# demux_stream_dispatcher_flat

==> demux_stream_dispatcher_flat/m1.png <==
The bar under the picture is 20 um long. Supply wires on this layer in gray.
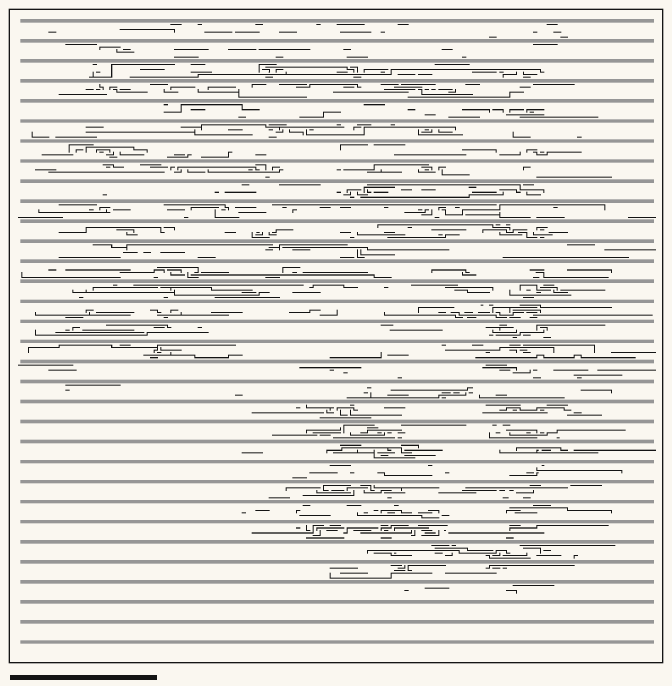

<file path="config.mk">
export PLATFORM = sky130hd
export DESIGN_NAME = demux_stream_dispatcher_flat
export DESIGN_NICKNAME = d
export VERILOG_FILES = /design/src/rtl/demux_stream_dispatcher_if.sv /design/src/rtl/demux_stream_dispatcher.sv /design/src/flat_wrapper.sv
export SDC_FILE = /design/constraint.sdc
export NUM_CORES = 1
export LEC_CHECK = 0
export ABC_AREA = 1
export CAP_MARGIN = 10
export CORE_UTILIZATION = 30
export DETAILED_ROUTE_END_ITERATION = 12
export SLEW_MARGIN = 0
export SYNTH_ARGS = -nofsm -noshare
export SYNTH_HDL_FRONTEND = slang
export SYNTH_SLANG_ARGS = --single-unit
</file>
<file path="constraint.sdc">
create_clock -name Clock_In -period 4 [get_ports Clock_In]
set_input_delay 0.8 -clock Clock_In [delete_from_list [all_inputs] [get_ports Clock_In]]
set_output_delay 0.8 -clock Clock_In [all_outputs]
set_load 0.005 [all_outputs]
</file>
<file path="src/rtl/demux_stream_dispatcher_if.sv">
// Stream bundle for demux_stream_dispatcher: one upstream valid/ready port and
// four downstream channel ports. The dispatcher uses "slave"; the environment uses "master".
interface demux_stream_dispatcher_if #(
    parameter int DATA_WIDTH = 8
);
    logic                  Valid_In;
    logic                  Ready_Out;
    logic [DATA_WIDTH-1:0] Data_In;
    logic [1:0]            Select_In;

    logic [DATA_WIDTH-1:0] Data_0_Out;
    logic [DATA_WIDTH-1:0] Data_1_Out;
    logic [DATA_WIDTH-1:0] Data_2_Out;
    logic [DATA_WIDTH-1:0] Data_3_Out;
    logic                  Valid_0_Out;
    logic                  Valid_1_Out;
    logic                  Valid_2_Out;
    logic                  Valid_3_Out;
    logic                  Ready_0_In;
    logic                  Ready_1_In;
    logic                  Ready_2_In;
    logic                  Ready_3_In;

    modport master (
        output Valid_In, Data_In, Select_In,
        output Ready_0_In, Ready_1_In, Ready_2_In, Ready_3_In,
        input  Ready_Out,
        input  Data_0_Out, Data_1_Out, Data_2_Out, Data_3_Out,
        input  Valid_0_Out, Valid_1_Out, Valid_2_Out, Valid_3_Out
    );

    modport slave (
        input  Valid_In, Data_In, Select_In,
        input  Ready_0_In, Ready_1_In, Ready_2_In, Ready_3_In,
        output Ready_Out,
        output Data_0_Out, Data_1_Out, Data_2_Out, Data_3_Out,
        output Valid_0_Out, Valid_1_Out, Valid_2_Out, Valid_3_Out
    );
endinterface

</file>
<file path="src/rtl/demux_stream_dispatcher.sv">
// Registered 1:4 stream demultiplexer with per-channel one-word holding registers,
// addressed or burst round-robin steering, and per-channel valid/ready back-pressure.
module demux_stream_dispatcher #(
    parameter int DATA_WIDTH = 8,
    parameter int BURST_LEN  = 4
) (
    input  logic       Clock_In,
    input  logic       Reset_N_In,
    input  logic       Enable_In,
    input  logic       Mode_In,
    output logic [1:0] Channel_Out,
    demux_stream_dispatcher_if.slave bus
);

    localparam logic [7:0] BURST_LAST = 8'(BURST_LEN - 1);

    logic [DATA_WIDTH-1:0] chan_data [4];
    logic [3:0]            chan_valid;
    logic [3:0]            chan_ready;
    logic [7:0]            burst_count;
    logic [1:0]            target;
    logic                  accept;

    assign chan_ready = {bus.Ready_3_In, bus.Ready_2_In, bus.Ready_1_In, bus.Ready_0_In};

    always_comb begin
        target = Mode_In ? Channel_Out : bus.Select_In;
    end

    // A full target whose consumer is ready can take a new word on the same edge it drains.
    assign bus.Ready_Out = Enable_In & (~chan_valid[target] | chan_ready[target]);
    assign accept        = bus.Valid_In & bus.Ready_Out;

    always_ff @(posedge Clock_In or negedge Reset_N_In) begin
        if (!Reset_N_In) begin
            chan_valid <= '0;
            for (int n = 0; n < 4; n++) begin
                chan_data[n] <= '0;
            end
        end else begin
            for (int n = 0; n < 4; n++) begin
                if (accept && (target == 2'(n))) begin
                    chan_data[n]  <= bus.Data_In;
                    chan_valid[n] <= 1'b1;
                end else if (chan_valid[n] && chan_ready[n]) begin
                    chan_valid[n] <= 1'b0;
                end
            end
        end
    end

    // Addressed mode parks the pointer so every round-robin entry starts a fresh burst on channel 0.
    always_ff @(posedge Clock_In or negedge Reset_N_In) begin
        if (!Reset_N_In) begin
            Channel_Out <= 2'd0;
            burst_count <= 8'd0;
        end else if (!Mode_In) begin
            Channel_Out <= 2'd0;
            burst_count <= 8'd0;
        end else if (accept) begin
            if (burst_count == BURST_LAST) begin
                burst_count <= 8'd0;
                Channel_Out <= Channel_Out + 2'd1;
            end else begin
                burst_count <= burst_count + 8'd1;
            end
        end
    end

    assign bus.Data_0_Out  = chan_data[0];
    assign bus.Data_1_Out  = chan_data[1];
    assign bus.Data_2_Out  = chan_data[2];
    assign bus.Data_3_Out  = chan_data[3];
    assign bus.Valid_0_Out = chan_valid[0];
    assign bus.Valid_1_Out = chan_valid[1];
    assign bus.Valid_2_Out = chan_valid[2];
    assign bus.Valid_3_Out = chan_valid[3];

endmodule
</file>
<file path="src/flat_wrapper.sv">
// flat-port wrapper written by rule: the top's interface ports become plain ports
module demux_stream_dispatcher_flat 
#(
    parameter int DATA_WIDTH = 8,
    parameter int BURST_LEN  = 4
)
  (Clock_In, Reset_N_In, Enable_In, Mode_In, Channel_Out, bus_Valid_In, bus_Data_In, bus_Select_In, bus_Ready_0_In, bus_Ready_1_In, bus_Ready_2_In, bus_Ready_3_In, bus_Ready_Out, bus_Data_0_Out, bus_Data_1_Out, bus_Data_2_Out, bus_Data_3_Out, bus_Valid_0_Out, bus_Valid_1_Out, bus_Valid_2_Out, bus_Valid_3_Out);
  demux_stream_dispatcher_if #(.DATA_WIDTH(DATA_WIDTH)) bus_i ();
  input  logic Clock_In;
  input  logic Reset_N_In;
  input  logic Enable_In;
  input  logic Mode_In;
  output logic [1:0] Channel_Out;
  input wire logic [$bits(bus_i.Valid_In)-1:0] bus_Valid_In;
  input wire logic [$bits(bus_i.Data_In)-1:0] bus_Data_In;
  input wire logic [$bits(bus_i.Select_In)-1:0] bus_Select_In;
  input wire logic [$bits(bus_i.Ready_0_In)-1:0] bus_Ready_0_In;
  input wire logic [$bits(bus_i.Ready_1_In)-1:0] bus_Ready_1_In;
  input wire logic [$bits(bus_i.Ready_2_In)-1:0] bus_Ready_2_In;
  input wire logic [$bits(bus_i.Ready_3_In)-1:0] bus_Ready_3_In;
  output wire logic [$bits(bus_i.Ready_Out)-1:0] bus_Ready_Out;
  output wire logic [$bits(bus_i.Data_0_Out)-1:0] bus_Data_0_Out;
  output wire logic [$bits(bus_i.Data_1_Out)-1:0] bus_Data_1_Out;
  output wire logic [$bits(bus_i.Data_2_Out)-1:0] bus_Data_2_Out;
  output wire logic [$bits(bus_i.Data_3_Out)-1:0] bus_Data_3_Out;
  output wire logic [$bits(bus_i.Valid_0_Out)-1:0] bus_Valid_0_Out;
  output wire logic [$bits(bus_i.Valid_1_Out)-1:0] bus_Valid_1_Out;
  output wire logic [$bits(bus_i.Valid_2_Out)-1:0] bus_Valid_2_Out;
  output wire logic [$bits(bus_i.Valid_3_Out)-1:0] bus_Valid_3_Out;
  assign bus_i.Valid_In = bus_Valid_In;
  assign bus_i.Data_In = bus_Data_In;
  assign bus_i.Select_In = bus_Select_In;
  assign bus_i.Ready_0_In = bus_Ready_0_In;
  assign bus_i.Ready_1_In = bus_Ready_1_In;
  assign bus_i.Ready_2_In = bus_Ready_2_In;
  assign bus_i.Ready_3_In = bus_Ready_3_In;
  assign bus_Ready_Out = bus_i.Ready_Out;
  assign bus_Data_0_Out = bus_i.Data_0_Out;
  assign bus_Data_1_Out = bus_i.Data_1_Out;
  assign bus_Data_2_Out = bus_i.Data_2_Out;
  assign bus_Data_3_Out = bus_i.Data_3_Out;
  assign bus_Valid_0_Out = bus_i.Valid_0_Out;
  assign bus_Valid_1_Out = bus_i.Valid_1_Out;
  assign bus_Valid_2_Out = bus_i.Valid_2_Out;
  assign bus_Valid_3_Out = bus_i.Valid_3_Out;
  demux_stream_dispatcher #(.DATA_WIDTH(DATA_WIDTH), .BURST_LEN(BURST_LEN)) u_core (.Clock_In(Clock_In), .Reset_N_In(Reset_N_In), .Enable_In(Enable_In), .Mode_In(Mode_In), .Channel_Out(Channel_Out), .bus(bus_i));
endmodule
</file>
# rom_burst_arbiter

===== src/rtl/rom_pkg.sv =====
// Shared constants for the ROM burst arbiter: parameter defaults, FSM encoding,
// requester IDs and the constant-table fill pattern.
package rom_pkg;

  localparam int DEF_ADDR_WIDTH = 3;
  localparam int DEF_DATA_WIDTH = 8;
  localparam int DEF_DEPTH      = 8;

  localparam logic IDLE  = 1'b0;
  localparam logic BURST = 1'b1;

  localparam logic REQ0 = 1'b0;
  localparam logic REQ1 = 1'b1;

  // Table word i is 0x11 * (i + 1); callers truncate to their word width.
  function automatic logic [31:0] rom_word(input int unsigned idx);
    return 32'h0000_0011 * (idx + 32'd1);
  endfunction

endpackage


===== src/rtl/rom_burst_arbiter_rom.sv =====
// Small constant-table ROM with a combinational read port.
module rom
  import rom_pkg::*;
#(
  parameter int ADDR_WIDTH = DEF_ADDR_WIDTH,
  parameter int DATA_WIDTH = DEF_DATA_WIDTH,
  parameter int DEPTH      = DEF_DEPTH
) (
  input  logic [ADDR_WIDTH-1:0] addr,
  output logic [DATA_WIDTH-1:0] data
);

  logic [DATA_WIDTH-1:0] mem [DEPTH];

  for (genvar i = 0; i < DEPTH; i++) begin : g_mem
    assign mem[i] = DATA_WIDTH'(rom_word(i));
  end

  // Addresses beyond the populated depth read as zero.
  if (DEPTH < 2**ADDR_WIDTH) begin : g_partial
    assign data = (addr < ADDR_WIDTH'(DEPTH)) ? mem[addr] : '0;
  end else begin : g_full
    assign data = mem[addr];
  end

endmodule


===== src/rtl/rom_burst_arbiter.sv =====
// Round-robin arbiter sharing one ROM between two burst requesters; streams the
// words out on a registered valid/ready interface tagged with the owner ID.
module rom_burst_arbiter
  import rom_pkg::*;
#(
  parameter int ADDR_WIDTH = DEF_ADDR_WIDTH,
  parameter int DATA_WIDTH = DEF_DATA_WIDTH,
  parameter int DEPTH      = DEF_DEPTH
) (
  input  logic                  clk,
  input  logic                  rst_n,
  input  logic                  req0,
  input  logic [ADDR_WIDTH-1:0] start_addr0,
  input  logic [ADDR_WIDTH-1:0] len0,
  input  logic                  req1,
  input  logic [ADDR_WIDTH-1:0] start_addr1,
  input  logic [ADDR_WIDTH-1:0] len1,
  output logic [1:0]            gnt,
  output logic                  out_valid,
  input  logic                  out_ready,
  output logic [DATA_WIDTH-1:0] out_data,
  output logic                  out_last,
  output logic                  out_id,
  output logic                  busy
);

  localparam logic [ADDR_WIDTH-1:0] LAST_ADDR = ADDR_WIDTH'(DEPTH - 1);

  logic                  state_q, state_d;
  logic                  last_served_q, last_served_d;
  logic [ADDR_WIDTH-1:0] ptr_q, ptr_d;
  logic [ADDR_WIDTH-1:0] rem_q, rem_d;
  logic [1:0]            gnt_q, gnt_d;
  logic                  valid_q, valid_d;
  logic                  last_q, last_d;
  logic                  id_q, id_d;
  logic                  busy_q, busy_d;
  logic [DATA_WIDTH-1:0] data_q, data_d;

  logic                  rom_data_unused_s;
  logic [DATA_WIDTH-1:0] rom_data;
  logic                  any_req, winner, handshake, start_ok;
  logic [ADDR_WIDTH-1:0] win_start, win_len;

  assign any_req   = req0 | req1;
  assign winner    = (req0 && req1) ? ~last_served_q : (req1 ? REQ1 : REQ0);
  assign win_start = (winner == REQ1) ? start_addr1 : start_addr0;
  assign win_len   = (winner == REQ1) ? len1 : len0;
  assign handshake = valid_q & out_ready;
  assign rom_data_unused_s = 1'b0;

  if (DEPTH < 2**ADDR_WIDTH) begin : g_clamp
    assign start_ok = (win_start < ADDR_WIDTH'(DEPTH));
  end else begin : g_noclamp
    assign start_ok = 1'b1;
  end

  rom #(
    .ADDR_WIDTH(ADDR_WIDTH),
    .DATA_WIDTH(DATA_WIDTH),
    .DEPTH     (DEPTH)
  ) u_rom (
    .addr(ptr_d),
    .data(rom_data)
  );

  always_ff @(posedge clk or negedge rst_n) begin
    if (!rst_n) begin
      state_q       <= IDLE;
      last_served_q <= REQ1;
      ptr_q         <= '0;
      rem_q         <= '0;
      gnt_q         <= 2'b00;
      valid_q       <= 1'b0;
      last_q        <= 1'b0;
      id_q          <= 1'b0;
      busy_q        <= 1'b0;
      data_q        <= '0;
    end else begin
      state_q       <= state_d;
      last_served_q <= last_served_d;
      ptr_q         <= ptr_d;
      rem_q         <= rem_d;
      gnt_q         <= gnt_d;
      valid_q       <= valid_d;
      last_q        <= last_d;
      id_q          <= id_d;
      busy_q        <= busy_d;
      data_q        <= data_d;
    end
  end

  always_comb begin
    state_d = state_q;
    case (state_q)
      IDLE: begin
        if (any_req) state_d = BURST;
        else         state_d = IDLE;
      end
      BURST: begin
        if (handshake && (rem_q == '0)) state_d = IDLE;
        else                            state_d = BURST;
      end
      default: state_d = IDLE;
    endcase
  end

  // Next pointer feeds the ROM address so the new word lands with the register update.
  always_comb begin
    ptr_d = ptr_q;
    rem_d = rem_q;
    case (state_q)
      IDLE: begin
        if (any_req) begin
          ptr_d = start_ok ? win_start : '0;
          rem_d = win_len;
        end else begin
          ptr_d = ptr_q;
          rem_d = rem_q;
        end
      end
      BURST: begin
        if (handshake && (rem_q != '0)) begin
          ptr_d = (ptr_q == LAST_ADDR) ? '0 : ptr_q + ADDR_WIDTH'(1);
          rem_d = rem_q - ADDR_WIDTH'(1);
        end else begin
          ptr_d = ptr_q;
          rem_d = rem_q;
        end
      end
      default: begin
        ptr_d = ptr_q;
        rem_d = rem_q;
      end
    endcase
  end

  always_comb begin
    gnt_d         = 2'b00;
    valid_d       = valid_q;
    last_d        = last_q;
    id_d          = id_q;
    busy_d        = busy_q;
    data_d        = data_q;
    last_served_d = last_served_q;
    case (state_q)
      IDLE: begin
        if (any_req) begin
          gnt_d[winner] = 1'b1;
          id_d          = winner;
          data_d        = rom_data;
          valid_d       = 1'b1;
          last_d        = (win_len == '0);
          busy_d        = 1'b1;
        end else begin
          gnt_d = 2'b00;
        end
      end
      BURST: begin
        if (handshake && (rem_q != '0)) begin
          data_d = rom_data;
          last_d = (rem_q == ADDR_WIDTH'(1));
        end else if (handshake) begin
          valid_d       = 1'b0;
          last_d        = 1'b0;
          busy_d        = 1'b0;
          last_served_d = id_q;
        end else begin
          gnt_d = 2'b00;
        end
      end
      default: gnt_d = 2'b00;
    endcase
  end

  assign gnt       = gnt_q;
  assign out_valid = valid_q;
  assign out_data  = data_q;
  assign out_last  = last_q;
  assign out_id    = id_q;
  assign busy      = busy_q;

endmodule


===== config.mk =====
export PLATFORM = sky130hd
export DESIGN_NAME = rom_burst_arbiter
export DESIGN_NICKNAME = d
export VERILOG_FILES = /design/src/rtl/rom_pkg.sv /design/src/rtl/rom_burst_arbiter_rom.sv /design/src/rtl/rom_burst_arbiter.sv
export SDC_FILE = /design/constraint.sdc
export NUM_CORES = 1
export LEC_CHECK = 0
export ABC_AREA = 1
export CORE_MARGIN = 2
export CORE_UTILIZATION = 44
export DETAILED_ROUTE_END_ITERATION = 10
export PLACE_DENSITY_LB_ADDON = 0.3
export SYNTH_ARGS = -nofsm -noshare
export SYNTH_HDL_FRONTEND = slang
export SYNTH_SLANG_ARGS = --single-unit

===== constraint.sdc =====
create_clock -name clk -period 2.5 [get_ports clk]
set_input_delay 0.375 -clock clk [delete_from_list [all_inputs] [get_ports clk]]
set_output_delay 0.375 -clock clk [all_outputs]
set_load 0.005 [all_outputs]

# apb_mem_slave_param

### src/rtl/apb_mem_slave_param.sv
// apb_mem_slave_param
//   Parametrised APB3/APB4 scratch-register slave. A DEPTH x DATA_WIDTH flop
//   array is read and written through the APB access phase, with a fixed
//   number of wait states, per-byte write strobes and PSLVERR on accesses
//   that fall outside the array or are not word aligned.
//
// Parameters
//   DATA_WIDTH   bus width in bits (8, 16, 32 or 64)
//   ADDR_WIDTH   byte-address width of paddr
//   DEPTH        number of implemented words
//   WAIT_STATES  access-phase cycles with pready low before completion (0..15)
//
// Ports
//   pclk     in   clock, rising edge
//   presetn  in   asynchronous reset, active HIGH despite the name
//   psel     in   slave select
//   penable  in   access-phase indicator
//   pwrite   in   1 = write, 0 = read
//   paddr    in   byte address
//   pwdata   in   write data
//   pstrb    in   byte-lane write enables
//   prdata   out  read data, non-zero only in a clean read completion cycle
//   pready   out  transfer completion
//   pslverr  out  transfer error, qualified by pready

module apb_mem_slave_param #(
  parameter int DATA_WIDTH  = 32,
  parameter int ADDR_WIDTH  = 12,
  parameter int DEPTH       = 64,
  parameter int WAIT_STATES = 1
) (
  input  logic                    pclk,
  input  logic                    presetn,
  input  logic                    psel,
  input  logic                    penable,
  input  logic                    pwrite,
  input  logic [ADDR_WIDTH-1:0]   paddr,
  input  logic [DATA_WIDTH-1:0]   pwdata,
  input  logic [DATA_WIDTH/8-1:0] pstrb,
  output logic [DATA_WIDTH-1:0]   prdata,
  output logic                    pready,
  output logic                    pslverr
);

  localparam int BYTES  = DATA_WIDTH / 8;
  localparam int LSB    = $clog2(BYTES);
  localparam int IDX_W  = ADDR_WIDTH - LSB;
  localparam int MEM_AW = (DEPTH > 1) ? $clog2(DEPTH) : 1;

  // One extra bit so DEPTH == 2**IDX_W is still representable.
  localparam logic [IDX_W:0] DEPTH_L = (IDX_W + 1)'(DEPTH);
  localparam logic [3:0]     WS      = 4'(WAIT_STATES);

  typedef enum logic {
    IDLE,
    ACCESS
  } state_t;

  state_t                  state;
  logic [3:0]              cnt;
  logic [DATA_WIDTH-1:0]   mem [DEPTH];

  logic [IDX_W-1:0]        index;
  logic [MEM_AW-1:0]       word;
  logic                    misaligned;
  logic                    err;
  logic                    done;

  assign index = paddr[ADDR_WIDTH-1:LSB];
  // Upper index bits only matter for the range check; they never reach the
  // array because err masks every access they would affect.
  assign word  = index[MEM_AW-1:0];

  // Byte-wide buses have no sub-word address bits, so nothing can misalign.
  generate
    if (LSB == 0) begin : gen_no_align
      assign misaligned = 1'b0;
    end else begin : gen_align
      assign misaligned = |paddr[LSB-1:0];
    end
  endgenerate

  assign err  = ({1'b0, index} >= DEPTH_L) || misaligned;

  // Completion: access phase held for exactly WAIT_STATES extra cycles.
  assign done = (state == ACCESS) && psel && penable && (cnt == WS);

  // Gating with presetn makes the outputs drop the instant reset rises,
  // independent of how the state flops settle.
  assign pready  = done && !presetn;
  assign pslverr = pready && err;
  assign prdata  = (pready && !pwrite && !err) ? mem[word] : '0;

  // NOTE: the storage is a flop array, not a RAM macro, so it can and must be
  // cleared by the asynchronous reset together with the control state.
  always_ff @(posedge pclk or posedge presetn) begin
    if (presetn) begin
      state <= IDLE;
      cnt   <= '0;
      for (int i = 0; i < DEPTH; i++) begin
        mem[i] <= '0;
      end
    end else begin
      // NOTE: non-blocking assignments throughout, so every decision in this
      // block sees the pre-edge values of state and cnt.
      case (state)
        IDLE: begin
          if (psel && !penable) begin
            state <= ACCESS;
            cnt   <= '0;
          end
        end
        ACCESS: begin
          if (!psel) begin
            state <= IDLE;
          end else if (cnt < WS) begin
            cnt <= cnt + 4'd1;
          end else begin
            state <= IDLE;
          end
        end
        default: state <= IDLE;
      endcase

      if (done && pwrite && !err) begin
        for (int k = 0; k < BYTES; k++) begin
          if (pstrb[k]) begin
            mem[word][k*8 +: 8] <= pwdata[k*8 +: 8];
          end
        end
      end
    end
  end

endmodule

### config.mk
export PLATFORM = sky130hd
export DESIGN_NAME = apb_mem_slave_param
export DESIGN_NICKNAME = d
export VERILOG_FILES = /design/src/rtl/apb_mem_slave_param.sv
export SDC_FILE = /design/constraint.sdc
export NUM_CORES = 2
export LEC_CHECK = 0
export ABC_AREA = 1
export CAP_MARGIN = 10
export CORE_ASPECT_RATIO = 0.75
export CORE_MARGIN = 2
export CORE_UTILIZATION = 50
export DETAILED_ROUTE_END_ITERATION = 6
export PLACE_DENSITY = 0.66
export SLEW_MARGIN = 25
export SYNTH_ARGS = -nofsm -noshare
export SYNTH_HDL_FRONTEND = slang
export SYNTH_SLANG_ARGS = --single-unit
export TNS_END_PERCENT = 5
### constraint.sdc
create_clock -name pclk -period 142.4 [get_ports pclk]
set_input_delay 35.6 -clock pclk [delete_from_list [all_inputs] [get_ports pclk]]
set_output_delay 35.6 -clock pclk [all_outputs]
set_load 0.01 [all_outputs]
# display_scan_ctrl_flat

**src/rtl/disp_pkg.sv**
```systemverilog
// Shared constants for the display scan slice.
//   SEG_0..SEG_9 : active-low segment patterns, bit 6 = a ... bit 0 = g
//   SEG_OFF      : all segments dark
//   ST_BLANK/ST_DRIVE : scan FSM state encoding
package disp_pkg;

  localparam logic [6:0] SEG_0   = 7'b0000001;
  localparam logic [6:0] SEG_1   = 7'b1001111;
  localparam logic [6:0] SEG_2   = 7'b0010010;
  localparam logic [6:0] SEG_3   = 7'b0000110;
  localparam logic [6:0] SEG_4   = 7'b1001100;
  localparam logic [6:0] SEG_5   = 7'b0100100;
  localparam logic [6:0] SEG_6   = 7'b0100000;
  localparam logic [6:0] SEG_7   = 7'b0001111;
  localparam logic [6:0] SEG_8   = 7'b0000000;
  localparam logic [6:0] SEG_9   = 7'b0000100;
  localparam logic [6:0] SEG_OFF = 7'b1111111;

  localparam logic [0:0] ST_BLANK = 1'b0;
  localparam logic [0:0] ST_DRIVE = 1'b1;

endpackage

```
**src/rtl/display_scan_ctrl_if.sv**
```systemverilog
// Load/ack handshake between the BCD datapath and the scan controller.
//   load       : one-cycle strobe, capture value_in
//   value_in   : N_DIGITS BCD nibbles, digit 0 in bits [3:0]
//   ack        : pulse when a pending value becomes displayed
//   frame_done : pulse at the start of each scan frame
// master = datapath side, slave = display_scan_ctrl.
interface display_scan_ctrl_if #(
  parameter int unsigned N_DIGITS = 4
) ();

  logic                    load;
  logic [4*N_DIGITS-1:0]   value_in;
  logic                    ack;
  logic                    frame_done;

  modport master (
    output load,
    output value_in,
    input  ack,
    input  frame_done
  );

  modport slave (
    input  load,
    input  value_in,
    output ack,
    output frame_done
  );

endinterface

```
**src/rtl/display_scan_ctrl_bcd2.sv**
```systemverilog
// bcd2: BCD digit to active-low 7-segment pattern.
//   bcd : digit value 0..15
//   seg : pattern, bit 6 = a ... bit 0 = g; non-decimal values give SEG_OFF
module bcd2
  import disp_pkg::*;
(
  input  logic [3:0] bcd,
  output logic [6:0] seg
);

  always_comb begin
    case (bcd)
      4'd0:    seg = SEG_0;
      4'd1:    seg = SEG_1;
      4'd2:    seg = SEG_2;
      4'd3:    seg = SEG_3;
      4'd4:    seg = SEG_4;
      4'd5:    seg = SEG_5;
      4'd6:    seg = SEG_6;
      4'd7:    seg = SEG_7;
      4'd8:    seg = SEG_8;
      4'd9:    seg = SEG_9;
      default: seg = SEG_OFF;
    endcase
  end

endmodule

```
**src/rtl/display_scan_ctrl.sv**
```systemverilog
// display_scan_ctrl: time-multiplexed scan controller for an N-digit
// common-anode 7-segment display with tear-free load/ack updates.
//   clk, rst : clock, synchronous active-high reset
//   bus      : slave side of the load/value_in/ack/frame_done handshake
//   an       : active-low anode enables, an[k] drives digit k
//   seg      : active-low segments, seg[6] = a ... seg[0] = g
// Every scan slot is DEAD_CYCLES of all-off followed by REFRESH_DIV cycles
// driving one digit; digits are scanned 0..N_DIGITS-1. A pending value is
// moved into the display register only at the frame boundary.
module display_scan_ctrl
  import disp_pkg::*;
#(
  parameter int unsigned N_DIGITS      = 4,
  parameter int unsigned REFRESH_DIV   = 50000,
  parameter int unsigned DEAD_CYCLES   = 2,
  parameter int unsigned BLANK_LEADING = 1
) (
  input  logic                 clk,
  input  logic                 rst,
  display_scan_ctrl_if.slave   bus,
  output logic [N_DIGITS-1:0]  an,
  output logic [6:0]           seg
);

  localparam int unsigned PMAX = (REFRESH_DIV > DEAD_CYCLES) ? REFRESH_DIV : DEAD_CYCLES;
  localparam int unsigned PW   = (PMAX > 1) ? $clog2(PMAX) : 1;
  localparam int unsigned IW   = $clog2(N_DIGITS);

  localparam logic [PW-1:0] PRE_BLANK_LAST = PW'(DEAD_CYCLES - 1);
  localparam logic [PW-1:0] PRE_DRIVE_LAST = PW'(REFRESH_DIV - 1);
  localparam logic [IW-1:0] IDX_LAST       = IW'(N_DIGITS - 1);

  logic [0:0]              state, state_n;
  logic [PW-1:0]           pre, pre_n;
  logic [IW-1:0]           idx, idx_n;
  logic                    xfer;

  logic [4*N_DIGITS-1:0]   disp_reg;
  logic [4*N_DIGITS-1:0]   pend_reg;
  logic                    pend_flag;

  logic [N_DIGITS-1:0]     zero_above;
  logic                    za;
  logic [3:0]              nib;
  logic [6:0]              dec;
  logic                    blank_lead;
  logic [N_DIGITS-1:0]     an_n;
  logic [6:0]              seg_n;

  // Scan sequencing; xfer marks the edge that enters the frame boundary.
  always_comb begin
    state_n = state;
    pre_n   = pre + 1'b1;
    idx_n   = idx;
    xfer    = 1'b0;
    case (state)
      ST_BLANK: begin
        if (pre == PRE_BLANK_LAST) begin
          state_n = ST_DRIVE;
          pre_n   = '0;
        end
      end
      ST_DRIVE: begin
        if (pre == PRE_DRIVE_LAST) begin
          state_n = ST_BLANK;
          pre_n   = '0;
          if (idx == IDX_LAST) begin
            idx_n = '0;
            xfer  = 1'b1;
          end else begin
            idx_n = idx + 1'b1;
          end
        end
      end
      default: begin
        state_n = ST_BLANK;
        pre_n   = '0;
      end
    endcase
  end

  // zero_above[k]: digit k and every more significant digit are zero.
  always_comb begin
    zero_above = '0;
    za         = 1'b1;
    for (int unsigned k = 0; k < N_DIGITS; k++) begin
      za = 1'b1;
      for (int unsigned j = k; j < N_DIGITS; j++) begin
        if (disp_reg[4*j +: 4] != 4'd0) za = 1'b0;
      end
      zero_above[k] = za;
    end
  end

  // Outputs are decoded from the next state and registered, so the pins
  // line up with the state they describe while still coming from flops.
  // disp_reg only changes when entering BLANK, so it is valid for DRIVE.
  assign nib = disp_reg[{idx_n, 2'b00} +: 4];

  bcd2 u_bcd2 (
    .bcd (nib),
    .seg (dec)
  );

  always_comb begin
    blank_lead = (BLANK_LEADING != 0) && (idx_n != '0) && zero_above[idx_n];
    if (state_n == ST_DRIVE) begin
      an_n  = ~({{(N_DIGITS-1){1'b0}}, 1'b1} << idx_n);
      seg_n = blank_lead ? SEG_OFF : dec;
    end else begin
      an_n  = '1;
      seg_n = SEG_OFF;
    end
  end

  always_ff @(posedge clk) begin
    if (rst) begin
      state          <= ST_BLANK;
      pre            <= '0;
      idx            <= '0;
      disp_reg       <= '0;
      pend_reg       <= '0;
      pend_flag      <= 1'b0;
      an             <= '1;
      seg            <= SEG_OFF;
      bus.ack        <= 1'b0;
      bus.frame_done <= 1'b0;
    end else begin
      state          <= state_n;
      pre            <= pre_n;
      idx            <= idx_n;
      an             <= an_n;
      seg            <= seg_n;
      bus.frame_done <= xfer;
      bus.ack        <= xfer && pend_flag;
      if (xfer && pend_flag) disp_reg <= pend_reg;
      // A load coinciding with the transfer edge moves the old value out
      // and leaves the new one pending for the following frame.
      if (bus.load) begin
        pend_reg  <= bus.value_in;
        pend_flag <= 1'b1;
      end else if (xfer) begin
        pend_flag <= 1'b0;
      end
    end
  end

endmodule
```
**src/flat_wrapper.sv**
```systemverilog
// flat-port wrapper written by rule: the top's interface ports become plain ports
module display_scan_ctrl_flat import disp_pkg::*;
#(
  parameter int unsigned N_DIGITS      = 4,
  parameter int unsigned REFRESH_DIV   = 50000,
  parameter int unsigned DEAD_CYCLES   = 2,
  parameter int unsigned BLANK_LEADING = 1
)
  (clk, rst, an, seg, bus_load, bus_value_in, bus_ack, bus_frame_done);
  display_scan_ctrl_if #(.N_DIGITS(N_DIGITS)) bus_i ();
  input  logic clk;
  input  logic rst;
  output logic [N_DIGITS-1:0] an;
  output logic [6:0] seg;
  input wire logic [$bits(bus_i.load)-1:0] bus_load;
  input wire logic [$bits(bus_i.value_in)-1:0] bus_value_in;
  output wire logic [$bits(bus_i.ack)-1:0] bus_ack;
  output wire logic [$bits(bus_i.frame_done)-1:0] bus_frame_done;
  assign bus_i.load = bus_load;
  assign bus_i.value_in = bus_value_in;
  assign bus_ack = bus_i.ack;
  assign bus_frame_done = bus_i.frame_done;
  display_scan_ctrl #(.N_DIGITS(N_DIGITS), .REFRESH_DIV(REFRESH_DIV), .DEAD_CYCLES(DEAD_CYCLES), .BLANK_LEADING(BLANK_LEADING)) u_core (.clk(clk), .rst(rst), .bus(bus_i), .an(an), .seg(seg));
endmodule
```
**config.mk**
```make
export PLATFORM = sky130hd
export DESIGN_NAME = display_scan_ctrl_flat
export DESIGN_NICKNAME = d
export VERILOG_FILES = /design/src/rtl/disp_pkg.sv /design/src/rtl/display_scan_ctrl_if.sv /design/src/rtl/display_scan_ctrl_bcd2.sv /design/src/rtl/display_scan_ctrl.sv /design/src/flat_wrapper.sv
export SDC_FILE = /design/constraint.sdc
export NUM_CORES = 1
export LEC_CHECK = 0
export CAP_MARGIN = 15
export CELL_PAD_IN_SITES_DETAIL_PLACEMENT = 1
export CELL_PAD_IN_SITES_GLOBAL_PLACEMENT = 2
export CORE_MARGIN = 5
export CORE_UTILIZATION = 33
export CTS_CLUSTER_SIZE = 28
export DETAILED_ROUTE_END_ITERATION = 12
export GPL_ROUTABILITY_DRIVEN = 0
export PLACE_DENSITY_LB_ADDON = 0.1
export RECOVER_POWER = 25
export SLEW_MARGIN = 10
export SYNTH_ARGS = -nofsm -noshare
export SYNTH_HDL_FRONTEND = slang
export SYNTH_HIERARCHICAL = 1
export SYNTH_SLANG_ARGS = --single-unit
export TNS_END_PERCENT = 50
```
**constraint.sdc**
```tcl
create_clock -name clk -period 3.2 [get_ports clk]
set_input_delay 0.48 -clock clk [delete_from_list [all_inputs] [get_ports clk]]
set_output_delay 0.48 -clock clk [all_outputs]
set_load 0.005 [all_outputs]
```
==> demux_stream_dispatcher_flat/clock_nets.png <==
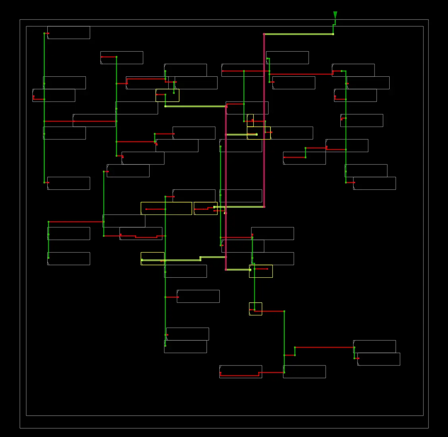
Num Clock Sinks: 46
clk latency late pin: 0.30 ns

Notes on demux_stream_dispatcher_flat/m1.png above:
The layer carries 2460 um of wire. 302 nets have wire on it. The wires run mostly horizontal. The layer holds 48% of the routed length. The longest straight run is 30.4 um.

==> impl_metrics.ini, demux_stream_dispatcher_flat <==
; generated from flow reports
[outcome]
status = finished, final reports clean

[sta]
tightest_slew_ns = 1.03
setup_viol = 0
fin_tns_setup_ns = 0

[logic_synthesis]
yosysSeqAreaShare_pct = 51.3
fp_nets = 284
top_cells_by_count = nand2_1 (133), dfrtp_1 (46), inv_1 (18), nor2_1 (10), nand3_1 (8)
ys_types = 25

[pwr]
power_leader = sequential cells
total_leakage_power_nw = 1.52
sequentialPower_mw = 0.677
p_clk_mw = 0.343
p_int_mw = 1.09

[layout]
inv_count = 23
comb_cells = 193
logic_area_sq_um = 968
seqCellArea_sq_um = 1150

[grt]
grt_pass1_vias = 1704

[setup_path]
ff2ff_path_depth = 13

[hold_path]
min_path_type = flop to flop

[placed_design]
dp_hpwl_um = 3690
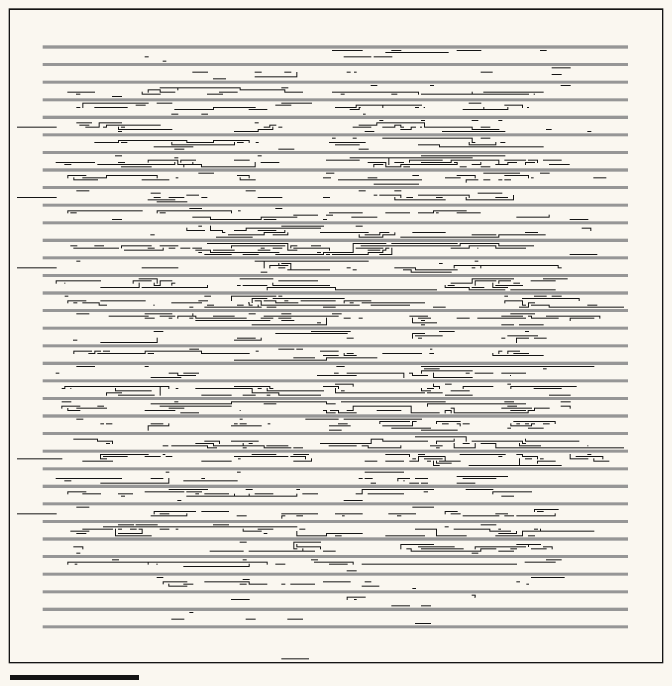
(display_scan_ctrl_flat/m1.png)
The bar under the picture is 20 um long. Supply wires on this layer in gray.
The layer holds 49% of the routed length. The wires run mostly horizontal. The layer carries 2990 um of wire. 357 nets have wire on it.
final wirelength: 6150 um
grt met1 use: 15.8%
via count: 2208

==> impl_metrics.ini, display_scan_ctrl_flat <==
; generated from flow reports
[outcome]
status = finished, violations left
violations = capacitance limit, slew limit

[grt]
grt_overflow = 0
grt_antenna_before_repair = 0

[job]
maxCapViolCount = 1

[floorplan]
io_pins = 32
tap_cells = 105
fp.coreArea_sq_um = 8130

[pwr]
power_leader = sequential cells
sequentialPower_mw = 0.864
clkPwrFrac_pct = 44.0
powerComb_mw = 0.134

[setup_path]
crit_type = flop to flop
path_depth = 12
worstPathArrival_ns = 3.16
cp-end-kind = flop
start_kind = flop
cpLargestDelayFamily = simple AND/OR/NAND/NOR gates

[clocking]
clock-sinks = 65
cts_buffers = 9
cts_buffer_depth = 2

[logic_synthesis]
ys_types = 40
ys_cells = 311
synthTopCellsByArea = dfxtp_1 (48%), mux2i_1 (7.7%), nor2_1 (6.9%), nand2_1 (5.8%), ha_1 (3.7%)
synth.top_cell.area_share_pct = 47.7
synthSimpleGateAreaFrac_pct = 24.8
most_common_cell = dfxtp_1
ys_ff = 65

[placed_design]
placed_cells = 443

[drt]
drt-initial-drc-count = 36
wl_per_cell_um = 13.3

[layout]
buf_share_pct = 11.6
sh_comb_area_pct = 39.2
fill_cells = 951
comb_cells = 226
num-nonclk-buffers = 43

[sta]
maxSlewViolCount = 37
setup_viol = 0
==> rom_burst_arbiter/gates.png <==
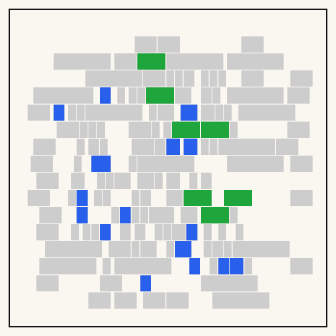
Key: green = fa/ha/maj cells [cells 7]; blue = aoi and oai cells [cells 16]
Layout Cells excl Fill: 171
combinational share of cell area: 32.8%
most frequent logic cell in the layout: clkdlybuf4s50_1

==> impl_metrics.ini, rom_burst_arbiter <==
; generated from flow reports
[outcome]
status = finished, final reports clean

[layout]
seq-cell-share_pct = 33.5
drive_gt1_share_pct = 8.33
area_delta_synth_final_pct = 34.7

[drt]
routed-via-count = 834
wl_met3_um = 121
met2_wirelength_um = 942

[grt]
use_met3_pct = 3.27

[placed_design]
place_worst_setup_slack_ns = 0.265

[pwr]
p_int_mw = 0.880
p_clk_mw = 0.148
sequentialPowerShare_pct = 34.5
powerComb_mw = 0.811
comb_power_share_pct = 55.4

[clocking]
clkLatencyLatePin_ns = 0.29
post_cts_buffers = 0
cts_buffers = 3

[job]
maxCapViolCount = 0
warning_count = 28

[setup_path]
crit_type = flop to flop
required_ns = 2.74
cpLargestDelayFamily = simple AND/OR/NAND/NOR gates
path_buffers = 2
start_kind = flop

[logic_synthesis]
synth-edff-count = 0
ys_cells = 114
yosysSeqAreaShare_pct = 45.1

[sta]
hold_viol_final = 0
==> apb_mem_slave_param/clock_nets.png <==
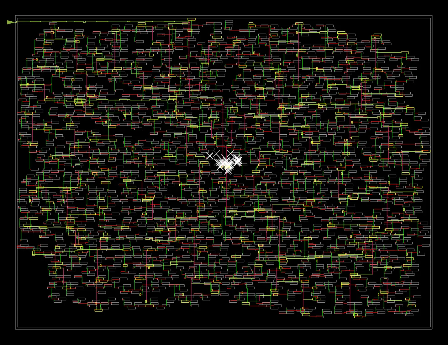
clock buffer count: 299
num sequential: 2053
clk pwr: 0.554 mW
Num Clock Sinks: 2053

==> impl_metrics.ini, apb_mem_slave_param <==
; generated from flow reports
[layout]
fill_cells = 17600
inv_count = 662
clk_share_pct = 6.50
logic_area_sq_um = 38000
area_delta_synth_final_pct = 9.39
finalNetCount = 12200

[drt]
drc = 190
routedLengthMet1_um = 140000

[floorplan]
io_pins = 87
tap_cells = 2520
initCoreUtil_pct = 50.3
fp.coreArea_sq_um = 189000
row_count = 138

[grt]
grt_use_total_pct = 32.4
grt_overflow = 0

[logic_synthesis]
synthTopCellsByArea = dfrtp_1 (54%), nand2_1 (21%), o21ai_0 (12%), nand3_1 (3.1%), clkbuf_1 (3.0%)
syn_area_per_cell_sq_um = 7.55
ys_types = 22
ys_top_logic_family = simple AND/OR/NAND/NOR gates
adder_share_pct = 0.0395
synthFlopType = dfrtp_1
top_cells_by_count = nand2_1 (5273), o21ai_0 (2225), dfrtp_1 (2053), clkbuf_1 (751), nor2_1 (662)

[clocking]
cts_buffer_depth = 3
clk_pin_slew_ns = 0.07

[placed_design]
gp_congestion = 0.885
placed_cells = 14400

[sta]
slew_headroom_pct = 17.2
period_used_pct = 54.9

[setup_path]
cp_cell_sequence = buf_8 -> inv_8 -> buf_4 -> buf_4 -> buf_4 -> buf_4 -> buf_4 -> nand2_1 -> nand3_1 -> nand2_1 -> nor2_1 -> nor2_1 -> a21oi_1 -> nand3_1 -> nor2_1 -> clkdlybuf4s50_1
ff2ff_path_depth = 8
reg2reg_from = cnt[1]$_DFFE_PP0P_
crit_fanout = 127

[job]
maxCapViolCount = 0

[outcome]
violations = DRC
status = finished, violations left

[pwr]
powerComb_mw = 0.0861
p_sw_share_pct = 25.1

==> layout pictures side by side <==
Met2 routing.
panel A
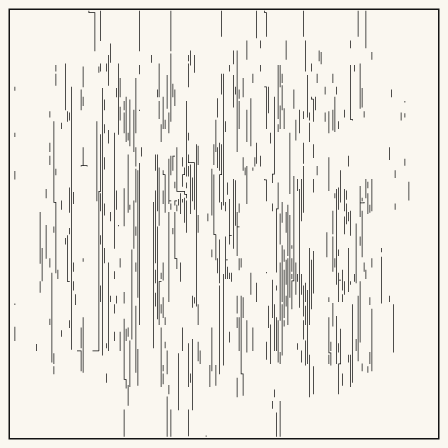
panel B
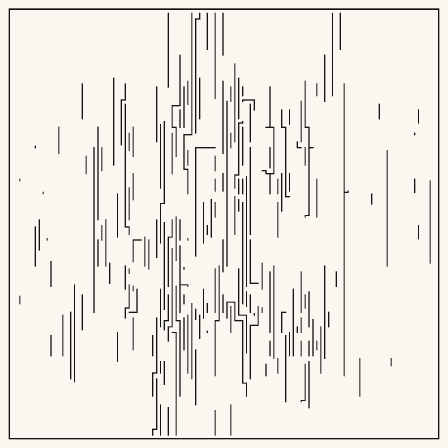
panel C
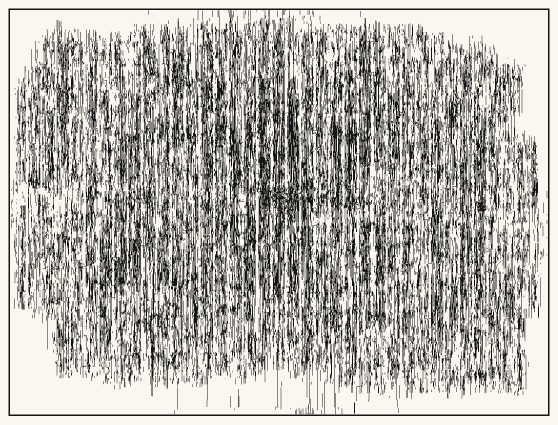
panel D
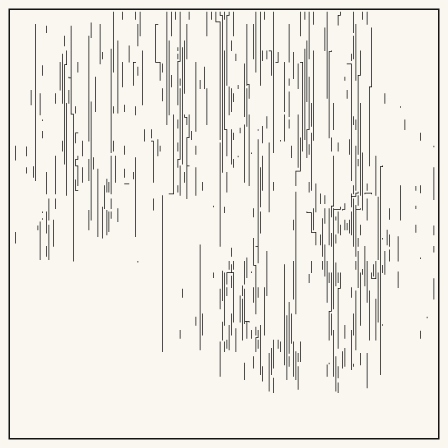
Panel A comes from display_scan_ctrl_flat.
Panel D comes from demux_stream_dispatcher_flat.
Panel B comes from rom_burst_arbiter.
Panel C comes from apb_mem_slave_param.

Key to panel C:
The longest straight run is 186 um. The layer carries 130 mm of wire. The wires run mostly vertical. 8600 nets have wire on it.


# cpu_run_monitor_flat

==> cpu_run_monitor_flat/m2.png <==
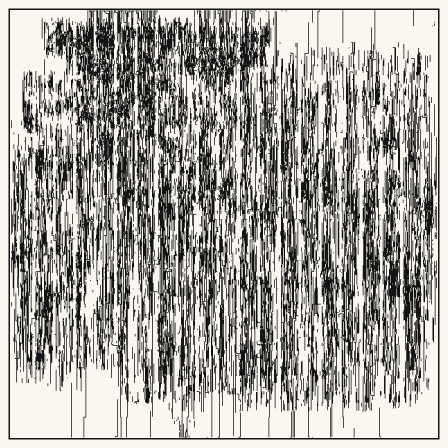

### src/rtl/cpu_run_monitor_pkg.sv
// Shared types and codes for the CPU run monitor: FSM states, dump beat kinds
// and stop reasons.
package cpu_mon_pkg;

  typedef enum logic [2:0] {
    ST_IDLE,
    ST_RUN,
    ST_DRAIN_TRACE,
    ST_DUMP_REGS,
    ST_DONE
  } mon_state_t;

  localparam logic [1:0] KIND_TRACE_PC   = 2'd0;
  localparam logic [1:0] KIND_TRACE_INST = 2'd1;
  localparam logic [1:0] KIND_REG        = 2'd2;

  localparam logic [1:0] STOP_NONE  = 2'd0;
  localparam logic [1:0] STOP_LIMIT = 2'd1;
  localparam logic [1:0] STOP_HALT  = 2'd2;

endpackage

### src/rtl/cpu_run_monitor_if.sv
// Dump stream port: one beat per valid&ready, with a kind code and an 8-bit
// tag (trace entry number or register index).
interface cpu_run_monitor_if #(
  parameter int DATA_W = 32
);
  logic              valid;
  logic              ready;
  logic [DATA_W-1:0] data;
  logic [1:0]        kind;
  logic [7:0]        tag;

  modport master (output valid, data, kind, tag, input ready);
  modport slave  (input valid, data, kind, tag, output ready);
endinterface

### src/rtl/cpu_run_monitor_trace.sv
// Fetch trace ring buffer: single write port, async read indexed from the
// oldest entry; once full, each push overwrites the oldest entry.
module trace_ring_buffer #(
  parameter int DEPTH = 16,
  parameter int WIDTH = 64
) (
  input  logic                     clk,
  input  logic                     rst,
  input  logic                     clear,
  input  logic                     push,
  input  logic [WIDTH-1:0]         wdata,
  input  logic [$clog2(DEPTH)-1:0] rd_idx,
  output logic [WIDTH-1:0]         rd_data,
  output logic [$clog2(DEPTH):0]   count
);
  localparam int PTR_W = $clog2(DEPTH);

  logic [WIDTH-1:0] mem [DEPTH];
  logic [PTR_W-1:0] wr_ptr;
  logic [PTR_W-1:0] oldest;
  logic [PTR_W-1:0] rd_addr;
  logic             full;

  assign full    = (count == (PTR_W+1)'(DEPTH));
  // When full, the write pointer already points at the oldest entry.
  assign oldest  = full ? wr_ptr : '0;
  assign rd_addr = oldest + rd_idx;
  assign rd_data = mem[rd_addr];

  always_ff @(posedge clk) begin
    if (rst || clear) begin
      wr_ptr <= '0;
      count  <= '0;
    end else if (push) begin
      wr_ptr <= wr_ptr + 1'b1;
      if (!full) count <= count + 1'b1;
    end
  end

  always_ff @(posedge clk) begin
    if (push && !(rst || clear)) mem[wr_ptr] <= wdata;
  end

endmodule

### src/rtl/cpu_run_monitor.sv
// Run controller for the multi-cycle CPU: gates execution, stops on a cycle
// limit or halt loop, then streams the fetch trace and a register dump.
//
//   state          | meaning
//   ST_IDLE        | after reset, waiting for start
//   ST_RUN         | cpu_run=1, counting cycles, recording fetches
//   ST_DRAIN_TRACE | emitting PC/INST beat pairs, oldest entry first
//   ST_DUMP_REGS   | emitting one REG beat per register index
//   ST_DONE        | dump finished, status frozen until start
module cpu_run_monitor
  import cpu_mon_pkg::*;
#(
  parameter int ADDR_W      = 32,
  parameter int DATA_W      = 32,
  parameter int MAX_CYCLES  = 40,
  parameter int TRACE_DEPTH = 16,
  parameter int REG_COUNT   = 32,
  parameter int REG_IDX_W   = 5,
  parameter int HALT_REPEAT = 3
) (
  input  logic                 clk,
  input  logic                 rst,
  input  logic                 start,
  input  logic [ADDR_W-1:0]    pc_in,
  input  logic [DATA_W-1:0]    inst_in,
  input  logic                 inst_valid,
  output logic                 cpu_run,
  output logic [REG_IDX_W-1:0] rf_raddr,
  input  logic [DATA_W-1:0]    rf_rdata,
  cpu_run_monitor_if.master    dump,
  output logic                 done,
  output logic [1:0]           stop_reason,
  output logic [31:0]          cycle_count,
  output logic [31:0]          inst_count
);
  localparam int TRC_W = $clog2(TRACE_DEPTH);
  localparam int HR_W  = $clog2(HALT_REPEAT + 1);

  mon_state_t state, state_nxt;

  logic [31:0]               run_timer;
  logic [ADDR_W-1:0]         prev_pc;
  logic                      have_prev;
  logic [HR_W-1:0]           repeat_cnt;
  logic [TRC_W-1:0]          trace_idx;
  logic                      beat_inst;
  logic [REG_IDX_W-1:0]      reg_idx;
  logic [ADDR_W+DATA_W-1:0]  trc_rdata;
  logic [TRC_W:0]            trc_count;

  logic launch, push, same_pc, halt_hit, limit_hit, trace_empty_nxt;
  logic beat_fire, last_entry, last_reg;

  assign launch          = ((state == ST_IDLE) || (state == ST_DONE)) && start;
  assign push            = (state == ST_RUN) && inst_valid;
  assign same_pc         = have_prev && (pc_in == prev_pc);
  assign halt_hit        = push && same_pc && ((repeat_cnt + 1'b1) == HR_W'(HALT_REPEAT - 1));
  assign limit_hit       = (state == ST_RUN) && (run_timer == '0);
  // A fetch in the stopping cycle still lands in the trace.
  assign trace_empty_nxt = (trc_count == '0) && !push;
  assign beat_fire       = dump.valid && dump.ready;
  assign last_entry      = ({1'b0, trace_idx} == (trc_count - 1'b1));
  assign last_reg        = (reg_idx == REG_IDX_W'(REG_COUNT - 1));

  assign cpu_run = (state == ST_RUN);
  assign done    = (state == ST_DONE);

  trace_ring_buffer #(
    .DEPTH (TRACE_DEPTH),
    .WIDTH (ADDR_W + DATA_W)
  ) u_trace (
    .clk     (clk),
    .rst     (rst),
    .clear   (launch),
    .push    (push),
    .wdata   ({pc_in, inst_in}),
    .rd_idx  (trace_idx),
    .rd_data (trc_rdata),
    .count   (trc_count)
  );

  always_ff @(posedge clk) begin
    if (rst) state <= ST_IDLE;
    else     state <= state_nxt;
  end

  always_comb begin
    state_nxt  = state;
    dump.valid = 1'b0;
    dump.data  = '0;
    dump.kind  = KIND_TRACE_PC;
    dump.tag   = '0;
    rf_raddr   = '0;
    case (state)
      ST_IDLE, ST_DONE: begin
        if (start) state_nxt = ST_RUN;
      end
      ST_RUN: begin
        if (halt_hit || limit_hit)
          state_nxt = trace_empty_nxt ? ST_DUMP_REGS : ST_DRAIN_TRACE;
      end
      ST_DRAIN_TRACE: begin
        dump.valid = 1'b1;
        dump.tag   = 8'(trace_idx);
        if (beat_inst) begin
          dump.kind = KIND_TRACE_INST;
          dump.data = trc_rdata[DATA_W-1:0];
        end else begin
          dump.kind = KIND_TRACE_PC;
          dump.data = DATA_W'(trc_rdata[ADDR_W+DATA_W-1:DATA_W]);
        end
        if (beat_fire && beat_inst && last_entry) state_nxt = ST_DUMP_REGS;
      end
      ST_DUMP_REGS: begin
        dump.valid = 1'b1;
        dump.kind  = KIND_REG;
        dump.tag   = 8'(reg_idx);
        dump.data  = rf_rdata;
        rf_raddr   = reg_idx;
        if (beat_fire && last_reg) state_nxt = ST_DONE;
      end
      default: state_nxt = ST_IDLE;
    endcase
  end

  always_ff @(posedge clk) begin
    if (rst) begin
      cycle_count <= '0;
      inst_count  <= '0;
      stop_reason <= STOP_NONE;
      run_timer   <= '0;
      prev_pc     <= '0;
      have_prev   <= 1'b0;
      repeat_cnt  <= '0;
      trace_idx   <= '0;
      beat_inst   <= 1'b0;
      reg_idx     <= '0;
    end else begin
      case (state)
        ST_IDLE, ST_DONE: begin
          if (start) begin
            cycle_count <= '0;
            inst_count  <= '0;
            stop_reason <= STOP_NONE;
            run_timer   <= 32'(MAX_CYCLES - 1);
            have_prev   <= 1'b0;
            repeat_cnt  <= '0;
            trace_idx   <= '0;
            beat_inst   <= 1'b0;
            reg_idx     <= '0;
          end
        end
        ST_RUN: begin
          cycle_count <= cycle_count + 32'd1;
          if (run_timer != '0) run_timer <= run_timer - 32'd1;
          if (inst_valid) begin
            inst_count <= inst_count + 32'd1;
            prev_pc    <= pc_in;
            have_prev  <= 1'b1;
            repeat_cnt <= same_pc ? repeat_cnt + 1'b1 : '0;
          end
          if (halt_hit)       stop_reason <= STOP_HALT;
          else if (limit_hit) stop_reason <= STOP_LIMIT;
        end
        ST_DRAIN_TRACE: begin
          if (beat_fire) begin
            beat_inst <= ~beat_inst;
            if (beat_inst) trace_idx <= trace_idx + 1'b1;
          end
        end
        ST_DUMP_REGS: begin
          if (beat_fire) reg_idx <= reg_idx + 1'b1;
        end
        default: ;
      endcase
    end
  end

endmodule

### src/flat_wrapper.sv
// flat-port wrapper written by rule: the top's interface ports become plain ports
module cpu_run_monitor_flat import cpu_mon_pkg::*;
#(
  parameter int ADDR_W      = 32,
  parameter int DATA_W      = 32,
  parameter int MAX_CYCLES  = 40,
  parameter int TRACE_DEPTH = 16,
  parameter int REG_COUNT   = 32,
  parameter int REG_IDX_W   = 5,
  parameter int HALT_REPEAT = 3
)
  (clk, rst, start, pc_in, inst_in, inst_valid, cpu_run, rf_raddr, rf_rdata, done, stop_reason, cycle_count, inst_count, dump_valid, dump_data, dump_kind, dump_tag, dump_ready);
  cpu_run_monitor_if #(.DATA_W(DATA_W)) dump_i ();
  input  logic clk;
  input  logic rst;
  input  logic start;
  input  logic [ADDR_W-1:0] pc_in;
  input  logic [DATA_W-1:0] inst_in;
  input  logic inst_valid;
  output logic cpu_run;
  output logic [REG_IDX_W-1:0] rf_raddr;
  input  logic [DATA_W-1:0] rf_rdata;
  output logic done;
  output logic [1:0] stop_reason;
  output logic [31:0] cycle_count;
  output logic [31:0] inst_count;
  output wire logic [$bits(dump_i.valid)-1:0] dump_valid;
  output wire logic [$bits(dump_i.data)-1:0] dump_data;
  output wire logic [$bits(dump_i.kind)-1:0] dump_kind;
  output wire logic [$bits(dump_i.tag)-1:0] dump_tag;
  input wire logic [$bits(dump_i.ready)-1:0] dump_ready;
  assign dump_valid = dump_i.valid;
  assign dump_data = dump_i.data;
  assign dump_kind = dump_i.kind;
  assign dump_tag = dump_i.tag;
  assign dump_i.ready = dump_ready;
  cpu_run_monitor #(.ADDR_W(ADDR_W), .DATA_W(DATA_W), .MAX_CYCLES(MAX_CYCLES), .TRACE_DEPTH(TRACE_DEPTH), .REG_COUNT(REG_COUNT), .REG_IDX_W(REG_IDX_W), .HALT_REPEAT(HALT_REPEAT)) u_core (.clk(clk), .rst(rst), .start(start), .pc_in(pc_in), .inst_in(inst_in), .inst_valid(inst_valid), .cpu_run(cpu_run), .rf_raddr(rf_raddr), .rf_rdata(rf_rdata), .dump(dump_i), .done(done), .stop_reason(stop_reason), .cycle_count(cycle_count), .inst_count(inst_count));
endmodule
### config.mk
export PLATFORM = sky130hd
export DESIGN_NAME = cpu_run_monitor_flat
export DESIGN_NICKNAME = d
export VERILOG_FILES = /design/src/rtl/cpu_run_monitor_pkg.sv /design/src/rtl/cpu_run_monitor_if.sv /design/src/rtl/cpu_run_monitor_trace.sv /design/src/rtl/cpu_run_monitor.sv /design/src/flat_wrapper.sv
export SDC_FILE = /design/constraint.sdc
export NUM_CORES = 1
export LEC_CHECK = 0
export CAP_MARGIN = 40
export CORE_MARGIN = 2
export CORE_UTILIZATION = 60
export CTS_CLUSTER_DIAMETER = 100
export DETAILED_ROUTE_END_ITERATION = 10
export PLACE_DENSITY = 0.79
export SLEW_MARGIN = 5
export SYNTH_ARGS = -nofsm -noshare
export SYNTH_HDL_FRONTEND = slang
export SYNTH_SLANG_ARGS = --single-unit
export TNS_END_PERCENT = 100
### constraint.sdc
create_clock -name clk -period 8.7 [get_ports clk]
set_clock_uncertainty 0.05 [all_clocks]
set_input_delay 1.74 -clock clk [delete_from_list [all_inputs] [get_ports clk]]
set_output_delay 1.74 -clock clk [all_outputs]
set_load 0.1 [all_outputs]
# mc_sequencer

**config.mk**
```make
export PLATFORM = sky130hd
export DESIGN_NAME = mc_sequencer
export DESIGN_NICKNAME = d
export VERILOG_FILES = /design/src/rtl/mc_pkg.sv /design/src/rtl/mc_opclass.sv /design/src/rtl/mc_sequencer.sv
export SDC_FILE = /design/constraint.sdc
export NUM_CORES = 1
export LEC_CHECK = 0
export ABC_AREA = 1
export CELL_PAD_IN_SITES_DETAIL_PLACEMENT = 0
export CELL_PAD_IN_SITES_GLOBAL_PLACEMENT = 1
export CORE_MARGIN = 2
export CORE_UTILIZATION = 31
export DETAILED_ROUTE_END_ITERATION = 6
export PLACE_DENSITY = 0.82
export SYNTH_ARGS = -nofsm -noshare
export SYNTH_HDL_FRONTEND = slang
export SYNTH_SLANG_ARGS = --single-unit
```
**constraint.sdc**
```tcl
create_clock -name clk -period 2.6 [get_ports clk]
set_clock_uncertainty 0.05 [all_clocks]
set_input_delay 0.39 -clock clk [delete_from_list [all_inputs] [get_ports clk]]
set_output_delay 0.39 -clock clk [all_outputs]
set_load 0.005 [all_outputs]
```
**src/rtl/mc_pkg.sv**
```systemverilog
`default_nettype none
// ============================================================================
// Module      : mc_pkg
// Description : Shared definitions for the multi-cycle sequencer:
//               - mc_state_t : sequencer state encoding (3 bits)
//               - c_opc_*    : RV32/RV64 base opcode constants (ir[6:0])
//               - pc_aligned : helper for the WB next-PC alignment check
// Revision    : 1.0 - initial release
// ============================================================================
package mc_pkg;

   typedef enum logic [2:0] {
      ST_FETCH  = 3'd0,
      ST_DECODE = 3'd1,
      ST_EXEC   = 3'd2,
      ST_MEM    = 3'd3,
      ST_WB     = 3'd4,
      ST_HALT   = 3'd5
   } mc_state_t;

   localparam logic [6:0] c_opc_load      = 7'b0000011;
   localparam logic [6:0] c_opc_misc_mem  = 7'b0001111;
   localparam logic [6:0] c_opc_op_imm    = 7'b0010011;
   localparam logic [6:0] c_opc_auipc     = 7'b0010111;
   localparam logic [6:0] c_opc_op_imm_32 = 7'b0011011;
   localparam logic [6:0] c_opc_store     = 7'b0100011;
   localparam logic [6:0] c_opc_op        = 7'b0110011;
   localparam logic [6:0] c_opc_lui       = 7'b0110111;
   localparam logic [6:0] c_opc_op_32     = 7'b0111011;
   localparam logic [6:0] c_opc_branch    = 7'b1100011;
   localparam logic [6:0] c_opc_jalr      = 7'b1100111;
   localparam logic [6:0] c_opc_jal       = 7'b1101111;
   localparam logic [6:0] c_opc_system    = 7'b1110011;

   // Instructions are 32-bit and word aligned; any other next-PC is a fault.
   function automatic logic pc_aligned(input logic [1:0] lsb);
      return (lsb == 2'b00);
   endfunction

endpackage
`default_nettype wire

```
**src/rtl/mc_opclass.sv**
```systemverilog
`default_nettype none
// ============================================================================
// Module      : mc_opclass
// Description : Purely combinational opcode classifier for the sequencer.
//               Every recognised base opcode ends in 2'b11, so an instruction
//               with ir[1:0] != 2'b11 never matches and is reported illegal.
// Ports       : i_opcode    [6:0] in  - ir[6:0] of the current instruction
//               o_is_mem          out - load or store (needs a MEM phase)
//               o_is_store        out - store (dmem_we during MEM)
//               o_writes_rd       out - instruction writes the register file
//               o_is_sys          out - SYSTEM opcode (orderly halt)
//               o_legal           out - opcode is recognised
// Revision    : 1.0 - initial release
// ============================================================================
module mc_opclass
   import mc_pkg::*;
(
   input  logic [6:0] i_opcode,
   output logic       o_is_mem,
   output logic       o_is_store,
   output logic       o_writes_rd,
   output logic       o_is_sys,
   output logic       o_legal
);

   always_comb begin
      o_is_mem    = 1'b0;
      o_is_store  = 1'b0;
      o_writes_rd = 1'b0;
      o_is_sys    = 1'b0;
      o_legal     = 1'b0;
      case (i_opcode)
         c_opc_load: begin
            o_legal     = 1'b1;
            o_is_mem    = 1'b1;
            o_writes_rd = 1'b1;
         end
         c_opc_store: begin
            o_legal    = 1'b1;
            o_is_mem   = 1'b1;
            o_is_store = 1'b1;
         end
         c_opc_op, c_opc_op_imm, c_opc_op_32, c_opc_op_imm_32,
         c_opc_lui, c_opc_auipc, c_opc_jal, c_opc_jalr: begin
            o_legal     = 1'b1;
            o_writes_rd = 1'b1;
         end
         c_opc_branch, c_opc_misc_mem: begin
            o_legal = 1'b1;
         end
         c_opc_system: begin
            o_legal  = 1'b1;
            o_is_sys = 1'b1;
         end
         default: begin
            o_legal = 1'b0;
         end
      endcase
   end

endmodule
`default_nettype wire

```
**src/rtl/mc_sequencer.sv**
```systemverilog
`default_nettype none
// ============================================================================
// Module      : mc_sequencer
// Description : Multi-cycle instruction sequencer. Walks each instruction
//               through FETCH -> DECODE -> EXEC -> [MEM] -> WB, drives the
//               instruction/data memory handshakes and the register-file
//               write strobe, and halts (sticky until reset) on SYSTEM,
//               illegal opcodes, misaligned next-PC or a memory timeout.
// Parameters  : XLEN     - PC / datapath width (32 or 64)
//               RESET_PC - PC value loaded by reset
//               MAX_WAIT - request cycles without ack before a timeout halt
// Ports       : clk, rst_n (async, active-low)
//               imem_req/imem_ack/imem_addr/imem_rdata - fetch handshake
//               dmem_req/dmem_we/dmem_ack              - data handshake
//               pc_next  - next PC from the datapath, consumed in WB
//               pc, ir   - registered PC and instruction
//               reg_we   - register-file write strobe (WB only)
//               state, halted, err - sequencer status
//               cycle_cnt, instret_cnt - present only with
//                 MC_SEQUENCER_PERF_EN defined (performance counters)
// Revision    : 1.0 - initial release
// ============================================================================
module mc_sequencer
   import mc_pkg::*;
#(
   parameter int               XLEN     = 64,
   parameter logic [XLEN-1:0]  RESET_PC = '0,
   parameter int               MAX_WAIT = 255
) (
`ifdef MC_SEQUENCER_PERF_EN
   output logic [63:0]     cycle_cnt,
   output logic [63:0]     instret_cnt,
`endif
   input  logic            clk,
   input  logic            rst_n,
   output logic            imem_req,
   input  logic            imem_ack,
   output logic [XLEN-1:0] imem_addr,
   input  logic [31:0]     imem_rdata,
   output logic            dmem_req,
   output logic            dmem_we,
   input  logic            dmem_ack,
   input  logic [XLEN-1:0] pc_next,
   output logic [XLEN-1:0] pc,
   output logic [31:0]     ir,
   output logic            reg_we,
   output logic [2:0]      state,
   output logic            halted,
   output logic            err
);

   // The wait counter runs 0 .. MAX_WAIT-1 across consecutive request cycles.
   localparam int                  c_wait_w    = (MAX_WAIT > 1) ? $clog2(MAX_WAIT) : 1;
   localparam logic [c_wait_w-1:0] c_wait_last = c_wait_w'(MAX_WAIT - 1);
   localparam logic [c_wait_w-1:0] c_wait_one  = c_wait_w'(1);

   mc_state_t         r_state;
   logic [XLEN-1:0]   r_pc;
   logic [31:0]       r_ir;
   logic              r_halted;
   logic              r_err;
   logic [c_wait_w-1:0] r_wait;

   logic w_is_mem;
   logic w_is_store;
   logic w_writes_rd;
   logic w_is_sys;
   logic w_legal;
   logic w_pc_ok;

   mc_opclass u_opclass (
      .i_opcode    (r_ir[6:0]),
      .o_is_mem    (w_is_mem),
      .o_is_store  (w_is_store),
      .o_writes_rd (w_writes_rd),
      .o_is_sys    (w_is_sys),
      .o_legal     (w_legal)
   );

   assign w_pc_ok = pc_aligned(pc_next[1:0]);

   // ------------------------------------------------------------------------
   // Sequencer FSM. Acks are only examined in the state that owns the
   // matching request, so stray acks elsewhere have no effect.
   // ------------------------------------------------------------------------
   always_ff @(posedge clk or negedge rst_n) begin
      if (!rst_n) begin
         r_state  <= ST_FETCH;
         r_pc     <= RESET_PC;
         r_ir     <= 32'h0;
         r_halted <= 1'b0;
         r_err    <= 1'b0;
         r_wait   <= '0;
      end else begin
         case (r_state)
            ST_FETCH: begin
               if (imem_ack) begin
                  r_ir    <= imem_rdata;
                  r_wait  <= '0;
                  r_state <= ST_DECODE;
               end else if (r_wait == c_wait_last) begin
                  r_wait   <= '0;
                  r_halted <= 1'b1;
                  r_err    <= 1'b1;
                  r_state  <= ST_HALT;
               end else begin
                  r_wait <= r_wait + c_wait_one;
               end
            end

            ST_DECODE: begin
               if (w_is_sys) begin
                  r_halted <= 1'b1;
                  r_err    <= 1'b0;
                  r_state  <= ST_HALT;
               end else if (!w_legal) begin
                  r_halted <= 1'b1;
                  r_err    <= 1'b1;
                  r_state  <= ST_HALT;
               end else begin
                  r_state <= ST_EXEC;
               end
            end

            ST_EXEC: begin
               r_state <= w_is_mem ? ST_MEM : ST_WB;
            end

            ST_MEM: begin
               if (dmem_ack) begin
                  r_wait  <= '0;
                  r_state <= ST_WB;
               end else if (r_wait == c_wait_last) begin
                  r_wait   <= '0;
                  r_halted <= 1'b1;
                  r_err    <= 1'b1;
                  r_state  <= ST_HALT;
               end else begin
                  r_wait <= r_wait + c_wait_one;
               end
            end

            ST_WB: begin
               // A misaligned next PC aborts the instruction: PC is kept
               // so the faulting instruction address remains visible.
               if (!w_pc_ok) begin
                  r_halted <= 1'b1;
                  r_err    <= 1'b1;
                  r_state  <= ST_HALT;
               end else begin
                  r_pc    <= pc_next;
                  r_state <= ST_FETCH;
               end
            end

            ST_HALT: begin
               r_state <= ST_HALT;
            end

            default: begin
               // Unreachable encodings are treated as a fault.
               r_halted <= 1'b1;
               r_err    <= 1'b1;
               r_state  <= ST_HALT;
            end
         endcase
      end
   end

   // ------------------------------------------------------------------------
   // Strobes are decoded straight from the state register. imem_req is also
   // gated by rst_n so it is low throughout reset yet high in the very first
   // cycle after release. reg_we needs pc_next, which is only valid in WB.
   // ------------------------------------------------------------------------
   assign imem_req  = rst_n & (r_state == ST_FETCH);
   assign imem_addr = r_pc;
   assign dmem_req  = (r_state == ST_MEM);
   assign dmem_we   = (r_state == ST_MEM) & w_is_store;
   assign reg_we    = (r_state == ST_WB) & w_writes_rd & w_pc_ok;

   assign pc     = r_pc;
   assign ir     = r_ir;
   assign state  = r_state;
   assign halted = r_halted;
   assign err    = r_err;

`ifdef MC_SEQUENCER_PERF_EN
   logic [63:0] r_cycle_cnt;
   logic [63:0] r_instret_cnt;

   // Retirement is a WB that advances to FETCH; a faulting WB does not count.
   always_ff @(posedge clk or negedge rst_n) begin
      if (!rst_n) begin
         r_cycle_cnt   <= 64'd0;
         r_instret_cnt <= 64'd0;
      end else begin
         if (r_state != ST_HALT) begin
            r_cycle_cnt <= r_cycle_cnt + 64'd1;
         end
         if ((r_state == ST_WB) && w_pc_ok) begin
            r_instret_cnt <= r_instret_cnt + 64'd1;
         end
      end
   end

   assign cycle_cnt   = r_cycle_cnt;
   assign instret_cnt = r_instret_cnt;
`endif

endmodule
`default_nettype wire
```
# binop_issue_stage

==> config.mk <==
export PLATFORM = sky130hd
export DESIGN_NAME = binop_issue_stage
export DESIGN_NICKNAME = d
export VERILOG_FILES = /design/src/rtl/binop_pkg.sv /design/src/rtl/binop_skid_buf.sv /design/src/rtl/binop_issue_stage.sv
export SDC_FILE = /design/constraint.sdc
export NUM_CORES = 1
export LEC_CHECK = 0
export ABC_AREA = 1
export CORE_MARGIN = 3
export CORE_UTILIZATION = 35
export CTS_BUF_LIST = sky130_fd_sc_hd__clkbuf_8
export DETAILED_ROUTE_END_ITERATION = 10
export PLACE_DENSITY = 0.58
export SYNTH_ARGS = -nofsm -noshare
export SYNTH_HDL_FRONTEND = slang
export SYNTH_SLANG_ARGS = --single-unit
==> constraint.sdc <==
create_clock -name clk -period 2.39 [get_ports clk]
set_clock_uncertainty 0.2 [all_clocks]
set_input_delay 0.239 -clock clk [delete_from_list [all_inputs] [get_ports clk]]
set_output_delay 0.239 -clock clk [all_outputs]
set_load 0.005 [all_outputs]
==> src/rtl/binop_pkg.sv <==
// Shared definitions for the binary-op issue stage and the downstream op unit:
// opcode enum, skid-buffer state encoding and opcode classification helpers.
package binop_pkg;

  localparam int BINOP_OP_W = 4;

  typedef enum logic [BINOP_OP_W-1:0] {
    OP_AND = 4'd0,
    OP_OR  = 4'd1,
    OP_XOR = 4'd2,
    OP_ADD = 4'd3,
    OP_SUB = 4'd4,
    OP_LT  = 4'd5,
    OP_LE  = 4'd6,
    OP_EQ  = 4'd7,
    OP_NE  = 4'd8,
    OP_GT  = 4'd9,
    OP_GE  = 4'd10,
    OP_SHL = 4'd11,
    OP_SHR = 4'd12
  } binop_e;

  typedef enum logic [1:0] {
    SKID_EMPTY,
    SKID_HALF,
    SKID_FULL
  } skid_state_e;

  function automatic logic is_shift(input logic [BINOP_OP_W-1:0] op);
    return (op == OP_SHL) || (op == OP_SHR);
  endfunction

  // Encodings above the last shift opcode are reserved.
  function automatic logic is_legal(input logic [BINOP_OP_W-1:0] op);
    return op <= OP_SHR;
  endfunction

endpackage

==> src/rtl/binop_skid_buf.sv <==
// Generic 2-entry valid/ready skid buffer: main register feeds the output,
// skid register catches the one request that arrives while the output stalls.
module binop_skid_buf
  import binop_pkg::*;
#(
  parameter int PW = 8
) (
  input  logic          clk,
  input  logic          rst_n,
  input  logic          in_valid,
  output logic          in_ready,
  input  logic [PW-1:0] in_data,
  output logic          out_valid,
  input  logic          out_ready,
  output logic [PW-1:0] out_data
);

  skid_state_e   state, state_n;
  logic [PW-1:0] main_q, skid_q;
  logic          push, pop;
  logic          load_main, load_skid, main_from_skid;

  assign push     = in_valid && in_ready;
  assign pop      = out_valid && out_ready;
  assign out_data = main_q;

  always_comb begin
    state_n        = state;
    load_main      = 1'b0;
    load_skid      = 1'b0;
    main_from_skid = 1'b0;
    case (state)
      SKID_EMPTY: begin
        if (push) begin
          load_main = 1'b1;
          state_n   = SKID_HALF;
        end
      end
      SKID_HALF: begin
        if (push && pop) begin
          load_main = 1'b1;
        end else if (push) begin
          load_skid = 1'b1;
          state_n   = SKID_FULL;
        end else if (pop) begin
          state_n = SKID_EMPTY;
        end
      end
      SKID_FULL: begin
        if (pop) begin
          main_from_skid = 1'b1;
          state_n        = SKID_HALF;
        end
      end
      default: state_n = SKID_EMPTY;
    endcase
  end

  // Handshake flags are registered from the next state so neither output
  // depends combinationally on the other side of the buffer.
  always_ff @(posedge clk) begin
    if (!rst_n) begin
      state     <= SKID_EMPTY;
      in_ready  <= 1'b1;
      out_valid <= 1'b0;
      main_q    <= '0;
      skid_q    <= '0;
    end else begin
      state     <= state_n;
      in_ready  <= (state_n != SKID_FULL);
      out_valid <= (state_n != SKID_EMPTY);
      if (load_main) begin
        main_q <= in_data;
      end else if (main_from_skid) begin
        main_q <= skid_q;
      end
      if (load_skid) begin
        skid_q <= in_data;
      end
    end
  end

endmodule

==> src/rtl/binop_issue_stage.sv <==
// Registered issue stage ahead of the combinational binary-op unit.
// Optional BINOP_ISSUE_STATS_EN adds issue_count / illegal_count outputs.
module binop_issue_stage
  import binop_pkg::*;
#(
  parameter  int W  = 4,
  parameter  int RW = 5,
  localparam int SW = $clog2(RW) + 1
) (
  input  logic                  clk,
  input  logic                  rst_n,
  input  logic                  in_valid,
  output logic                  in_ready,
  input  logic [BINOP_OP_W-1:0] in_op,
  input  logic                  in_signed,
  input  logic [W-1:0]          in_a,
  input  logic [W-1:0]          in_b,
  output logic                  out_valid,
  input  logic                  out_ready,
  output logic [BINOP_OP_W-1:0] out_op,
  output logic                  out_signed,
  output logic [RW-1:0]         out_a,
  output logic [RW-1:0]         out_b,
  output logic [SW-1:0]         out_shamt,
  output logic                  err_illegal
`ifdef BINOP_ISSUE_STATS_EN
  ,
  output logic [31:0]           issue_count,
  output logic [15:0]           illegal_count
`endif
);

  localparam int PW = BINOP_OP_W + 1 + 2 * RW + SW;

  logic          legal, shift, illegal_accept;
  logic [RW-1:0] a_ext, b_ext, b_out;
  logic [SW-1:0] shamt, shamt_out;
  int unsigned   b_u;
  logic [PW-1:0] in_pl, out_pl;

  assign legal          = is_legal(in_op);
  assign shift          = is_shift(in_op);
  assign illegal_accept = in_valid && in_ready && !legal;

  // Replicating the fill bit ahead of the operand and truncating gives both
  // sign and zero extension, and stays well-formed when RW equals W.
  always_comb begin
    a_ext = RW'({{RW{in_signed && in_a[W-1]}}, in_a});
    b_ext = RW'({{RW{in_signed && in_b[W-1]}}, in_b});
    b_u   = 32'(in_b);
    shamt = (b_u > $unsigned(RW)) ? SW'(RW) : SW'(b_u);
    b_out     = shift ? '0 : b_ext;
    shamt_out = shift ? shamt : '0;
    in_pl     = {in_op, in_signed, a_ext, b_out, shamt_out};
  end

  binop_skid_buf #(
    .PW(PW)
  ) u_buf (
    .clk      (clk),
    .rst_n    (rst_n),
    .in_valid (in_valid && legal),
    .in_ready (in_ready),
    .in_data  (in_pl),
    .out_valid(out_valid),
    .out_ready(out_ready),
    .out_data (out_pl)
  );

  assign {out_op, out_signed, out_a, out_b, out_shamt} = out_pl;

  // Illegal requests complete the handshake but never enter the buffer.
  always_ff @(posedge clk) begin
    if (!rst_n) begin
      err_illegal <= 1'b0;
    end else begin
      err_illegal <= illegal_accept;
    end
  end

`ifdef BINOP_ISSUE_STATS_EN
  always_ff @(posedge clk) begin
    if (!rst_n) begin
      issue_count   <= '0;
      illegal_count <= '0;
    end else begin
      if (out_valid && out_ready) begin
        issue_count <= issue_count + 32'd1;
      end
      if (illegal_accept) begin
        illegal_count <= illegal_count + 16'd1;
      end
    end
  end
`endif

endmodule

# source_fade_switch

**src/rtl/source_fade_switch.sv**
```systemverilog
// Click-free two-source stereo switch: ramps the live source to silence, swaps, ramps back.
// Optional macro SOURCE_FADE_SOFT_START_EN makes reset start silent and fade in.
module source_fade_switch #(
  parameter int WIDTH     = 24,
  parameter int RAMP_BITS = 6
) (
  input  logic                 clk,
  input  logic                 reset,
  input  logic                 en,
  input  logic                 sel,
  input  logic [WIDTH-1:0]     dataInA_left,
  input  logic [WIDTH-1:0]     dataInA_right,
  input  logic [WIDTH-1:0]     dataInB_left,
  input  logic [WIDTH-1:0]     dataInB_right,
  output logic [WIDTH-1:0]     dataOut_left,
  output logic [WIDTH-1:0]     dataOut_right,
  output logic                 busy,
  output logic [1:0]           dbg_state,
  output logic [RAMP_BITS:0]   dbg_gain
);

  // Strobe semantics: en is a one-cycle sample strobe (read_ready & write_ready).
  // There is no back-pressure; every register holds its value on cycles with en=0.

  localparam int PW = WIDTH + RAMP_BITS + 2;
  localparam logic [RAMP_BITS:0] UNITY = {1'b1, {RAMP_BITS{1'b0}}};
  localparam logic [RAMP_BITS:0] ONE   = {{RAMP_BITS{1'b0}}, 1'b1};

  typedef enum logic [1:0] {
    IDLE     = 2'd0,
    FADE_OUT = 2'd1,
    FADE_IN  = 2'd2
  } state_t;

`ifdef SOURCE_FADE_SOFT_START_EN
  localparam state_t             RST_STATE = FADE_IN;
  localparam logic [RAMP_BITS:0] RST_GAIN  = '0;
`else
  localparam state_t             RST_STATE = IDLE;
  localparam logic [RAMP_BITS:0] RST_GAIN  = UNITY;
`endif

  state_t             state_q, state_d;
  logic [RAMP_BITS:0] gain_q, gain_d;
  logic               src_q, src_d;
  logic [WIDTH-1:0]   out_l_q, out_l_d;
  logic [WIDTH-1:0]   out_r_q, out_r_d;

  logic [WIDTH-1:0]     sample_l, sample_r;
  logic signed [PW-1:0] prod_l, prod_r;
  logic [RAMP_BITS:0]   gain_inc;
  logic                 unused_prod;

  always_ff @(posedge clk) begin
    if (reset) begin
      state_q <= RST_STATE;
      gain_q  <= RST_GAIN;
      src_q   <= 1'b0;
      out_l_q <= '0;
      out_r_q <= '0;
    end else begin
      state_q <= state_d;
      gain_q  <= gain_d;
      src_q   <= src_d;
      out_l_q <= out_l_d;
      out_r_q <= out_r_d;
    end
  end

  assign gain_inc = gain_q + ONE;

  always_comb begin
    state_d = state_q;
    gain_d  = gain_q;
    src_d   = src_q;
    if (en) begin
      unique case (state_q)
        IDLE: begin
          if (sel != src_q) state_d = FADE_OUT;
        end
        FADE_OUT: begin
          // A withdrawn request turns around at the current gain, no jump.
          if (sel == src_q) begin
            state_d = FADE_IN;
          end else if (gain_q == '0) begin
            src_d   = sel;
            state_d = FADE_IN;
          end else begin
            gain_d = gain_q - ONE;
          end
        end
        FADE_IN: begin
          if (sel != src_q) begin
            state_d = FADE_OUT;
          end else begin
            gain_d = gain_inc;
            if (gain_inc == UNITY) state_d = IDLE;
          end
        end
        default: begin
          state_d = IDLE;
          gain_d  = UNITY;
        end
      endcase
    end
  end

  // Signed sample times unsigned gain, then floor-divide by unity via arithmetic shift.
  always_comb begin
    sample_l = src_q ? dataInB_left  : dataInA_left;
    sample_r = src_q ? dataInB_right : dataInA_right;
    prod_l   = PW'($signed(sample_l)) * PW'($signed({1'b0, gain_q}));
    prod_r   = PW'($signed(sample_r)) * PW'($signed({1'b0, gain_q}));
    out_l_d  = en ? prod_l[RAMP_BITS +: WIDTH] : out_l_q;
    out_r_d  = en ? prod_r[RAMP_BITS +: WIDTH] : out_r_q;
  end

  assign unused_prod = ^{prod_l[PW-1:WIDTH+RAMP_BITS], prod_l[RAMP_BITS-1:0],
                         prod_r[PW-1:WIDTH+RAMP_BITS], prod_r[RAMP_BITS-1:0]};

  always_comb begin
    busy          = (state_q != IDLE);
    dbg_state     = state_q;
    dbg_gain      = gain_q;
    dataOut_left  = out_l_q;
    dataOut_right = out_r_q;
  end

endmodule

```
**config.mk**
```make
export PLATFORM = sky130hd
export DESIGN_NAME = source_fade_switch
export DESIGN_NICKNAME = d
export VERILOG_FILES = /design/src/rtl/source_fade_switch.sv
export SDC_FILE = /design/constraint.sdc
export NUM_CORES = 1
export LEC_CHECK = 0
export ABC_AREA = 1
export ABC_CLOCK_PERIOD_IN_PS = 4830
export CAP_MARGIN = 20
export CORE_ASPECT_RATIO = 1.2
export CORE_MARGIN = 1.5
export CORE_UTILIZATION = 30
export CTS_BUF_LIST = sky130_fd_sc_hd__clkbuf_8
export DETAILED_ROUTE_END_ITERATION = 10
export PLACE_DENSITY_LB_ADDON = 0.1
export SYNTH_ARGS = -nofsm -noshare
export SYNTH_HDL_FRONTEND = slang
export SYNTH_SLANG_ARGS = --single-unit
export TNS_END_PERCENT = 10
```
**constraint.sdc**
```tcl
create_clock -name clk -period 4.83 [get_ports clk]
set_clock_uncertainty 0.1 [all_clocks]
set_input_delay 0.966 -clock clk [delete_from_list [all_inputs] [get_ports clk]]
set_output_delay 0.966 -clock clk [all_outputs]
set_load 0.005 [all_outputs]
```
==> mc_sequencer/m4.png <==
Supply wires on this layer in gray.
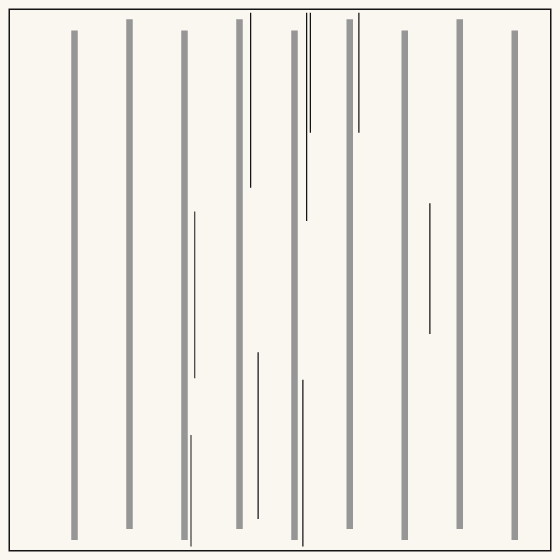
The layer carries 334 um of wire. The wires run mostly vertical.

==> impl_metrics.ini, mc_sequencer <==
; generated from flow reports
[outcome]
status = finished, final reports clean

[setup_path]
cp_cell_sequence = inv_1 -> nand2_1 -> nor2_1 -> nand2_1 -> nor2_1 -> clkdlybuf4s50_1
cpLargestDelayFamily = buffers and inverters
cp_slowest_cell = clkdlybuf4s50_1
endpoint = dmem_we

[pwr]
p_int_mw = 2.64
p_switching_mw = 0.700
p_clk_mw = 1.45

[floorplan]
io_pins = 269
row_count = 47
die-area_sq_um = 17700
initCoreUtil_pct = 31.4

[sta]
clock.fmax_mhz = 430

[clocking]
clock-sinks = 109
post_cts_buffers = 0
htreeDepth = 3
cts_buffer_depth = 2

[logic_synthesis]
top_cells_by_count = dfrtp_1 (109), buf_4 (64), nand2_1 (48), mux2_2 (47), mux2_4 (37)
top_area_cell = dfrtp_1
ys_sh_xor_pct = 0.169
synthTopCellsByArea = dfrtp_1 (53%), mux2_4 (11%), mux2_2 (10%), buf_4 (9.3%), nand2_1 (3.5%)
synthArstFlopShare_pct = 100
synth.top_cell.area_share_pct = 52.8

[drt]
antenna_left = 0
wl_met3_um = 985

[layout]
instances_no_fill = 856
buf_share_pct = 34.7

[grt]
grt_pass1_vias = 3862

[placed_design]
io_buffers = 268
==> binop_issue_stage/clock_nets.png <==
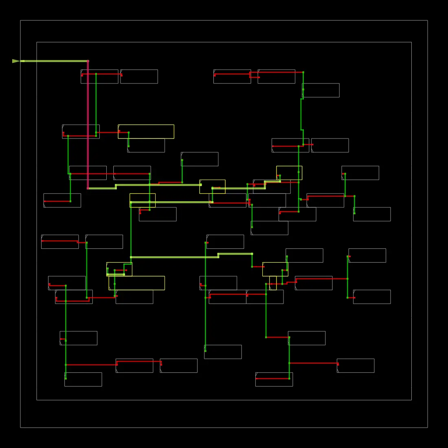
clk latency late pin: 0.29 ns
num sequential: 43
clock buffer count: 5

==> impl_metrics.ini, binop_issue_stage <==
; generated from flow reports
[layout]
inv_count = 32
final_core_util_pct = 47.4
instances_no_fill = 392

[sta]
rsz0062_at_grt = no
period_used_pct = 77.1
setup_viol = 0

[outcome]
status = finished, final reports clean

[pwr]
total_leakage_power_nw = 1.12
powerComb_mw = 0.287

[hold_path]
whs_path_depth = 2
min_path_type = flop to flop

[floorplan]
fp.coreArea_sq_um = 5240
tap_cells = 70

[clocking]
htreeDepth = 2

[setup_path]
endpoint = u_buf.skid_q[13]$_SDFFE_PN0P_
reg2reg_from = u_buf.out_valid$_SDFF_PN0_
path_depth = 8
crit_fanout = 16
path_buffers = 2

[grt]
grt_pass1_vias = 1726
grt_overflow = 0

[logic_synthesis]
synthFlopType = dfxtp_1
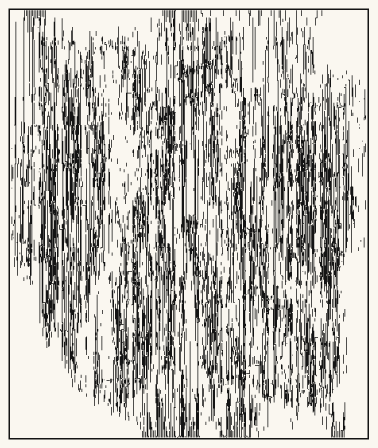
(source_fade_switch/m2.png)
2613 nets have wire on it. The longest straight run is 82.2 um.
met2 usage: 45.4%
via count: 15000
final wirelength: 55300 um

==> source_fade_switch/m4.png <==
Supply wires on this layer in gray.
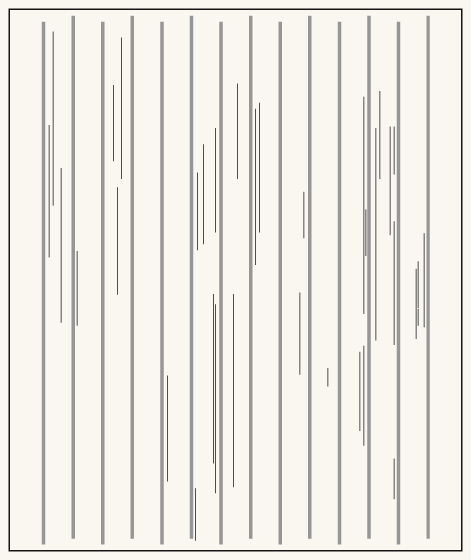
32 nets have wire on it. The layer carries 1680 um of wire. The layer holds 3.0% of the routed length. The wires run mostly vertical.

==> impl_metrics.ini, source_fade_switch <==
; generated from flow reports
[hold_path]
min_path_type = flop to flop

[logic_synthesis]
ys_cells = 2119
ys_sh_xor_pct = 1.57
ys_ff = 58
adder_share_pct = 42.2
fp_nets = 2580
synthSimpleGateAreaFrac_pct = 25.4

[sta]
fin_ws_ns = -0.176
hold_slack_ns = 0.386
maxSlewViolCount = 0
setup_viol = 33

[layout]
area_delta_synth_final_pct = 56.6
logic_area_sq_um = 14300
seq-cell-share_pct = 4.97
finalNetCount = 3111
clkbuf_count = 9
sh_comb_area_pct = 61.0
n_antenna_cell = 0

[setup_path]
crit_fanout = 5
reg2reg_from = src_q$_SDFFE_PP0P_

[clocking]
cts_resized = 610
clock-sinks = 58
htreeDepth = 3

[pwr]
power_leader = combinational cells
ir_drop_v = 0.000150
p_per_area_nw_per_um2 = 114

[outcome]
violations = setup timing
status = finished, violations left

[grt]
grtUsageMet1_pct = 23.7
busiest_layer = met2
grt_overflow = 0
use_met3_pct = 1.84
grt_pass1_vias = 16600

[floorplan]
io_pins = 158

[placed_design]
place_worst_setup_slack_ns = -1.11
==> cpu_run_monitor_flat/m3.png <==
The bar under the picture is 100 um long.
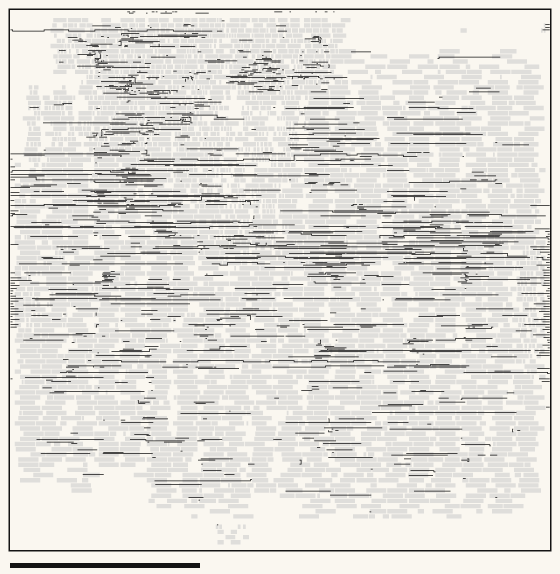
The layer carries 11400 um of wire. 536 nets have wire on it. The wires run mostly horizontal. The layer holds 9.3% of the routed length.
final wirelength: 123000 um
via count: 27400
met3 Resource Use GR: 5.94%

About cpu_run_monitor_flat/m2.png:
The layer holds 51% of the routed length. The longest straight run is 139 um. The wires run mostly vertical. 2807 nets have wire on it.
met2 usage: 52.4%

==> impl_metrics.ini, cpu_run_monitor_flat <==
; generated from flow reports
[outcome]
status = finished, final reports clean

[floorplan]
row_count = 102
die_x_um = 284
die_h_um = 284

[logic_synthesis]
ys_sh_xor_pct = 1.10
ys_top_logic_family = multiplexers
syn_area_per_cell_sq_um = 18.3
most_common_cell = edfxtp_1
ys_cells = 2574
synthSimpleGateAreaFrac_pct = 5.09
ys_ff = 1179

[setup_path]
worstPathArrival_ns = 5.84
cp_slowest_cell = fa_4
setup.worst_path.start = u_core.u_trace.count[0]$_SDFFE_PP0P_
path_depth = 13
endpoint = dump_data[3]
reg2reg_from = u_core.state[0]$_SDFFE_PP0P_

[placed_design]
gp_congestion = 0.839
place_worst_setup_slack_ns = 1.79
io_buffers = 213

[layout]
buf_share_pct = 8.01
nFlopsAndLatches = 1179
finalNetCount = 3036
sh_comb_area_pct = 22.6
seq-cell-share_pct = 60.3
comb_cells = 1228
instances_no_fill = 4059
num-nonclk-buffers = 372

[grt]
grt_pass1_vias = 27900
grt_overflow = 0

[drt]
highest_layer = met5

[clocking]
clk_pin_slew_ns = 0.06
cts-root-buf = clkbuf_16
cts_resized = 0
cts_tree = built
post_cts_buffers = 0
clkLatencyLatePin_ns = 0.67

[sta]
period_used_pct = 87.7
setup_viol = 0
fin_ws_ns = 1.07

[pwr]
clkPwrFrac_pct = 40.4
p_switching_mw = 2.80
sequentialPower_mw = 6.24
total_leakage_power_nw = 18.2

[job]
maxCapViolCount = 0

# radix2_otfc

==> radix2_otfc/clock_nets.png <==
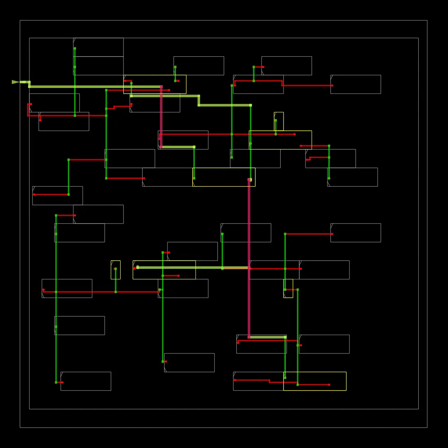

[config.mk]
export PLATFORM = sky130hd
export DESIGN_NAME = radix2_otfc
export DESIGN_NICKNAME = d
export VERILOG_FILES = /design/src/rtl/radix2_otfc.sv
export SDC_FILE = /design/constraint.sdc
export NUM_CORES = 1
export LEC_CHECK = 0
export CORE_UTILIZATION = 41
export CTS_BUF_LIST = sky130_fd_sc_hd__clkbuf_16
export DETAILED_ROUTE_END_ITERATION = 16
export DONT_BUFFER_PORTS = 1
export PLACE_DENSITY = 0.52
export SLEW_MARGIN = 20
export SYNTH_ARGS = -nofsm -noshare
export SYNTH_HDL_FRONTEND = slang
export SYNTH_SLANG_ARGS = --single-unit
export TNS_END_PERCENT = 5
[constraint.sdc]
create_clock -name clk -period 2 [get_ports clk]
set_input_delay 0.3 -clock clk [delete_from_list [all_inputs] [get_ports clk]]
set_output_delay 0.3 -clock clk [all_outputs]
set_load 0.02 [all_outputs]
[src/rtl/radix2_otfc.sv]
// Radix-2 on-the-fly converter: turns MSB-first signed digits {-1,0,+1} into a
// two's-complement fraction via the Q/QM register pair. Optional OTFC_ERR_EN adds digit_err.
module radix2_otfc #(
    parameter int no_of_digits = 8,
    parameter int radix_bits   = 2
) (
    input  logic                           clk,
    input  logic                           reset,
    input  logic                           start,
    input  logic                           digit_valid,
    input  logic signed [radix_bits-1:0]   p_j,
    output logic                           busy,
    output logic        [no_of_digits:0]   result,
    output logic                           result_valid
`ifdef OTFC_ERR_EN
    ,
    output logic                           digit_err
`endif
);

    localparam int W     = no_of_digits + 1;
    localparam int CNT_W = $clog2(no_of_digits + 1);

    localparam logic signed [radix_bits-1:0] P_ZERO = '0;
    localparam logic signed [radix_bits-1:0] P_POS  = radix_bits'(1);
    localparam logic signed [radix_bits-1:0] P_NEG  = '1;

    typedef enum logic [1:0] {IDLE, CONV, DONE} state_t;

    state_t           state, state_nxt;
    logic [W-1:0]     q, qm, q_step, qm_step;
    logic [CNT_W-1:0] count;
    logic             accept, last;

    // One conversion step; the shift drops the MSB, so QM stays exactly Q - 2^-j.
    // Any code other than +1/-1 (including the illegal one) acts as digit 0.
    function automatic logic [2*W-1:0] otfc_step(input logic [W-1:0] q_in,
                                                 input logic [W-1:0] qm_in,
                                                 input logic signed [radix_bits-1:0] d);
        logic [2*W-1:0] nxt;
        if (d == P_POS)
            nxt = {q_in[W-2:0], 1'b1, q_in[W-2:0], 1'b0};
        else if (d == P_NEG)
            nxt = {qm_in[W-2:0], 1'b1, qm_in[W-2:0], 1'b0};
        else
            nxt = {q_in[W-2:0], 1'b0, qm_in[W-2:0], 1'b1};
        return nxt;
    endfunction

    assign {q_step, qm_step} = otfc_step(q, qm, p_j);

    // start always wins, so a digit presented alongside it is never accepted.
    assign accept = (state == CONV) && digit_valid && !start;
    assign last   = accept && (count == CNT_W'(no_of_digits - 1));

    always_comb begin
        state_nxt    = state;
        busy         = (state != IDLE);
        result_valid = (state == DONE);
        case (state)
            IDLE:    if (start) state_nxt = CONV;
            CONV:    if (start) state_nxt = CONV;
                     else if (last) state_nxt = DONE;
            DONE:    state_nxt = start ? CONV : IDLE;
            default: state_nxt = IDLE;
        endcase
    end

    always_ff @(posedge clk) begin
        if (reset) begin
            state  <= IDLE;
            q      <= '0;
            qm     <= '1;
            count  <= '0;
            result <= '0;
        end else begin
            state <= state_nxt;
            if (start) begin
                q     <= '0;
                qm    <= '1;
                count <= '0;
            end else if (accept) begin
                q     <= q_step;
                qm    <= qm_step;
                count <= count + 1'b1;
                if (last)
                    result <= q_step;
            end
        end
    end

`ifdef OTFC_ERR_EN
    // Sticky flag for the reserved code; cleared only by start or reset.
    always_ff @(posedge clk) begin
        if (reset || start)
            digit_err <= 1'b0;
        else if (accept && (p_j != P_ZERO) && (p_j != P_POS) && (p_j != P_NEG))
            digit_err <= 1'b1;
    end
`endif

endmodule
# forwarding_unit

`config.mk`:
```
export PLATFORM = sky130hd
export DESIGN_NAME = forwarding_unit
export DESIGN_NICKNAME = d
export VERILOG_FILES = /design/src/rtl/forwarding_unit.sv
export SDC_FILE = /design/constraint.sdc
export NUM_CORES = 1
export LEC_CHECK = 0
export CAP_MARGIN = 20
export CORE_MARGIN = 10
export CORE_UTILIZATION = 50
export DETAILED_ROUTE_END_ITERATION = 8
export PLACE_DENSITY = 0.82
export SLEW_MARGIN = 10
export SYNTH_ARGS = -nofsm -noshare
export SYNTH_HDL_FRONTEND = slang
export SYNTH_SLANG_ARGS = --single-unit
```
`constraint.sdc`:
```
create_clock -name clk -period 4.04 [get_ports clk]
set_input_delay 0.808 -clock clk [delete_from_list [all_inputs] [get_ports clk]]
set_output_delay 0.808 -clock clk [all_outputs]
set_load 0.01 [all_outputs]
```
`src/rtl/forwarding_unit.sv`:
```
// forwarding_unit: ALU operand-forwarding selects for the EX stage plus
// saturating counters of how often each forwarding path is taken.
module forwarding_unit #(
  parameter int unsigned CNT_W = 16
) (
  input  logic             clk,
  input  logic             rst,
  input  logic [4:0]       Rs1,
  input  logic [4:0]       Rs2,
  input  logic [4:0]       Rd1,
  input  logic [4:0]       Rd2,
  input  logic             Wb1,
  input  logic             Wb2,
  input  logic             cnt_clr,
  output logic [1:0]       ForwardA,
  output logic [1:0]       ForwardB,
  output logic [CNT_W-1:0] ex_fwd_cnt,
  output logic [CNT_W-1:0] mem_fwd_cnt
);

  localparam logic [1:0] SEL_RF  = 2'b00;
  localparam logic [1:0] SEL_EX  = 2'b10;
  localparam logic [1:0] SEL_MEM = 2'b01;

  logic             w_ex_hit_a;
  logic             w_ex_hit_b;
  logic             w_mem_hit_a;
  logic             w_mem_hit_b;
  logic [1:0]       w_ex_inc;
  logic [1:0]       w_mem_inc;
  logic [CNT_W:0]   w_ex_sum;
  logic [CNT_W:0]   w_mem_sum;
  logic [CNT_W-1:0] w_ex_next;
  logic [CNT_W-1:0] w_mem_next;
  logic [CNT_W-1:0] r_ex_cnt;
  logic [CNT_W-1:0] r_mem_cnt;

  // Per-operand select: EX/MEM wins over MEM/WB (newer value); x0 never forwards.
  always_comb begin
    w_ex_hit_a  = Wb1 && (Rd1 != 5'd0) && (Rd1 == Rs1);
    w_ex_hit_b  = Wb1 && (Rd1 != 5'd0) && (Rd1 == Rs2);
    w_mem_hit_a = Wb2 && (Rd2 != 5'd0) && (Rd2 == Rs1);
    w_mem_hit_b = Wb2 && (Rd2 != 5'd0) && (Rd2 == Rs2);

    ForwardA = SEL_RF;
    if (w_ex_hit_a)       ForwardA = SEL_EX;
    else if (w_mem_hit_a) ForwardA = SEL_MEM;

    ForwardB = SEL_RF;
    if (w_ex_hit_b)       ForwardB = SEL_EX;
    else if (w_mem_hit_b) ForwardB = SEL_MEM;
  end

  // Count this cycle's events per path and saturate; one extra sum bit flags overflow.
  always_comb begin
    w_ex_inc  = 2'((ForwardA == SEL_EX))  + 2'((ForwardB == SEL_EX));
    w_mem_inc = 2'((ForwardA == SEL_MEM)) + 2'((ForwardB == SEL_MEM));
    w_ex_sum  = {1'b0, r_ex_cnt}  + (CNT_W+1)'(w_ex_inc);
    w_mem_sum = {1'b0, r_mem_cnt} + (CNT_W+1)'(w_mem_inc);
    w_ex_next  = w_ex_sum[CNT_W]  ? '1 : w_ex_sum[CNT_W-1:0];
    w_mem_next = w_mem_sum[CNT_W] ? '1 : w_mem_sum[CNT_W-1:0];
  end

  // Event counters: async reset, sync clear has priority over increment.
  always_ff @(posedge clk or posedge rst) begin
    if (rst) begin
      r_ex_cnt  <= '0;
      r_mem_cnt <= '0;
    end else if (cnt_clr) begin
      r_ex_cnt  <= '0;
      r_mem_cnt <= '0;
    end else begin
      r_ex_cnt  <= w_ex_next;
      r_mem_cnt <= w_mem_next;
    end
  end

  assign ex_fwd_cnt  = r_ex_cnt;
  assign mem_fwd_cnt = r_mem_cnt;

endmodule

```
==> forwarding_unit/gates.png <==
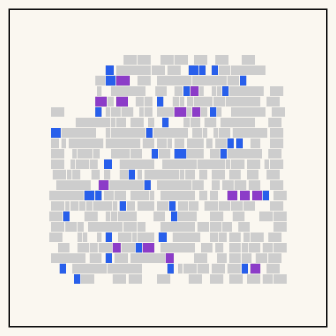
Key: blue = aoi and oai cells [cells 37]; purple = and/or cells [cells 14]
most frequent logic cell in the layout: clkdlybuf4s50_1
Layout Cells excl Fill: 331
combinational share of cell area: 38.3%

==> impl_metrics.ini, forwarding_unit <==
; generated from flow reports
[placed_design]
placed_cells = 322
gp_congestion = 0.846
dp_hpwl_um = 3950

[setup_path]
path_depth = 8
required_ns = 3.23
crit_type = primary input to output pin
worstPathArrival_ns = 3.14
start_kind = primary input
cp_slowest_cell = clkdlybuf4s50_1
slowest_delay_ns = 0.61
setup.worst_path.start = Rd1[3]

[pwr]
p_int_mw = 0.501
p_sw_share_pct = 23.5

[logic_synthesis]
adder_share_pct = 3.35
synthFlopType = dfrtp_1
ys_types = 36
synthSimpleGateAreaFrac_pct = 21.3
synthArstFlopShare_pct = 100
synth.area.mux_share_pct = 1.55

[grt]
grt_pass1_vias = 1841
busiest_layer = met2
grt_use_total_pct = 16.2

[floorplan]
die-area_sq_um = 6780
fp.coreArea_sq_um = 3720
initCoreUtil_pct = 52.3

[clocking]
cts_buffer_depth = 2
clock-sinks = 32
clk_pin_slew_ns = 0.06
clkLatencyLatePin_ns = 0.28

[drt]
highest_layer = met4
drc = 0
wl_um = 5330
wl_per_cell_um = 16.1
drt-initial-drc-count = 62

[sta]
fin_tns_setup_ns = 0
fin_skew_ns = 0.0101
min_period_ns = 3.95
slew_headroom_pct = 39.0

[layout]
inv_count = 10
final_cell_mix = clkdlybuf4s50_1 (60), dfrtp_1 (32), a21oi_1 (24)
seq-cell-share_pct = 28.7

[job]
warning_count = 26

[outcome]
status = finished, final reports clean
==> radix2_otfc/m1.png <==
The bar under the picture is 20 um long. Supply wires on this layer in gray.
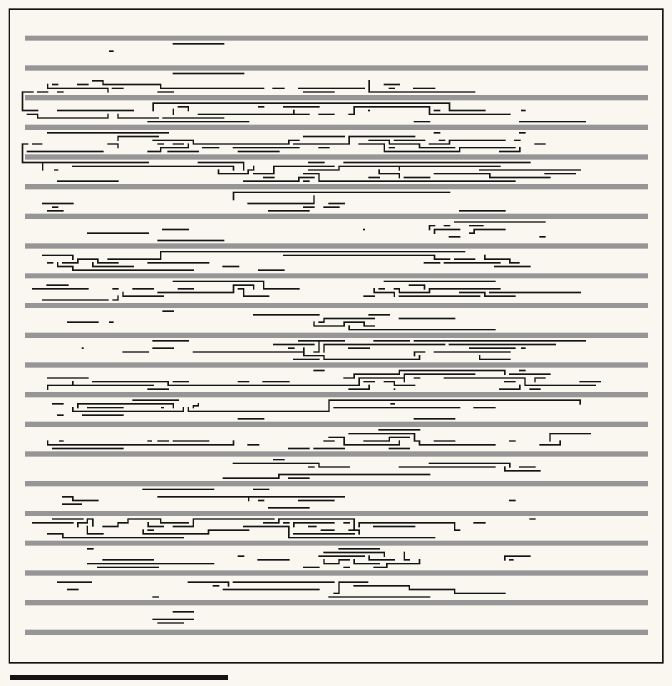
The layer carries 1440 um of wire. The longest straight run is 27.8 um. The layer holds 52% of the routed length.
grt met1 use: 27.3%
final wirelength: 2760 um
via count: 977

Notes on radix2_otfc/clock_nets.png above:
clk latency late pin: 0.27 ns
clk pwr: 0.693 mW
num sequential: 31
clock buffer count: 5
Num Clock Sinks: 31

==> impl_metrics.ini, radix2_otfc <==
; generated from flow reports
[outcome]
status = finished, final reports clean

[logic_synthesis]
yosysSeqAreaShare_pct = 45.5
synth.top_cell.area_share_pct = 45.5
synth_warnings = 0
synthTopCellsByArea = dfxtp_1 (45%), mux2i_1 (11%), a21oi_1 (9.9%), a211oi_2 (7.3%), o21ai_0 (3.3%)

[layout]
stdcell_area_sq_um = 1510
area_delta_synth_final_pct = 10.5
comb_cells = 96

[pwr]
p_switching_mw = 0.298
sequentialPowerShare_pct = 45.4
power_mw = 1.40

[job]
maxCapViolCount = 0

[sta]
clock.fmax_mhz = 687
fin_ws_ns = 0.544
fin_tns_setup_ns = 0
tightest_slew_ns = 0.532
min_period_ns = 1.46

[setup_path]
cpLargestDelayFamily = simple AND/OR/NAND/NOR gates
regToRegSetupSlack_ns = 0.54
endpoint = state[0]$_SDFFE_PP0P_

[hold_path]
whs_path_depth = 1

[drt]
wl_met3_um = 137
wl_per_cell_um = 15.1
routedLengthMet1_um = 1440

[placed_design]
place_worst_setup_slack_ns = 0.545
gp_congestion = 0.722

[floorplan]
die-area_sq_um = 3560

# serial_subtractor_32

==> serial_subtractor_32/clock_nets.png <==
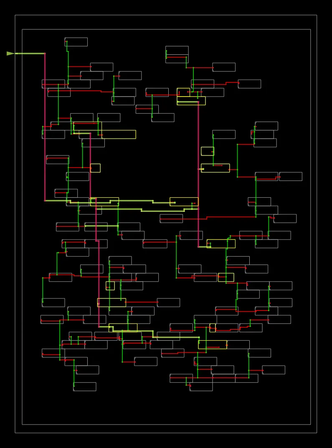

===== src/rtl/sub_pkg.sv =====
// Shared types and sizing helpers for the chunked serial subtractor.
package sub_pkg;

    typedef enum logic [1:0] {IDLE, RUN, DONE} state_t;

    localparam int DEF_WIDTH   = 32;
    localparam int DEF_CHUNK_W = 8;

    function automatic int chunk_count(input int width, input int chunk_w);
        return width / chunk_w;
    endfunction

endpackage


===== src/rtl/sub_chunk.sv =====
// Combinational CHUNK_W-bit subtract-with-borrow stage, reused every RUN cycle.
module sub_chunk #(
    parameter int CHUNK_W = 8
) (
    input  logic [CHUNK_W-1:0] a_chunk,
    input  logic [CHUNK_W-1:0] b_chunk,
    input  logic               bin,
    output logic [CHUNK_W-1:0] diff_chunk,
    output logic               bout
);

    logic [CHUNK_W:0] full;

    // The extra top bit goes to 1 exactly when the chunk subtraction underflows.
    assign full       = {1'b0, a_chunk} - {1'b0, b_chunk} - {{CHUNK_W{1'b0}}, bin};
    assign diff_chunk = full[CHUNK_W-1:0];
    assign bout       = full[CHUNK_W];

endmodule


===== src/rtl/serial_subtractor_32.sv =====
// Multi-cycle diff = a - b - b_in, CHUNK_W bits per clock, LSB chunk first.
// Define SUB_OVERFLOW_EN to build the signed-overflow flag; otherwise ovf is tied low.
module serial_subtractor_32
    import sub_pkg::*;
#(
    parameter int WIDTH   = DEF_WIDTH,
    parameter int CHUNK_W = DEF_CHUNK_W
) (
    input  logic             clk,
    input  logic             rst,
    input  logic             start,
    input  logic [WIDTH-1:0] a,
    input  logic [WIDTH-1:0] b,
    input  logic             b_in,
    output logic             ready,
    output logic             done,
    output logic [WIDTH-1:0] diff,
    output logic             b_out,
    output logic             ovf
);

    localparam int N     = chunk_count(WIDTH, CHUNK_W);
    localparam int CNT_W = (N > 1) ? $clog2(N) : 1;

    generate
        if (WIDTH % CHUNK_W != 0) begin : g_bad_chunk
            $error("CHUNK_W must divide WIDTH exactly");
        end
    endgenerate

    state_t             state_reg;
    logic [CNT_W-1:0]   cnt_reg;
    logic [WIDTH-1:0]   a_reg;
    logic [WIDTH-1:0]   b_reg;
    logic [WIDTH-1:0]   diff_reg;
    logic               borrow_reg;
    logic               ready_reg;
    logic               done_reg;
    logic               b_out_reg;

    logic [CHUNK_W-1:0] a_chunks [N];
    logic [CHUNK_W-1:0] b_chunks [N];
    logic [CHUNK_W-1:0] diff_chunk;
    logic               chunk_bout;
    logic               last_chunk;

    genvar gi;
    generate
        for (gi = 0; gi < N; gi++) begin : g_slice
            assign a_chunks[gi] = a_reg[gi*CHUNK_W +: CHUNK_W];
            assign b_chunks[gi] = b_reg[gi*CHUNK_W +: CHUNK_W];
        end
    endgenerate

    assign last_chunk = (cnt_reg == CNT_W'(N - 1));

    sub_chunk #(.CHUNK_W(CHUNK_W)) u_chunk (
        .a_chunk    (a_chunks[cnt_reg]),
        .b_chunk    (b_chunks[cnt_reg]),
        .bin        (borrow_reg),
        .diff_chunk (diff_chunk),
        .bout       (chunk_bout)
    );

    always_ff @(posedge clk) begin
        if (rst) begin
            state_reg  <= IDLE;
            cnt_reg    <= '0;
            a_reg      <= '0;
            b_reg      <= '0;
            diff_reg   <= '0;
            borrow_reg <= 1'b0;
            ready_reg  <= 1'b1;
            done_reg   <= 1'b0;
            b_out_reg  <= 1'b0;
        end else begin
            done_reg <= 1'b0;
            case (state_reg)
                IDLE: begin
                    if (start) begin
                        a_reg      <= a;
                        b_reg      <= b;
                        borrow_reg <= b_in;
                        cnt_reg    <= '0;
                        ready_reg  <= 1'b0;
                        state_reg  <= RUN;
                    end
                end
                RUN: begin
                    diff_reg[cnt_reg*CHUNK_W +: CHUNK_W] <= diff_chunk;
                    borrow_reg <= chunk_bout;
                    cnt_reg    <= cnt_reg + 1'b1;
                    if (last_chunk) begin
                        b_out_reg <= chunk_bout;
                        done_reg  <= 1'b1;
                        state_reg <= DONE;
                    end
                end
                DONE: begin
                    ready_reg <= 1'b1;
                    state_reg <= IDLE;
                end
                default: begin
                    ready_reg <= 1'b1;
                    state_reg <= IDLE;
                end
            endcase
        end
    end

`ifdef SUB_OVERFLOW_EN
    logic ovf_reg;

    // The final diff MSB is the top bit of the last chunk being written this edge.
    always_ff @(posedge clk) begin
        if (rst) begin
            ovf_reg <= 1'b0;
        end else if (state_reg == IDLE && start) begin
            ovf_reg <= 1'b0;
        end else if (state_reg == RUN && last_chunk) begin
            ovf_reg <= (a_reg[WIDTH-1] != b_reg[WIDTH-1]) &&
                       (diff_chunk[CHUNK_W-1] != a_reg[WIDTH-1]);
        end
    end

    assign ovf = ovf_reg;
`else
    assign ovf = 1'b0;
`endif

    assign ready = ready_reg;
    assign done  = done_reg;
    assign diff  = diff_reg;
    assign b_out = b_out_reg;

endmodule


===== config.mk =====
export PLATFORM = sky130hd
export DESIGN_NAME = serial_subtractor_32
export DESIGN_NICKNAME = d
export VERILOG_FILES = /design/src/rtl/sub_pkg.sv /design/src/rtl/sub_chunk.sv /design/src/rtl/serial_subtractor_32.sv
export SDC_FILE = /design/constraint.sdc
export NUM_CORES = 1
export LEC_CHECK = 0
export ABC_CLOCK_PERIOD_IN_PS = 3350
export CORE_ASPECT_RATIO = 1.4
export CORE_MARGIN = 2
export CORE_UTILIZATION = 38
export DETAILED_ROUTE_END_ITERATION = 7
export PLACE_DENSITY_LB_ADDON = 0.15
export SLEW_MARGIN = 20
export SYNTH_ARGS = -nofsm -noshare
export SYNTH_HDL_FRONTEND = slang
export SYNTH_SLANG_ARGS = --single-unit

===== constraint.sdc =====
create_clock -name clk -period 3.35 [get_ports clk]
set_clock_uncertainty 0.1 [all_clocks]
set_input_delay 0.335 -clock clk [delete_from_list [all_inputs] [get_ports clk]]
set_output_delay 0.335 -clock clk [all_outputs]
set_load 0.05 [all_outputs]

# alu_issue_ctrl

### src/rtl/alu_issue_pkg.sv
// Shared definitions for the ALU issue controller: opcodes, instruction
// layout, FSM state encoding and the opcode legality helper.
package alu_issue_pkg;

   localparam int unsigned REG_AW  = 4;
   localparam int unsigned OP_W    = 4;
   localparam int unsigned IMM_W   = 15;
   localparam int unsigned INSTR_W = 32;

   // Instruction field bit positions (LSB of each field)
   localparam int unsigned OP_LSB      = 28;
   localparam int unsigned RD_LSB      = 24;
   localparam int unsigned RS1_LSB     = 20;
   localparam int unsigned RS2_LSB     = 16;
   localparam int unsigned IMM_SEL_BIT = 15;
   localparam int unsigned IMM_LSB     = 0;

   localparam logic [OP_W-1:0] OP_ADD  = 4'b0000;
   localparam logic [OP_W-1:0] OP_SUB  = 4'b0001;
   localparam logic [OP_W-1:0] OP_AND  = 4'b0010;
   localparam logic [OP_W-1:0] OP_OR   = 4'b0011;
   localparam logic [OP_W-1:0] OP_XOR  = 4'b0100;
   localparam logic [OP_W-1:0] OP_NOT  = 4'b0101;
   localparam logic [OP_W-1:0] OP_SLL  = 4'b0110;
   localparam logic [OP_W-1:0] OP_SRA  = 4'b0111;
   localparam logic [OP_W-1:0] OP_SRL  = 4'b1000;
   localparam logic [OP_W-1:0] OP_ADD4 = 4'b1001;
   localparam logic [OP_W-1:0] OP_SUB4 = 4'b1010;
   localparam logic [OP_W-1:0] OP_PASS = 4'b1011;
   localparam logic [OP_W-1:0] OP_LAST_LEGAL = 4'b1011;

   typedef enum logic [1:0] {
      ST_IDLE   = 2'd0,
      ST_DECODE = 2'd1,
      ST_EXEC   = 2'd2,
      ST_WB     = 2'd3
   } state_t;

   // Encoded instruction word, MSB first
   typedef struct packed {
      logic [OP_W-1:0]   op;
      logic [REG_AW-1:0] rd;
      logic [REG_AW-1:0] rs1;
      logic [REG_AW-1:0] rs2;
      logic              imm_sel;
      logic [IMM_W-1:0]  imm;
   } instr_t;

   function automatic logic op_legal(input logic [OP_W-1:0] op);
      return (op <= OP_LAST_LEGAL);
   endfunction

endpackage

### src/rtl/alu_issue_regfile.sv
// Register file for the issue controller.
// Ports: clk/rst_n (sync clear), one write port (we/waddr/wdata),
// two combinational operand reads (raddr1/2 -> rdata1_c/rdata2_c),
// one combinational debug read (dbg_addr -> dbg_data_c). Entry 0 reads 0.
module alu_issue_regfile
   import alu_issue_pkg::*;
#(
   parameter int unsigned NREG   = 16,
   parameter int unsigned DATA_W = 32
)
(
   input  logic              clk,
   input  logic              rst_n,
   input  logic              we,
   input  logic [3:0]        waddr,
   input  logic [DATA_W-1:0] wdata,
   input  logic [3:0]        raddr1,
   output logic [DATA_W-1:0] rdata1_c,
   input  logic [3:0]        raddr2,
   output logic [DATA_W-1:0] rdata2_c,
   input  logic [3:0]        dbg_addr,
   output logic [DATA_W-1:0] dbg_data_c
);

   logic [DATA_W-1:0] mem [NREG];

   // Write port; index 0 is never stored so it stays cleared
   always_ff @(posedge clk) begin
      if (!rst_n) begin
         mem <= '{default: '0};
      end else if (we && (waddr != '0)) begin
         mem[waddr] <= wdata;
      end
   end

   // Read ports with entry 0 forced to zero
   always_comb begin
      rdata1_c   = (raddr1   == '0) ? '0 : mem[raddr1];
      rdata2_c   = (raddr2   == '0) ? '0 : mem[raddr2];
      dbg_data_c = (dbg_addr == '0) ? '0 : mem[dbg_addr];
   end

endmodule

### src/rtl/alu_issue_ctrl.sv
// Instruction-issue controller for a shared combinational ALU.
// Accepts instruction words (instr_valid/instr_ready), reads operands from
// the local register file, drives the ALU (alu_en/alu_op/alu_a/alu_b) for one
// cycle, captures alu_res, writes back and reports via done_valid/done_data/
// zero/err. dbg_addr/dbg_data give a combinational register-file peek.
module alu_issue_ctrl
   import alu_issue_pkg::*;
#(
   parameter int unsigned NREG   = 16,
   parameter int unsigned DATA_W = 32
)
(
   input  logic              clk,
   input  logic              rst_n,
   input  logic              instr_valid,
   output logic              instr_ready,
   input  logic [31:0]       instr,
   output logic              alu_en,
   output logic [3:0]        alu_op,
   output logic [DATA_W-1:0] alu_a,
   output logic [DATA_W-1:0] alu_b,
   input  logic [DATA_W-1:0] alu_res,
   output logic              done_valid,
   output logic [DATA_W-1:0] done_data,
   output logic              zero,
   output logic              err,
   input  logic [3:0]        dbg_addr,
   output logic [DATA_W-1:0] dbg_data
);

   state_t            state;
   state_t            state_nxt;
   instr_t            instr_q;
   logic              legal_c;
   logic [DATA_W-1:0] rdata1_c;
   logic [DATA_W-1:0] rdata2_c;

   logic ready_d;
   logic en_d;
   logic dv_d;
   logic err_d;
   logic ld_instr_c;
   logic ld_ops_c;
   logic cap_res_c;
   logic wb_we_c;

   assign legal_c = op_legal(instr_q.op);

   alu_issue_regfile #(
      .NREG   (NREG),
      .DATA_W (DATA_W)
   ) u_regfile (
      .clk        (clk),
      .rst_n      (rst_n),
      .we         (wb_we_c),
      .waddr      (instr_q.rd),
      .wdata      (done_data),
      .raddr1     (instr_q.rs1),
      .rdata1_c   (rdata1_c),
      .raddr2     (instr_q.rs2),
      .rdata2_c   (rdata2_c),
      .dbg_addr   (dbg_addr),
      .dbg_data_c (dbg_data)
   );

   // State register
   always_ff @(posedge clk) begin
      if (!rst_n) begin
         state <= ST_IDLE;
      end else begin
         state <= state_nxt;
      end
   end

   // Next state; illegal opcodes skip EXEC so the ALU is never enabled
   always_comb begin
      state_nxt = state;
      case (state)
         ST_IDLE:   if (instr_valid) state_nxt = ST_DECODE;
         ST_DECODE: state_nxt = legal_c ? ST_EXEC : ST_WB;
         ST_EXEC:   state_nxt = ST_WB;
         ST_WB:     state_nxt = ST_IDLE;
         default:   state_nxt = ST_IDLE;
      endcase
   end

   // Output/control decode; status flags are precomputed from state_nxt
   // so the registered outputs line up with the state they describe
   always_comb begin
      ready_d    = 1'b0;
      en_d       = 1'b0;
      dv_d       = 1'b0;
      err_d      = 1'b0;
      ld_instr_c = 1'b0;
      ld_ops_c   = 1'b0;
      cap_res_c  = 1'b0;
      wb_we_c    = 1'b0;

      ready_d    = (state_nxt == ST_IDLE);
      en_d       = (state_nxt == ST_EXEC);
      dv_d       = (state_nxt == ST_WB);
      err_d      = (state == ST_DECODE) && !legal_c;
      ld_instr_c = (state == ST_IDLE) && instr_valid;
      ld_ops_c   = (state == ST_DECODE);
      cap_res_c  = (state == ST_EXEC);
      wb_we_c    = (state == ST_WB) && !err;
   end

   // Datapath and registered outputs; done_data doubles as the result register
   always_ff @(posedge clk) begin
      if (!rst_n) begin
         instr_q     <= '0;
         instr_ready <= 1'b1;
         alu_en      <= 1'b0;
         alu_op      <= '0;
         alu_a       <= '0;
         alu_b       <= '0;
         done_valid  <= 1'b0;
         done_data   <= '0;
         zero        <= 1'b0;
         err         <= 1'b0;
      end else begin
         instr_ready <= ready_d;
         alu_en      <= en_d;
         done_valid  <= dv_d;
         err         <= err_d;
         if (ld_instr_c) begin
            instr_q <= instr_t'(instr);
         end
         if (ld_ops_c) begin
            alu_op <= instr_q.op;
            alu_a  <= rdata1_c;
            alu_b  <= instr_q.imm_sel ? DATA_W'(instr_q.imm) : rdata2_c;
         end
         if (dv_d) begin
            done_data <= cap_res_c ? alu_res : '0;
            zero      <= cap_res_c && (alu_res == '0);
         end
      end
   end

endmodule
### config.mk
export PLATFORM = sky130hd
export DESIGN_NAME = alu_issue_ctrl
export DESIGN_NICKNAME = d
export VERILOG_FILES = /design/src/rtl/alu_issue_pkg.sv /design/src/rtl/alu_issue_regfile.sv /design/src/rtl/alu_issue_ctrl.sv
export SDC_FILE = /design/constraint.sdc
export NUM_CORES = 2
export LEC_CHECK = 0
export ABC_AREA = 1
export CAP_MARGIN = 20
export CORE_UTILIZATION = 30
export DETAILED_ROUTE_END_ITERATION = 8
export PLACE_DENSITY = 0.57
export SLEW_MARGIN = 0
export SYNTH_ARGS = -nofsm -noshare
export SYNTH_HDL_FRONTEND = slang
export SYNTH_SLANG_ARGS = --single-unit
### constraint.sdc
create_clock -name clk -period 4.3 [get_ports clk]
set_clock_uncertainty 0.2 [all_clocks]
set_input_delay 0.86 -clock clk [delete_from_list [all_inputs] [get_ports clk]]
set_output_delay 0.86 -clock clk [all_outputs]
set_load 0.01 [all_outputs]
==> serial_subtractor_32/m2.png <==
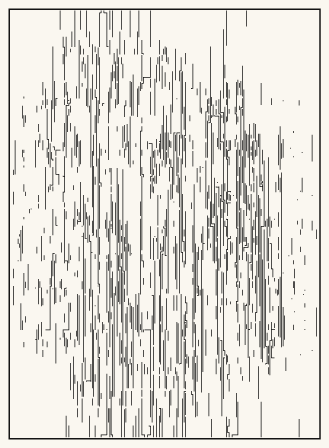
The longest straight run is 55.1 um. The wires run mostly vertical. The layer carries 6000 um of wire.

==> serial_subtractor_32/m4.png <==
Supply wires on this layer in gray.
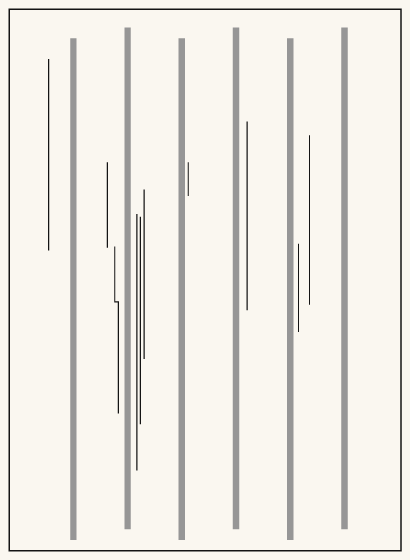
8 nets have wire on it. The layer holds 3.3% of the routed length. The layer carries 388 um of wire. The longest straight run is 63.9 um.
via count: 4030
final wirelength: 11700 um

Notes on serial_subtractor_32/clock_nets.png above:
clock buffer count: 10
clk latency late pin: 0.35 ns

==> impl_metrics.ini, serial_subtractor_32 <==
; generated from flow reports
[outcome]
status = finished, final reports clean

[logic_synthesis]
ys_top_logic_family = simple AND/OR/NAND/NOR gates
ys_sh_xor_pct = 0.938
synth-edff-count = 0
top_cells_by_count = nand2_1 (136), dfxtp_1 (104), a21oi_1 (79), nor2_1 (40), clkbuf_1 (26)
syn_area_per_cell_sq_um = 8.60
synthFlopType = dfxtp_1
synthSimpleGateAreaFrac_pct = 19.3

[setup_path]
start_kind = flop
regToRegSetupSlack_ns = 0.20
required_ns = 3.50
worst_path_most_repeated_cell = ha_1
slowest_delay_ns = 0.55
cp_cell_sequence = buf_12 -> mux4_2 -> ha_1 -> inv_1 -> ha_1 -> or4_1 -> a21oi_1 -> a211oi_2 -> o311ai_1

[drt]
highest_layer = met4
drt-initial-drc-count = 162
viasPerCell = 5.13
firstDrtPassIters = 4

[grt]
grt_pass1_vias = 3998
grt_overflow = 0

[pwr]
p_switching_mw = 0.900
comb_power_share_pct = 21.9
p_clk_mw = 1.09
p_sw_share_pct = 29.0

[placed_design]
placed_cells = 769

[clocking]
cts_resized = 0
cts_buffers = 9
htreeDepth = 3
postCtsHoldBufs = 0

[layout]
clk_share_pct = 5.08
instances_no_fill = 785

[hold_path]
worstHoldEndpoint = a_reg[23]$_SDFFE_PP0P_
whs_path_depth = 2

[floorplan]
fp.coreArea_sq_um = 11900
die-area_sq_um = 13200
initCoreUtil_pct = 39.1

[job]
warning_count = 31

[sta]
clock.fmax_mhz = 318
slew_headroom_pct = 52.7
==> alu_issue_ctrl/m4.png <==
Supply wires on this layer in gray.
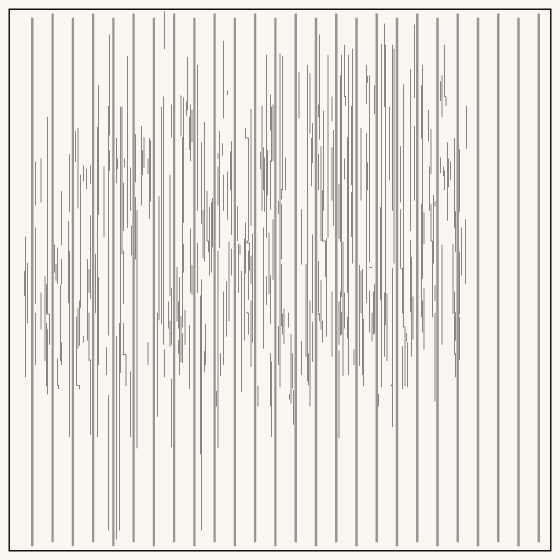
160 nets have wire on it. The longest straight run is 230 um. The layer holds 7.8% of the routed length. The layer carries 14800 um of wire.
final wirelength: 188000 um
via count: 45000

==> impl_metrics.ini, alu_issue_ctrl <==
; generated from flow reports
[logic_synthesis]
ys_chip_area_sq_um = 38800
top_cells_by_count = nand2_1 (1587), nor2_1 (1012), nand3_1 (932), inv_1 (676), dfxtp_1 (651)
adder_share_pct = 0.161
synthSimpleGateAreaFrac_pct = 37.9
synth.area.mux_share_pct = 0
ys_cells = 6677
synthTopCellsByArea = dfxtp_1 (34%), nand2_1 (15%), nand3_1 (12%), nor2_1 (9.8%), o21ai_0 (8.1%)

[grt]
grt_pass1_wl_um = 274000
grt_use_total_pct = 27.7
grt_pass1_vias = 41300
use_met3_pct = 4.87

[placed_design]
io_buffers = 207
placed_cells = 8197
dp_hpwl_um = 111000
postPlaceCellArea_sq_um = 42400

[pwr]
p_switching_mw = 9.08
p_clk_mw = 7.19
comb_power_share_pct = 37.0
clkPwrFrac_pct = 32.7
ir_drop_v = 0.000409

[layout]
seqCellArea_sq_um = 13100
drive_gt1_share_pct = 5.23
inv_count = 693
finalNetCount = 6626
largest_class = multi-input combinational cells
clkbuf_count = 112
final_core_util_pct = 35.2
final_cell_mix = nand2_1 (1586), nor2_1 (1008), nand3_1 (932)

[clocking]
post_cts_buffers = 0
htreeDepth = 3

[setup_path]
start_kind = primary input
required_ns = 3.24
cpLargestDelayFamily = buffers and inverters
cp_slowest_cell = clkdlybuf4s50_1
slowest_delay_ns = 0.67
endpoint = dbg_data[29]

[outcome]
status = finished, final reports clean

[drt]
firstDrtPassIters = 8
wl_met3_um = 18800
antenna_left = 0

[sta]
rsz0062_at_grt = no
clock.fmax_mhz = 237
fin_ws_ns = 0.0718

[floorplan]
fp.coreArea_sq_um = 128000
die_x_um = 362

==> screenshots <==
Metal 1.
picture 1
The bar under the picture is 20 um long. Supply wires on this layer in gray.
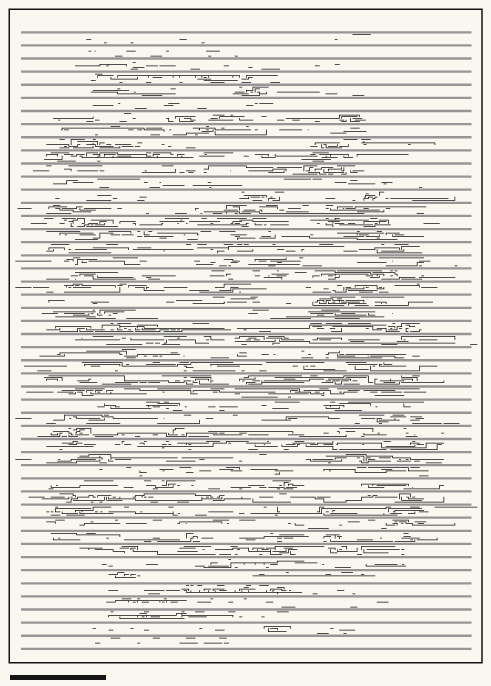
picture 2
The bar under the picture is 100 um long. Supply wires on this layer in gray.
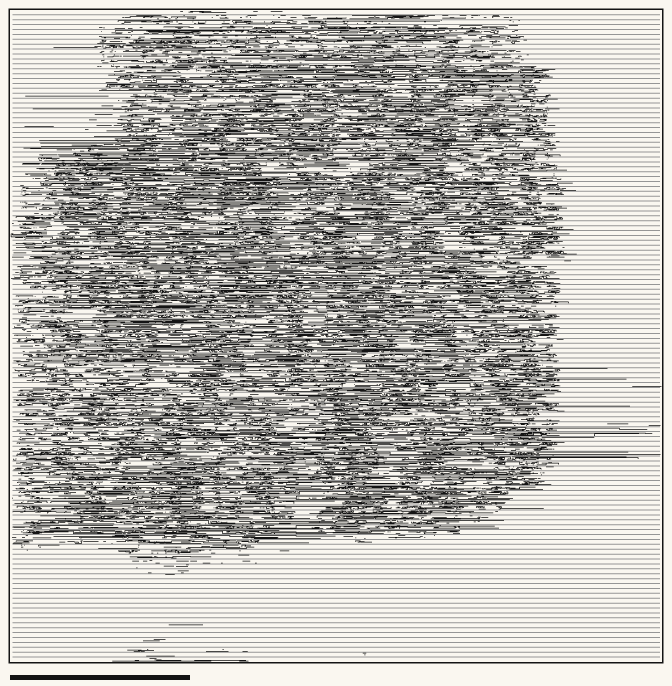
Of these, largest die: picture 2
serial_subtractor_32 -> picture 1
alu_issue_ctrl -> picture 2

Key to picture 2:
6142 nets have wire on it. The layer holds 39% of the routed length. The longest straight run is 81.0 um. The wires run mostly horizontal. The layer carries 74.2 mm of wire.



==> screenshots <==
Selected gate families.
(a)
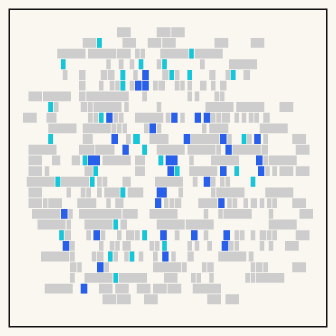
(b)
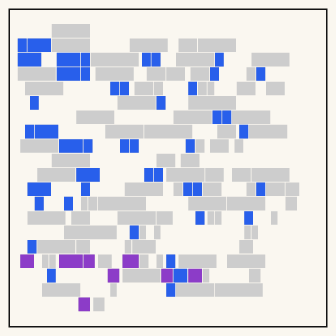
(c)
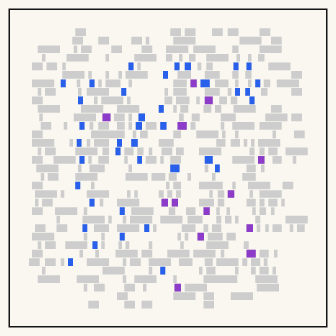
(d)
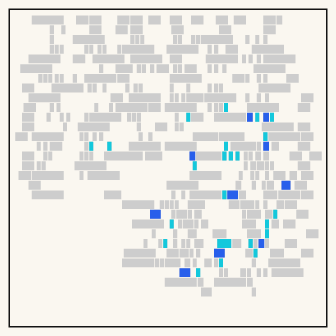
(d) -> demux_stream_dispatcher_flat
(b) -> radix2_otfc
(a) -> binop_issue_stage
(c) -> display_scan_ctrl_flat
The one with the fewest cells is (b).


==> notes/layouts.md <==
Pictures saved along the way, in no particular order.

The metal 3 layer.
The bar under the picture is 20 um long.
image #1
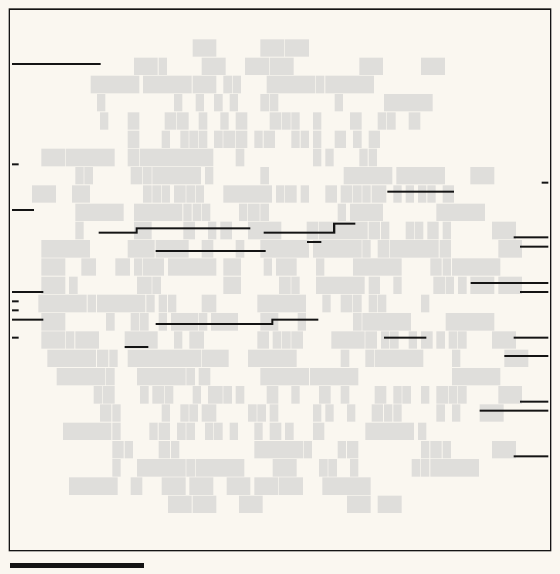
image #2
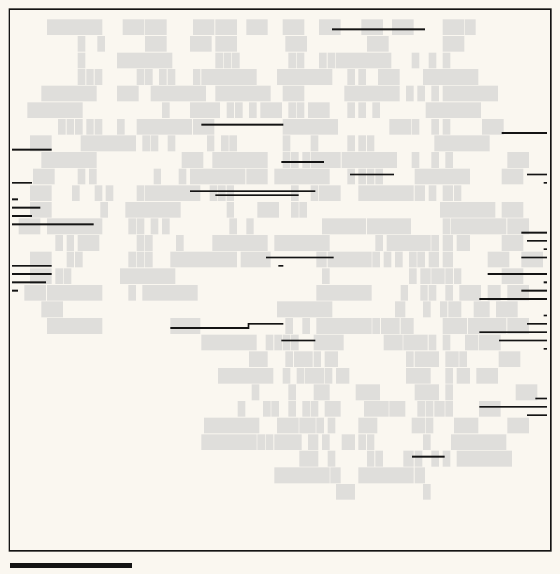
image #3
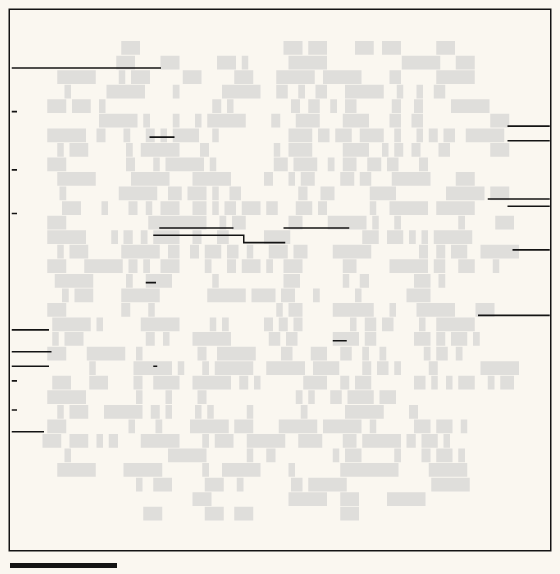
image #4
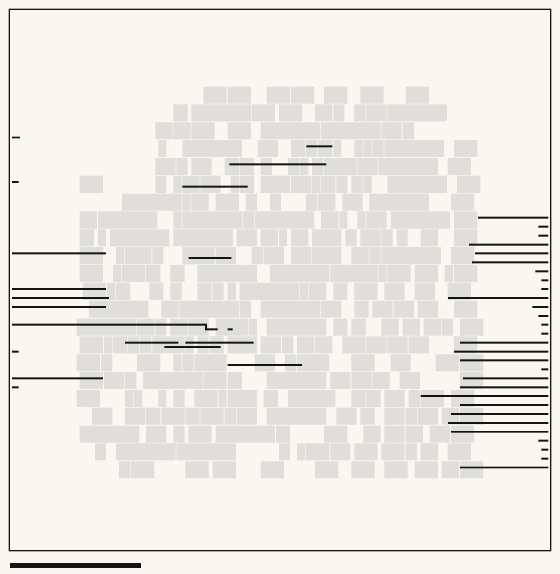
image #5
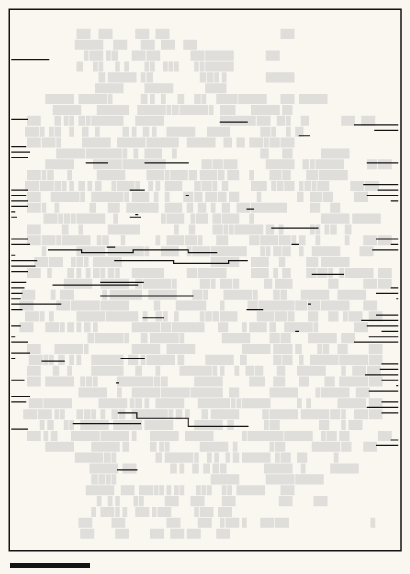
image #6
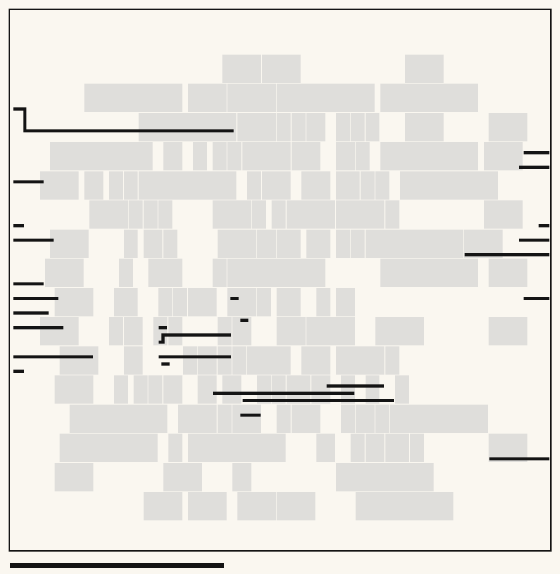
| picture | from |
|---|---|
| image #5 | serial_subtractor_32 |
| image #4 | forwarding_unit |
| image #6 | rom_burst_arbiter |
| image #3 | display_scan_ctrl_flat |
| image #2 | demux_stream_dispatcher_flat |
| image #1 | binop_issue_stage |
Of these, largest die: image #5

No activity file was given, so power comes from the tool's default toggle rates.
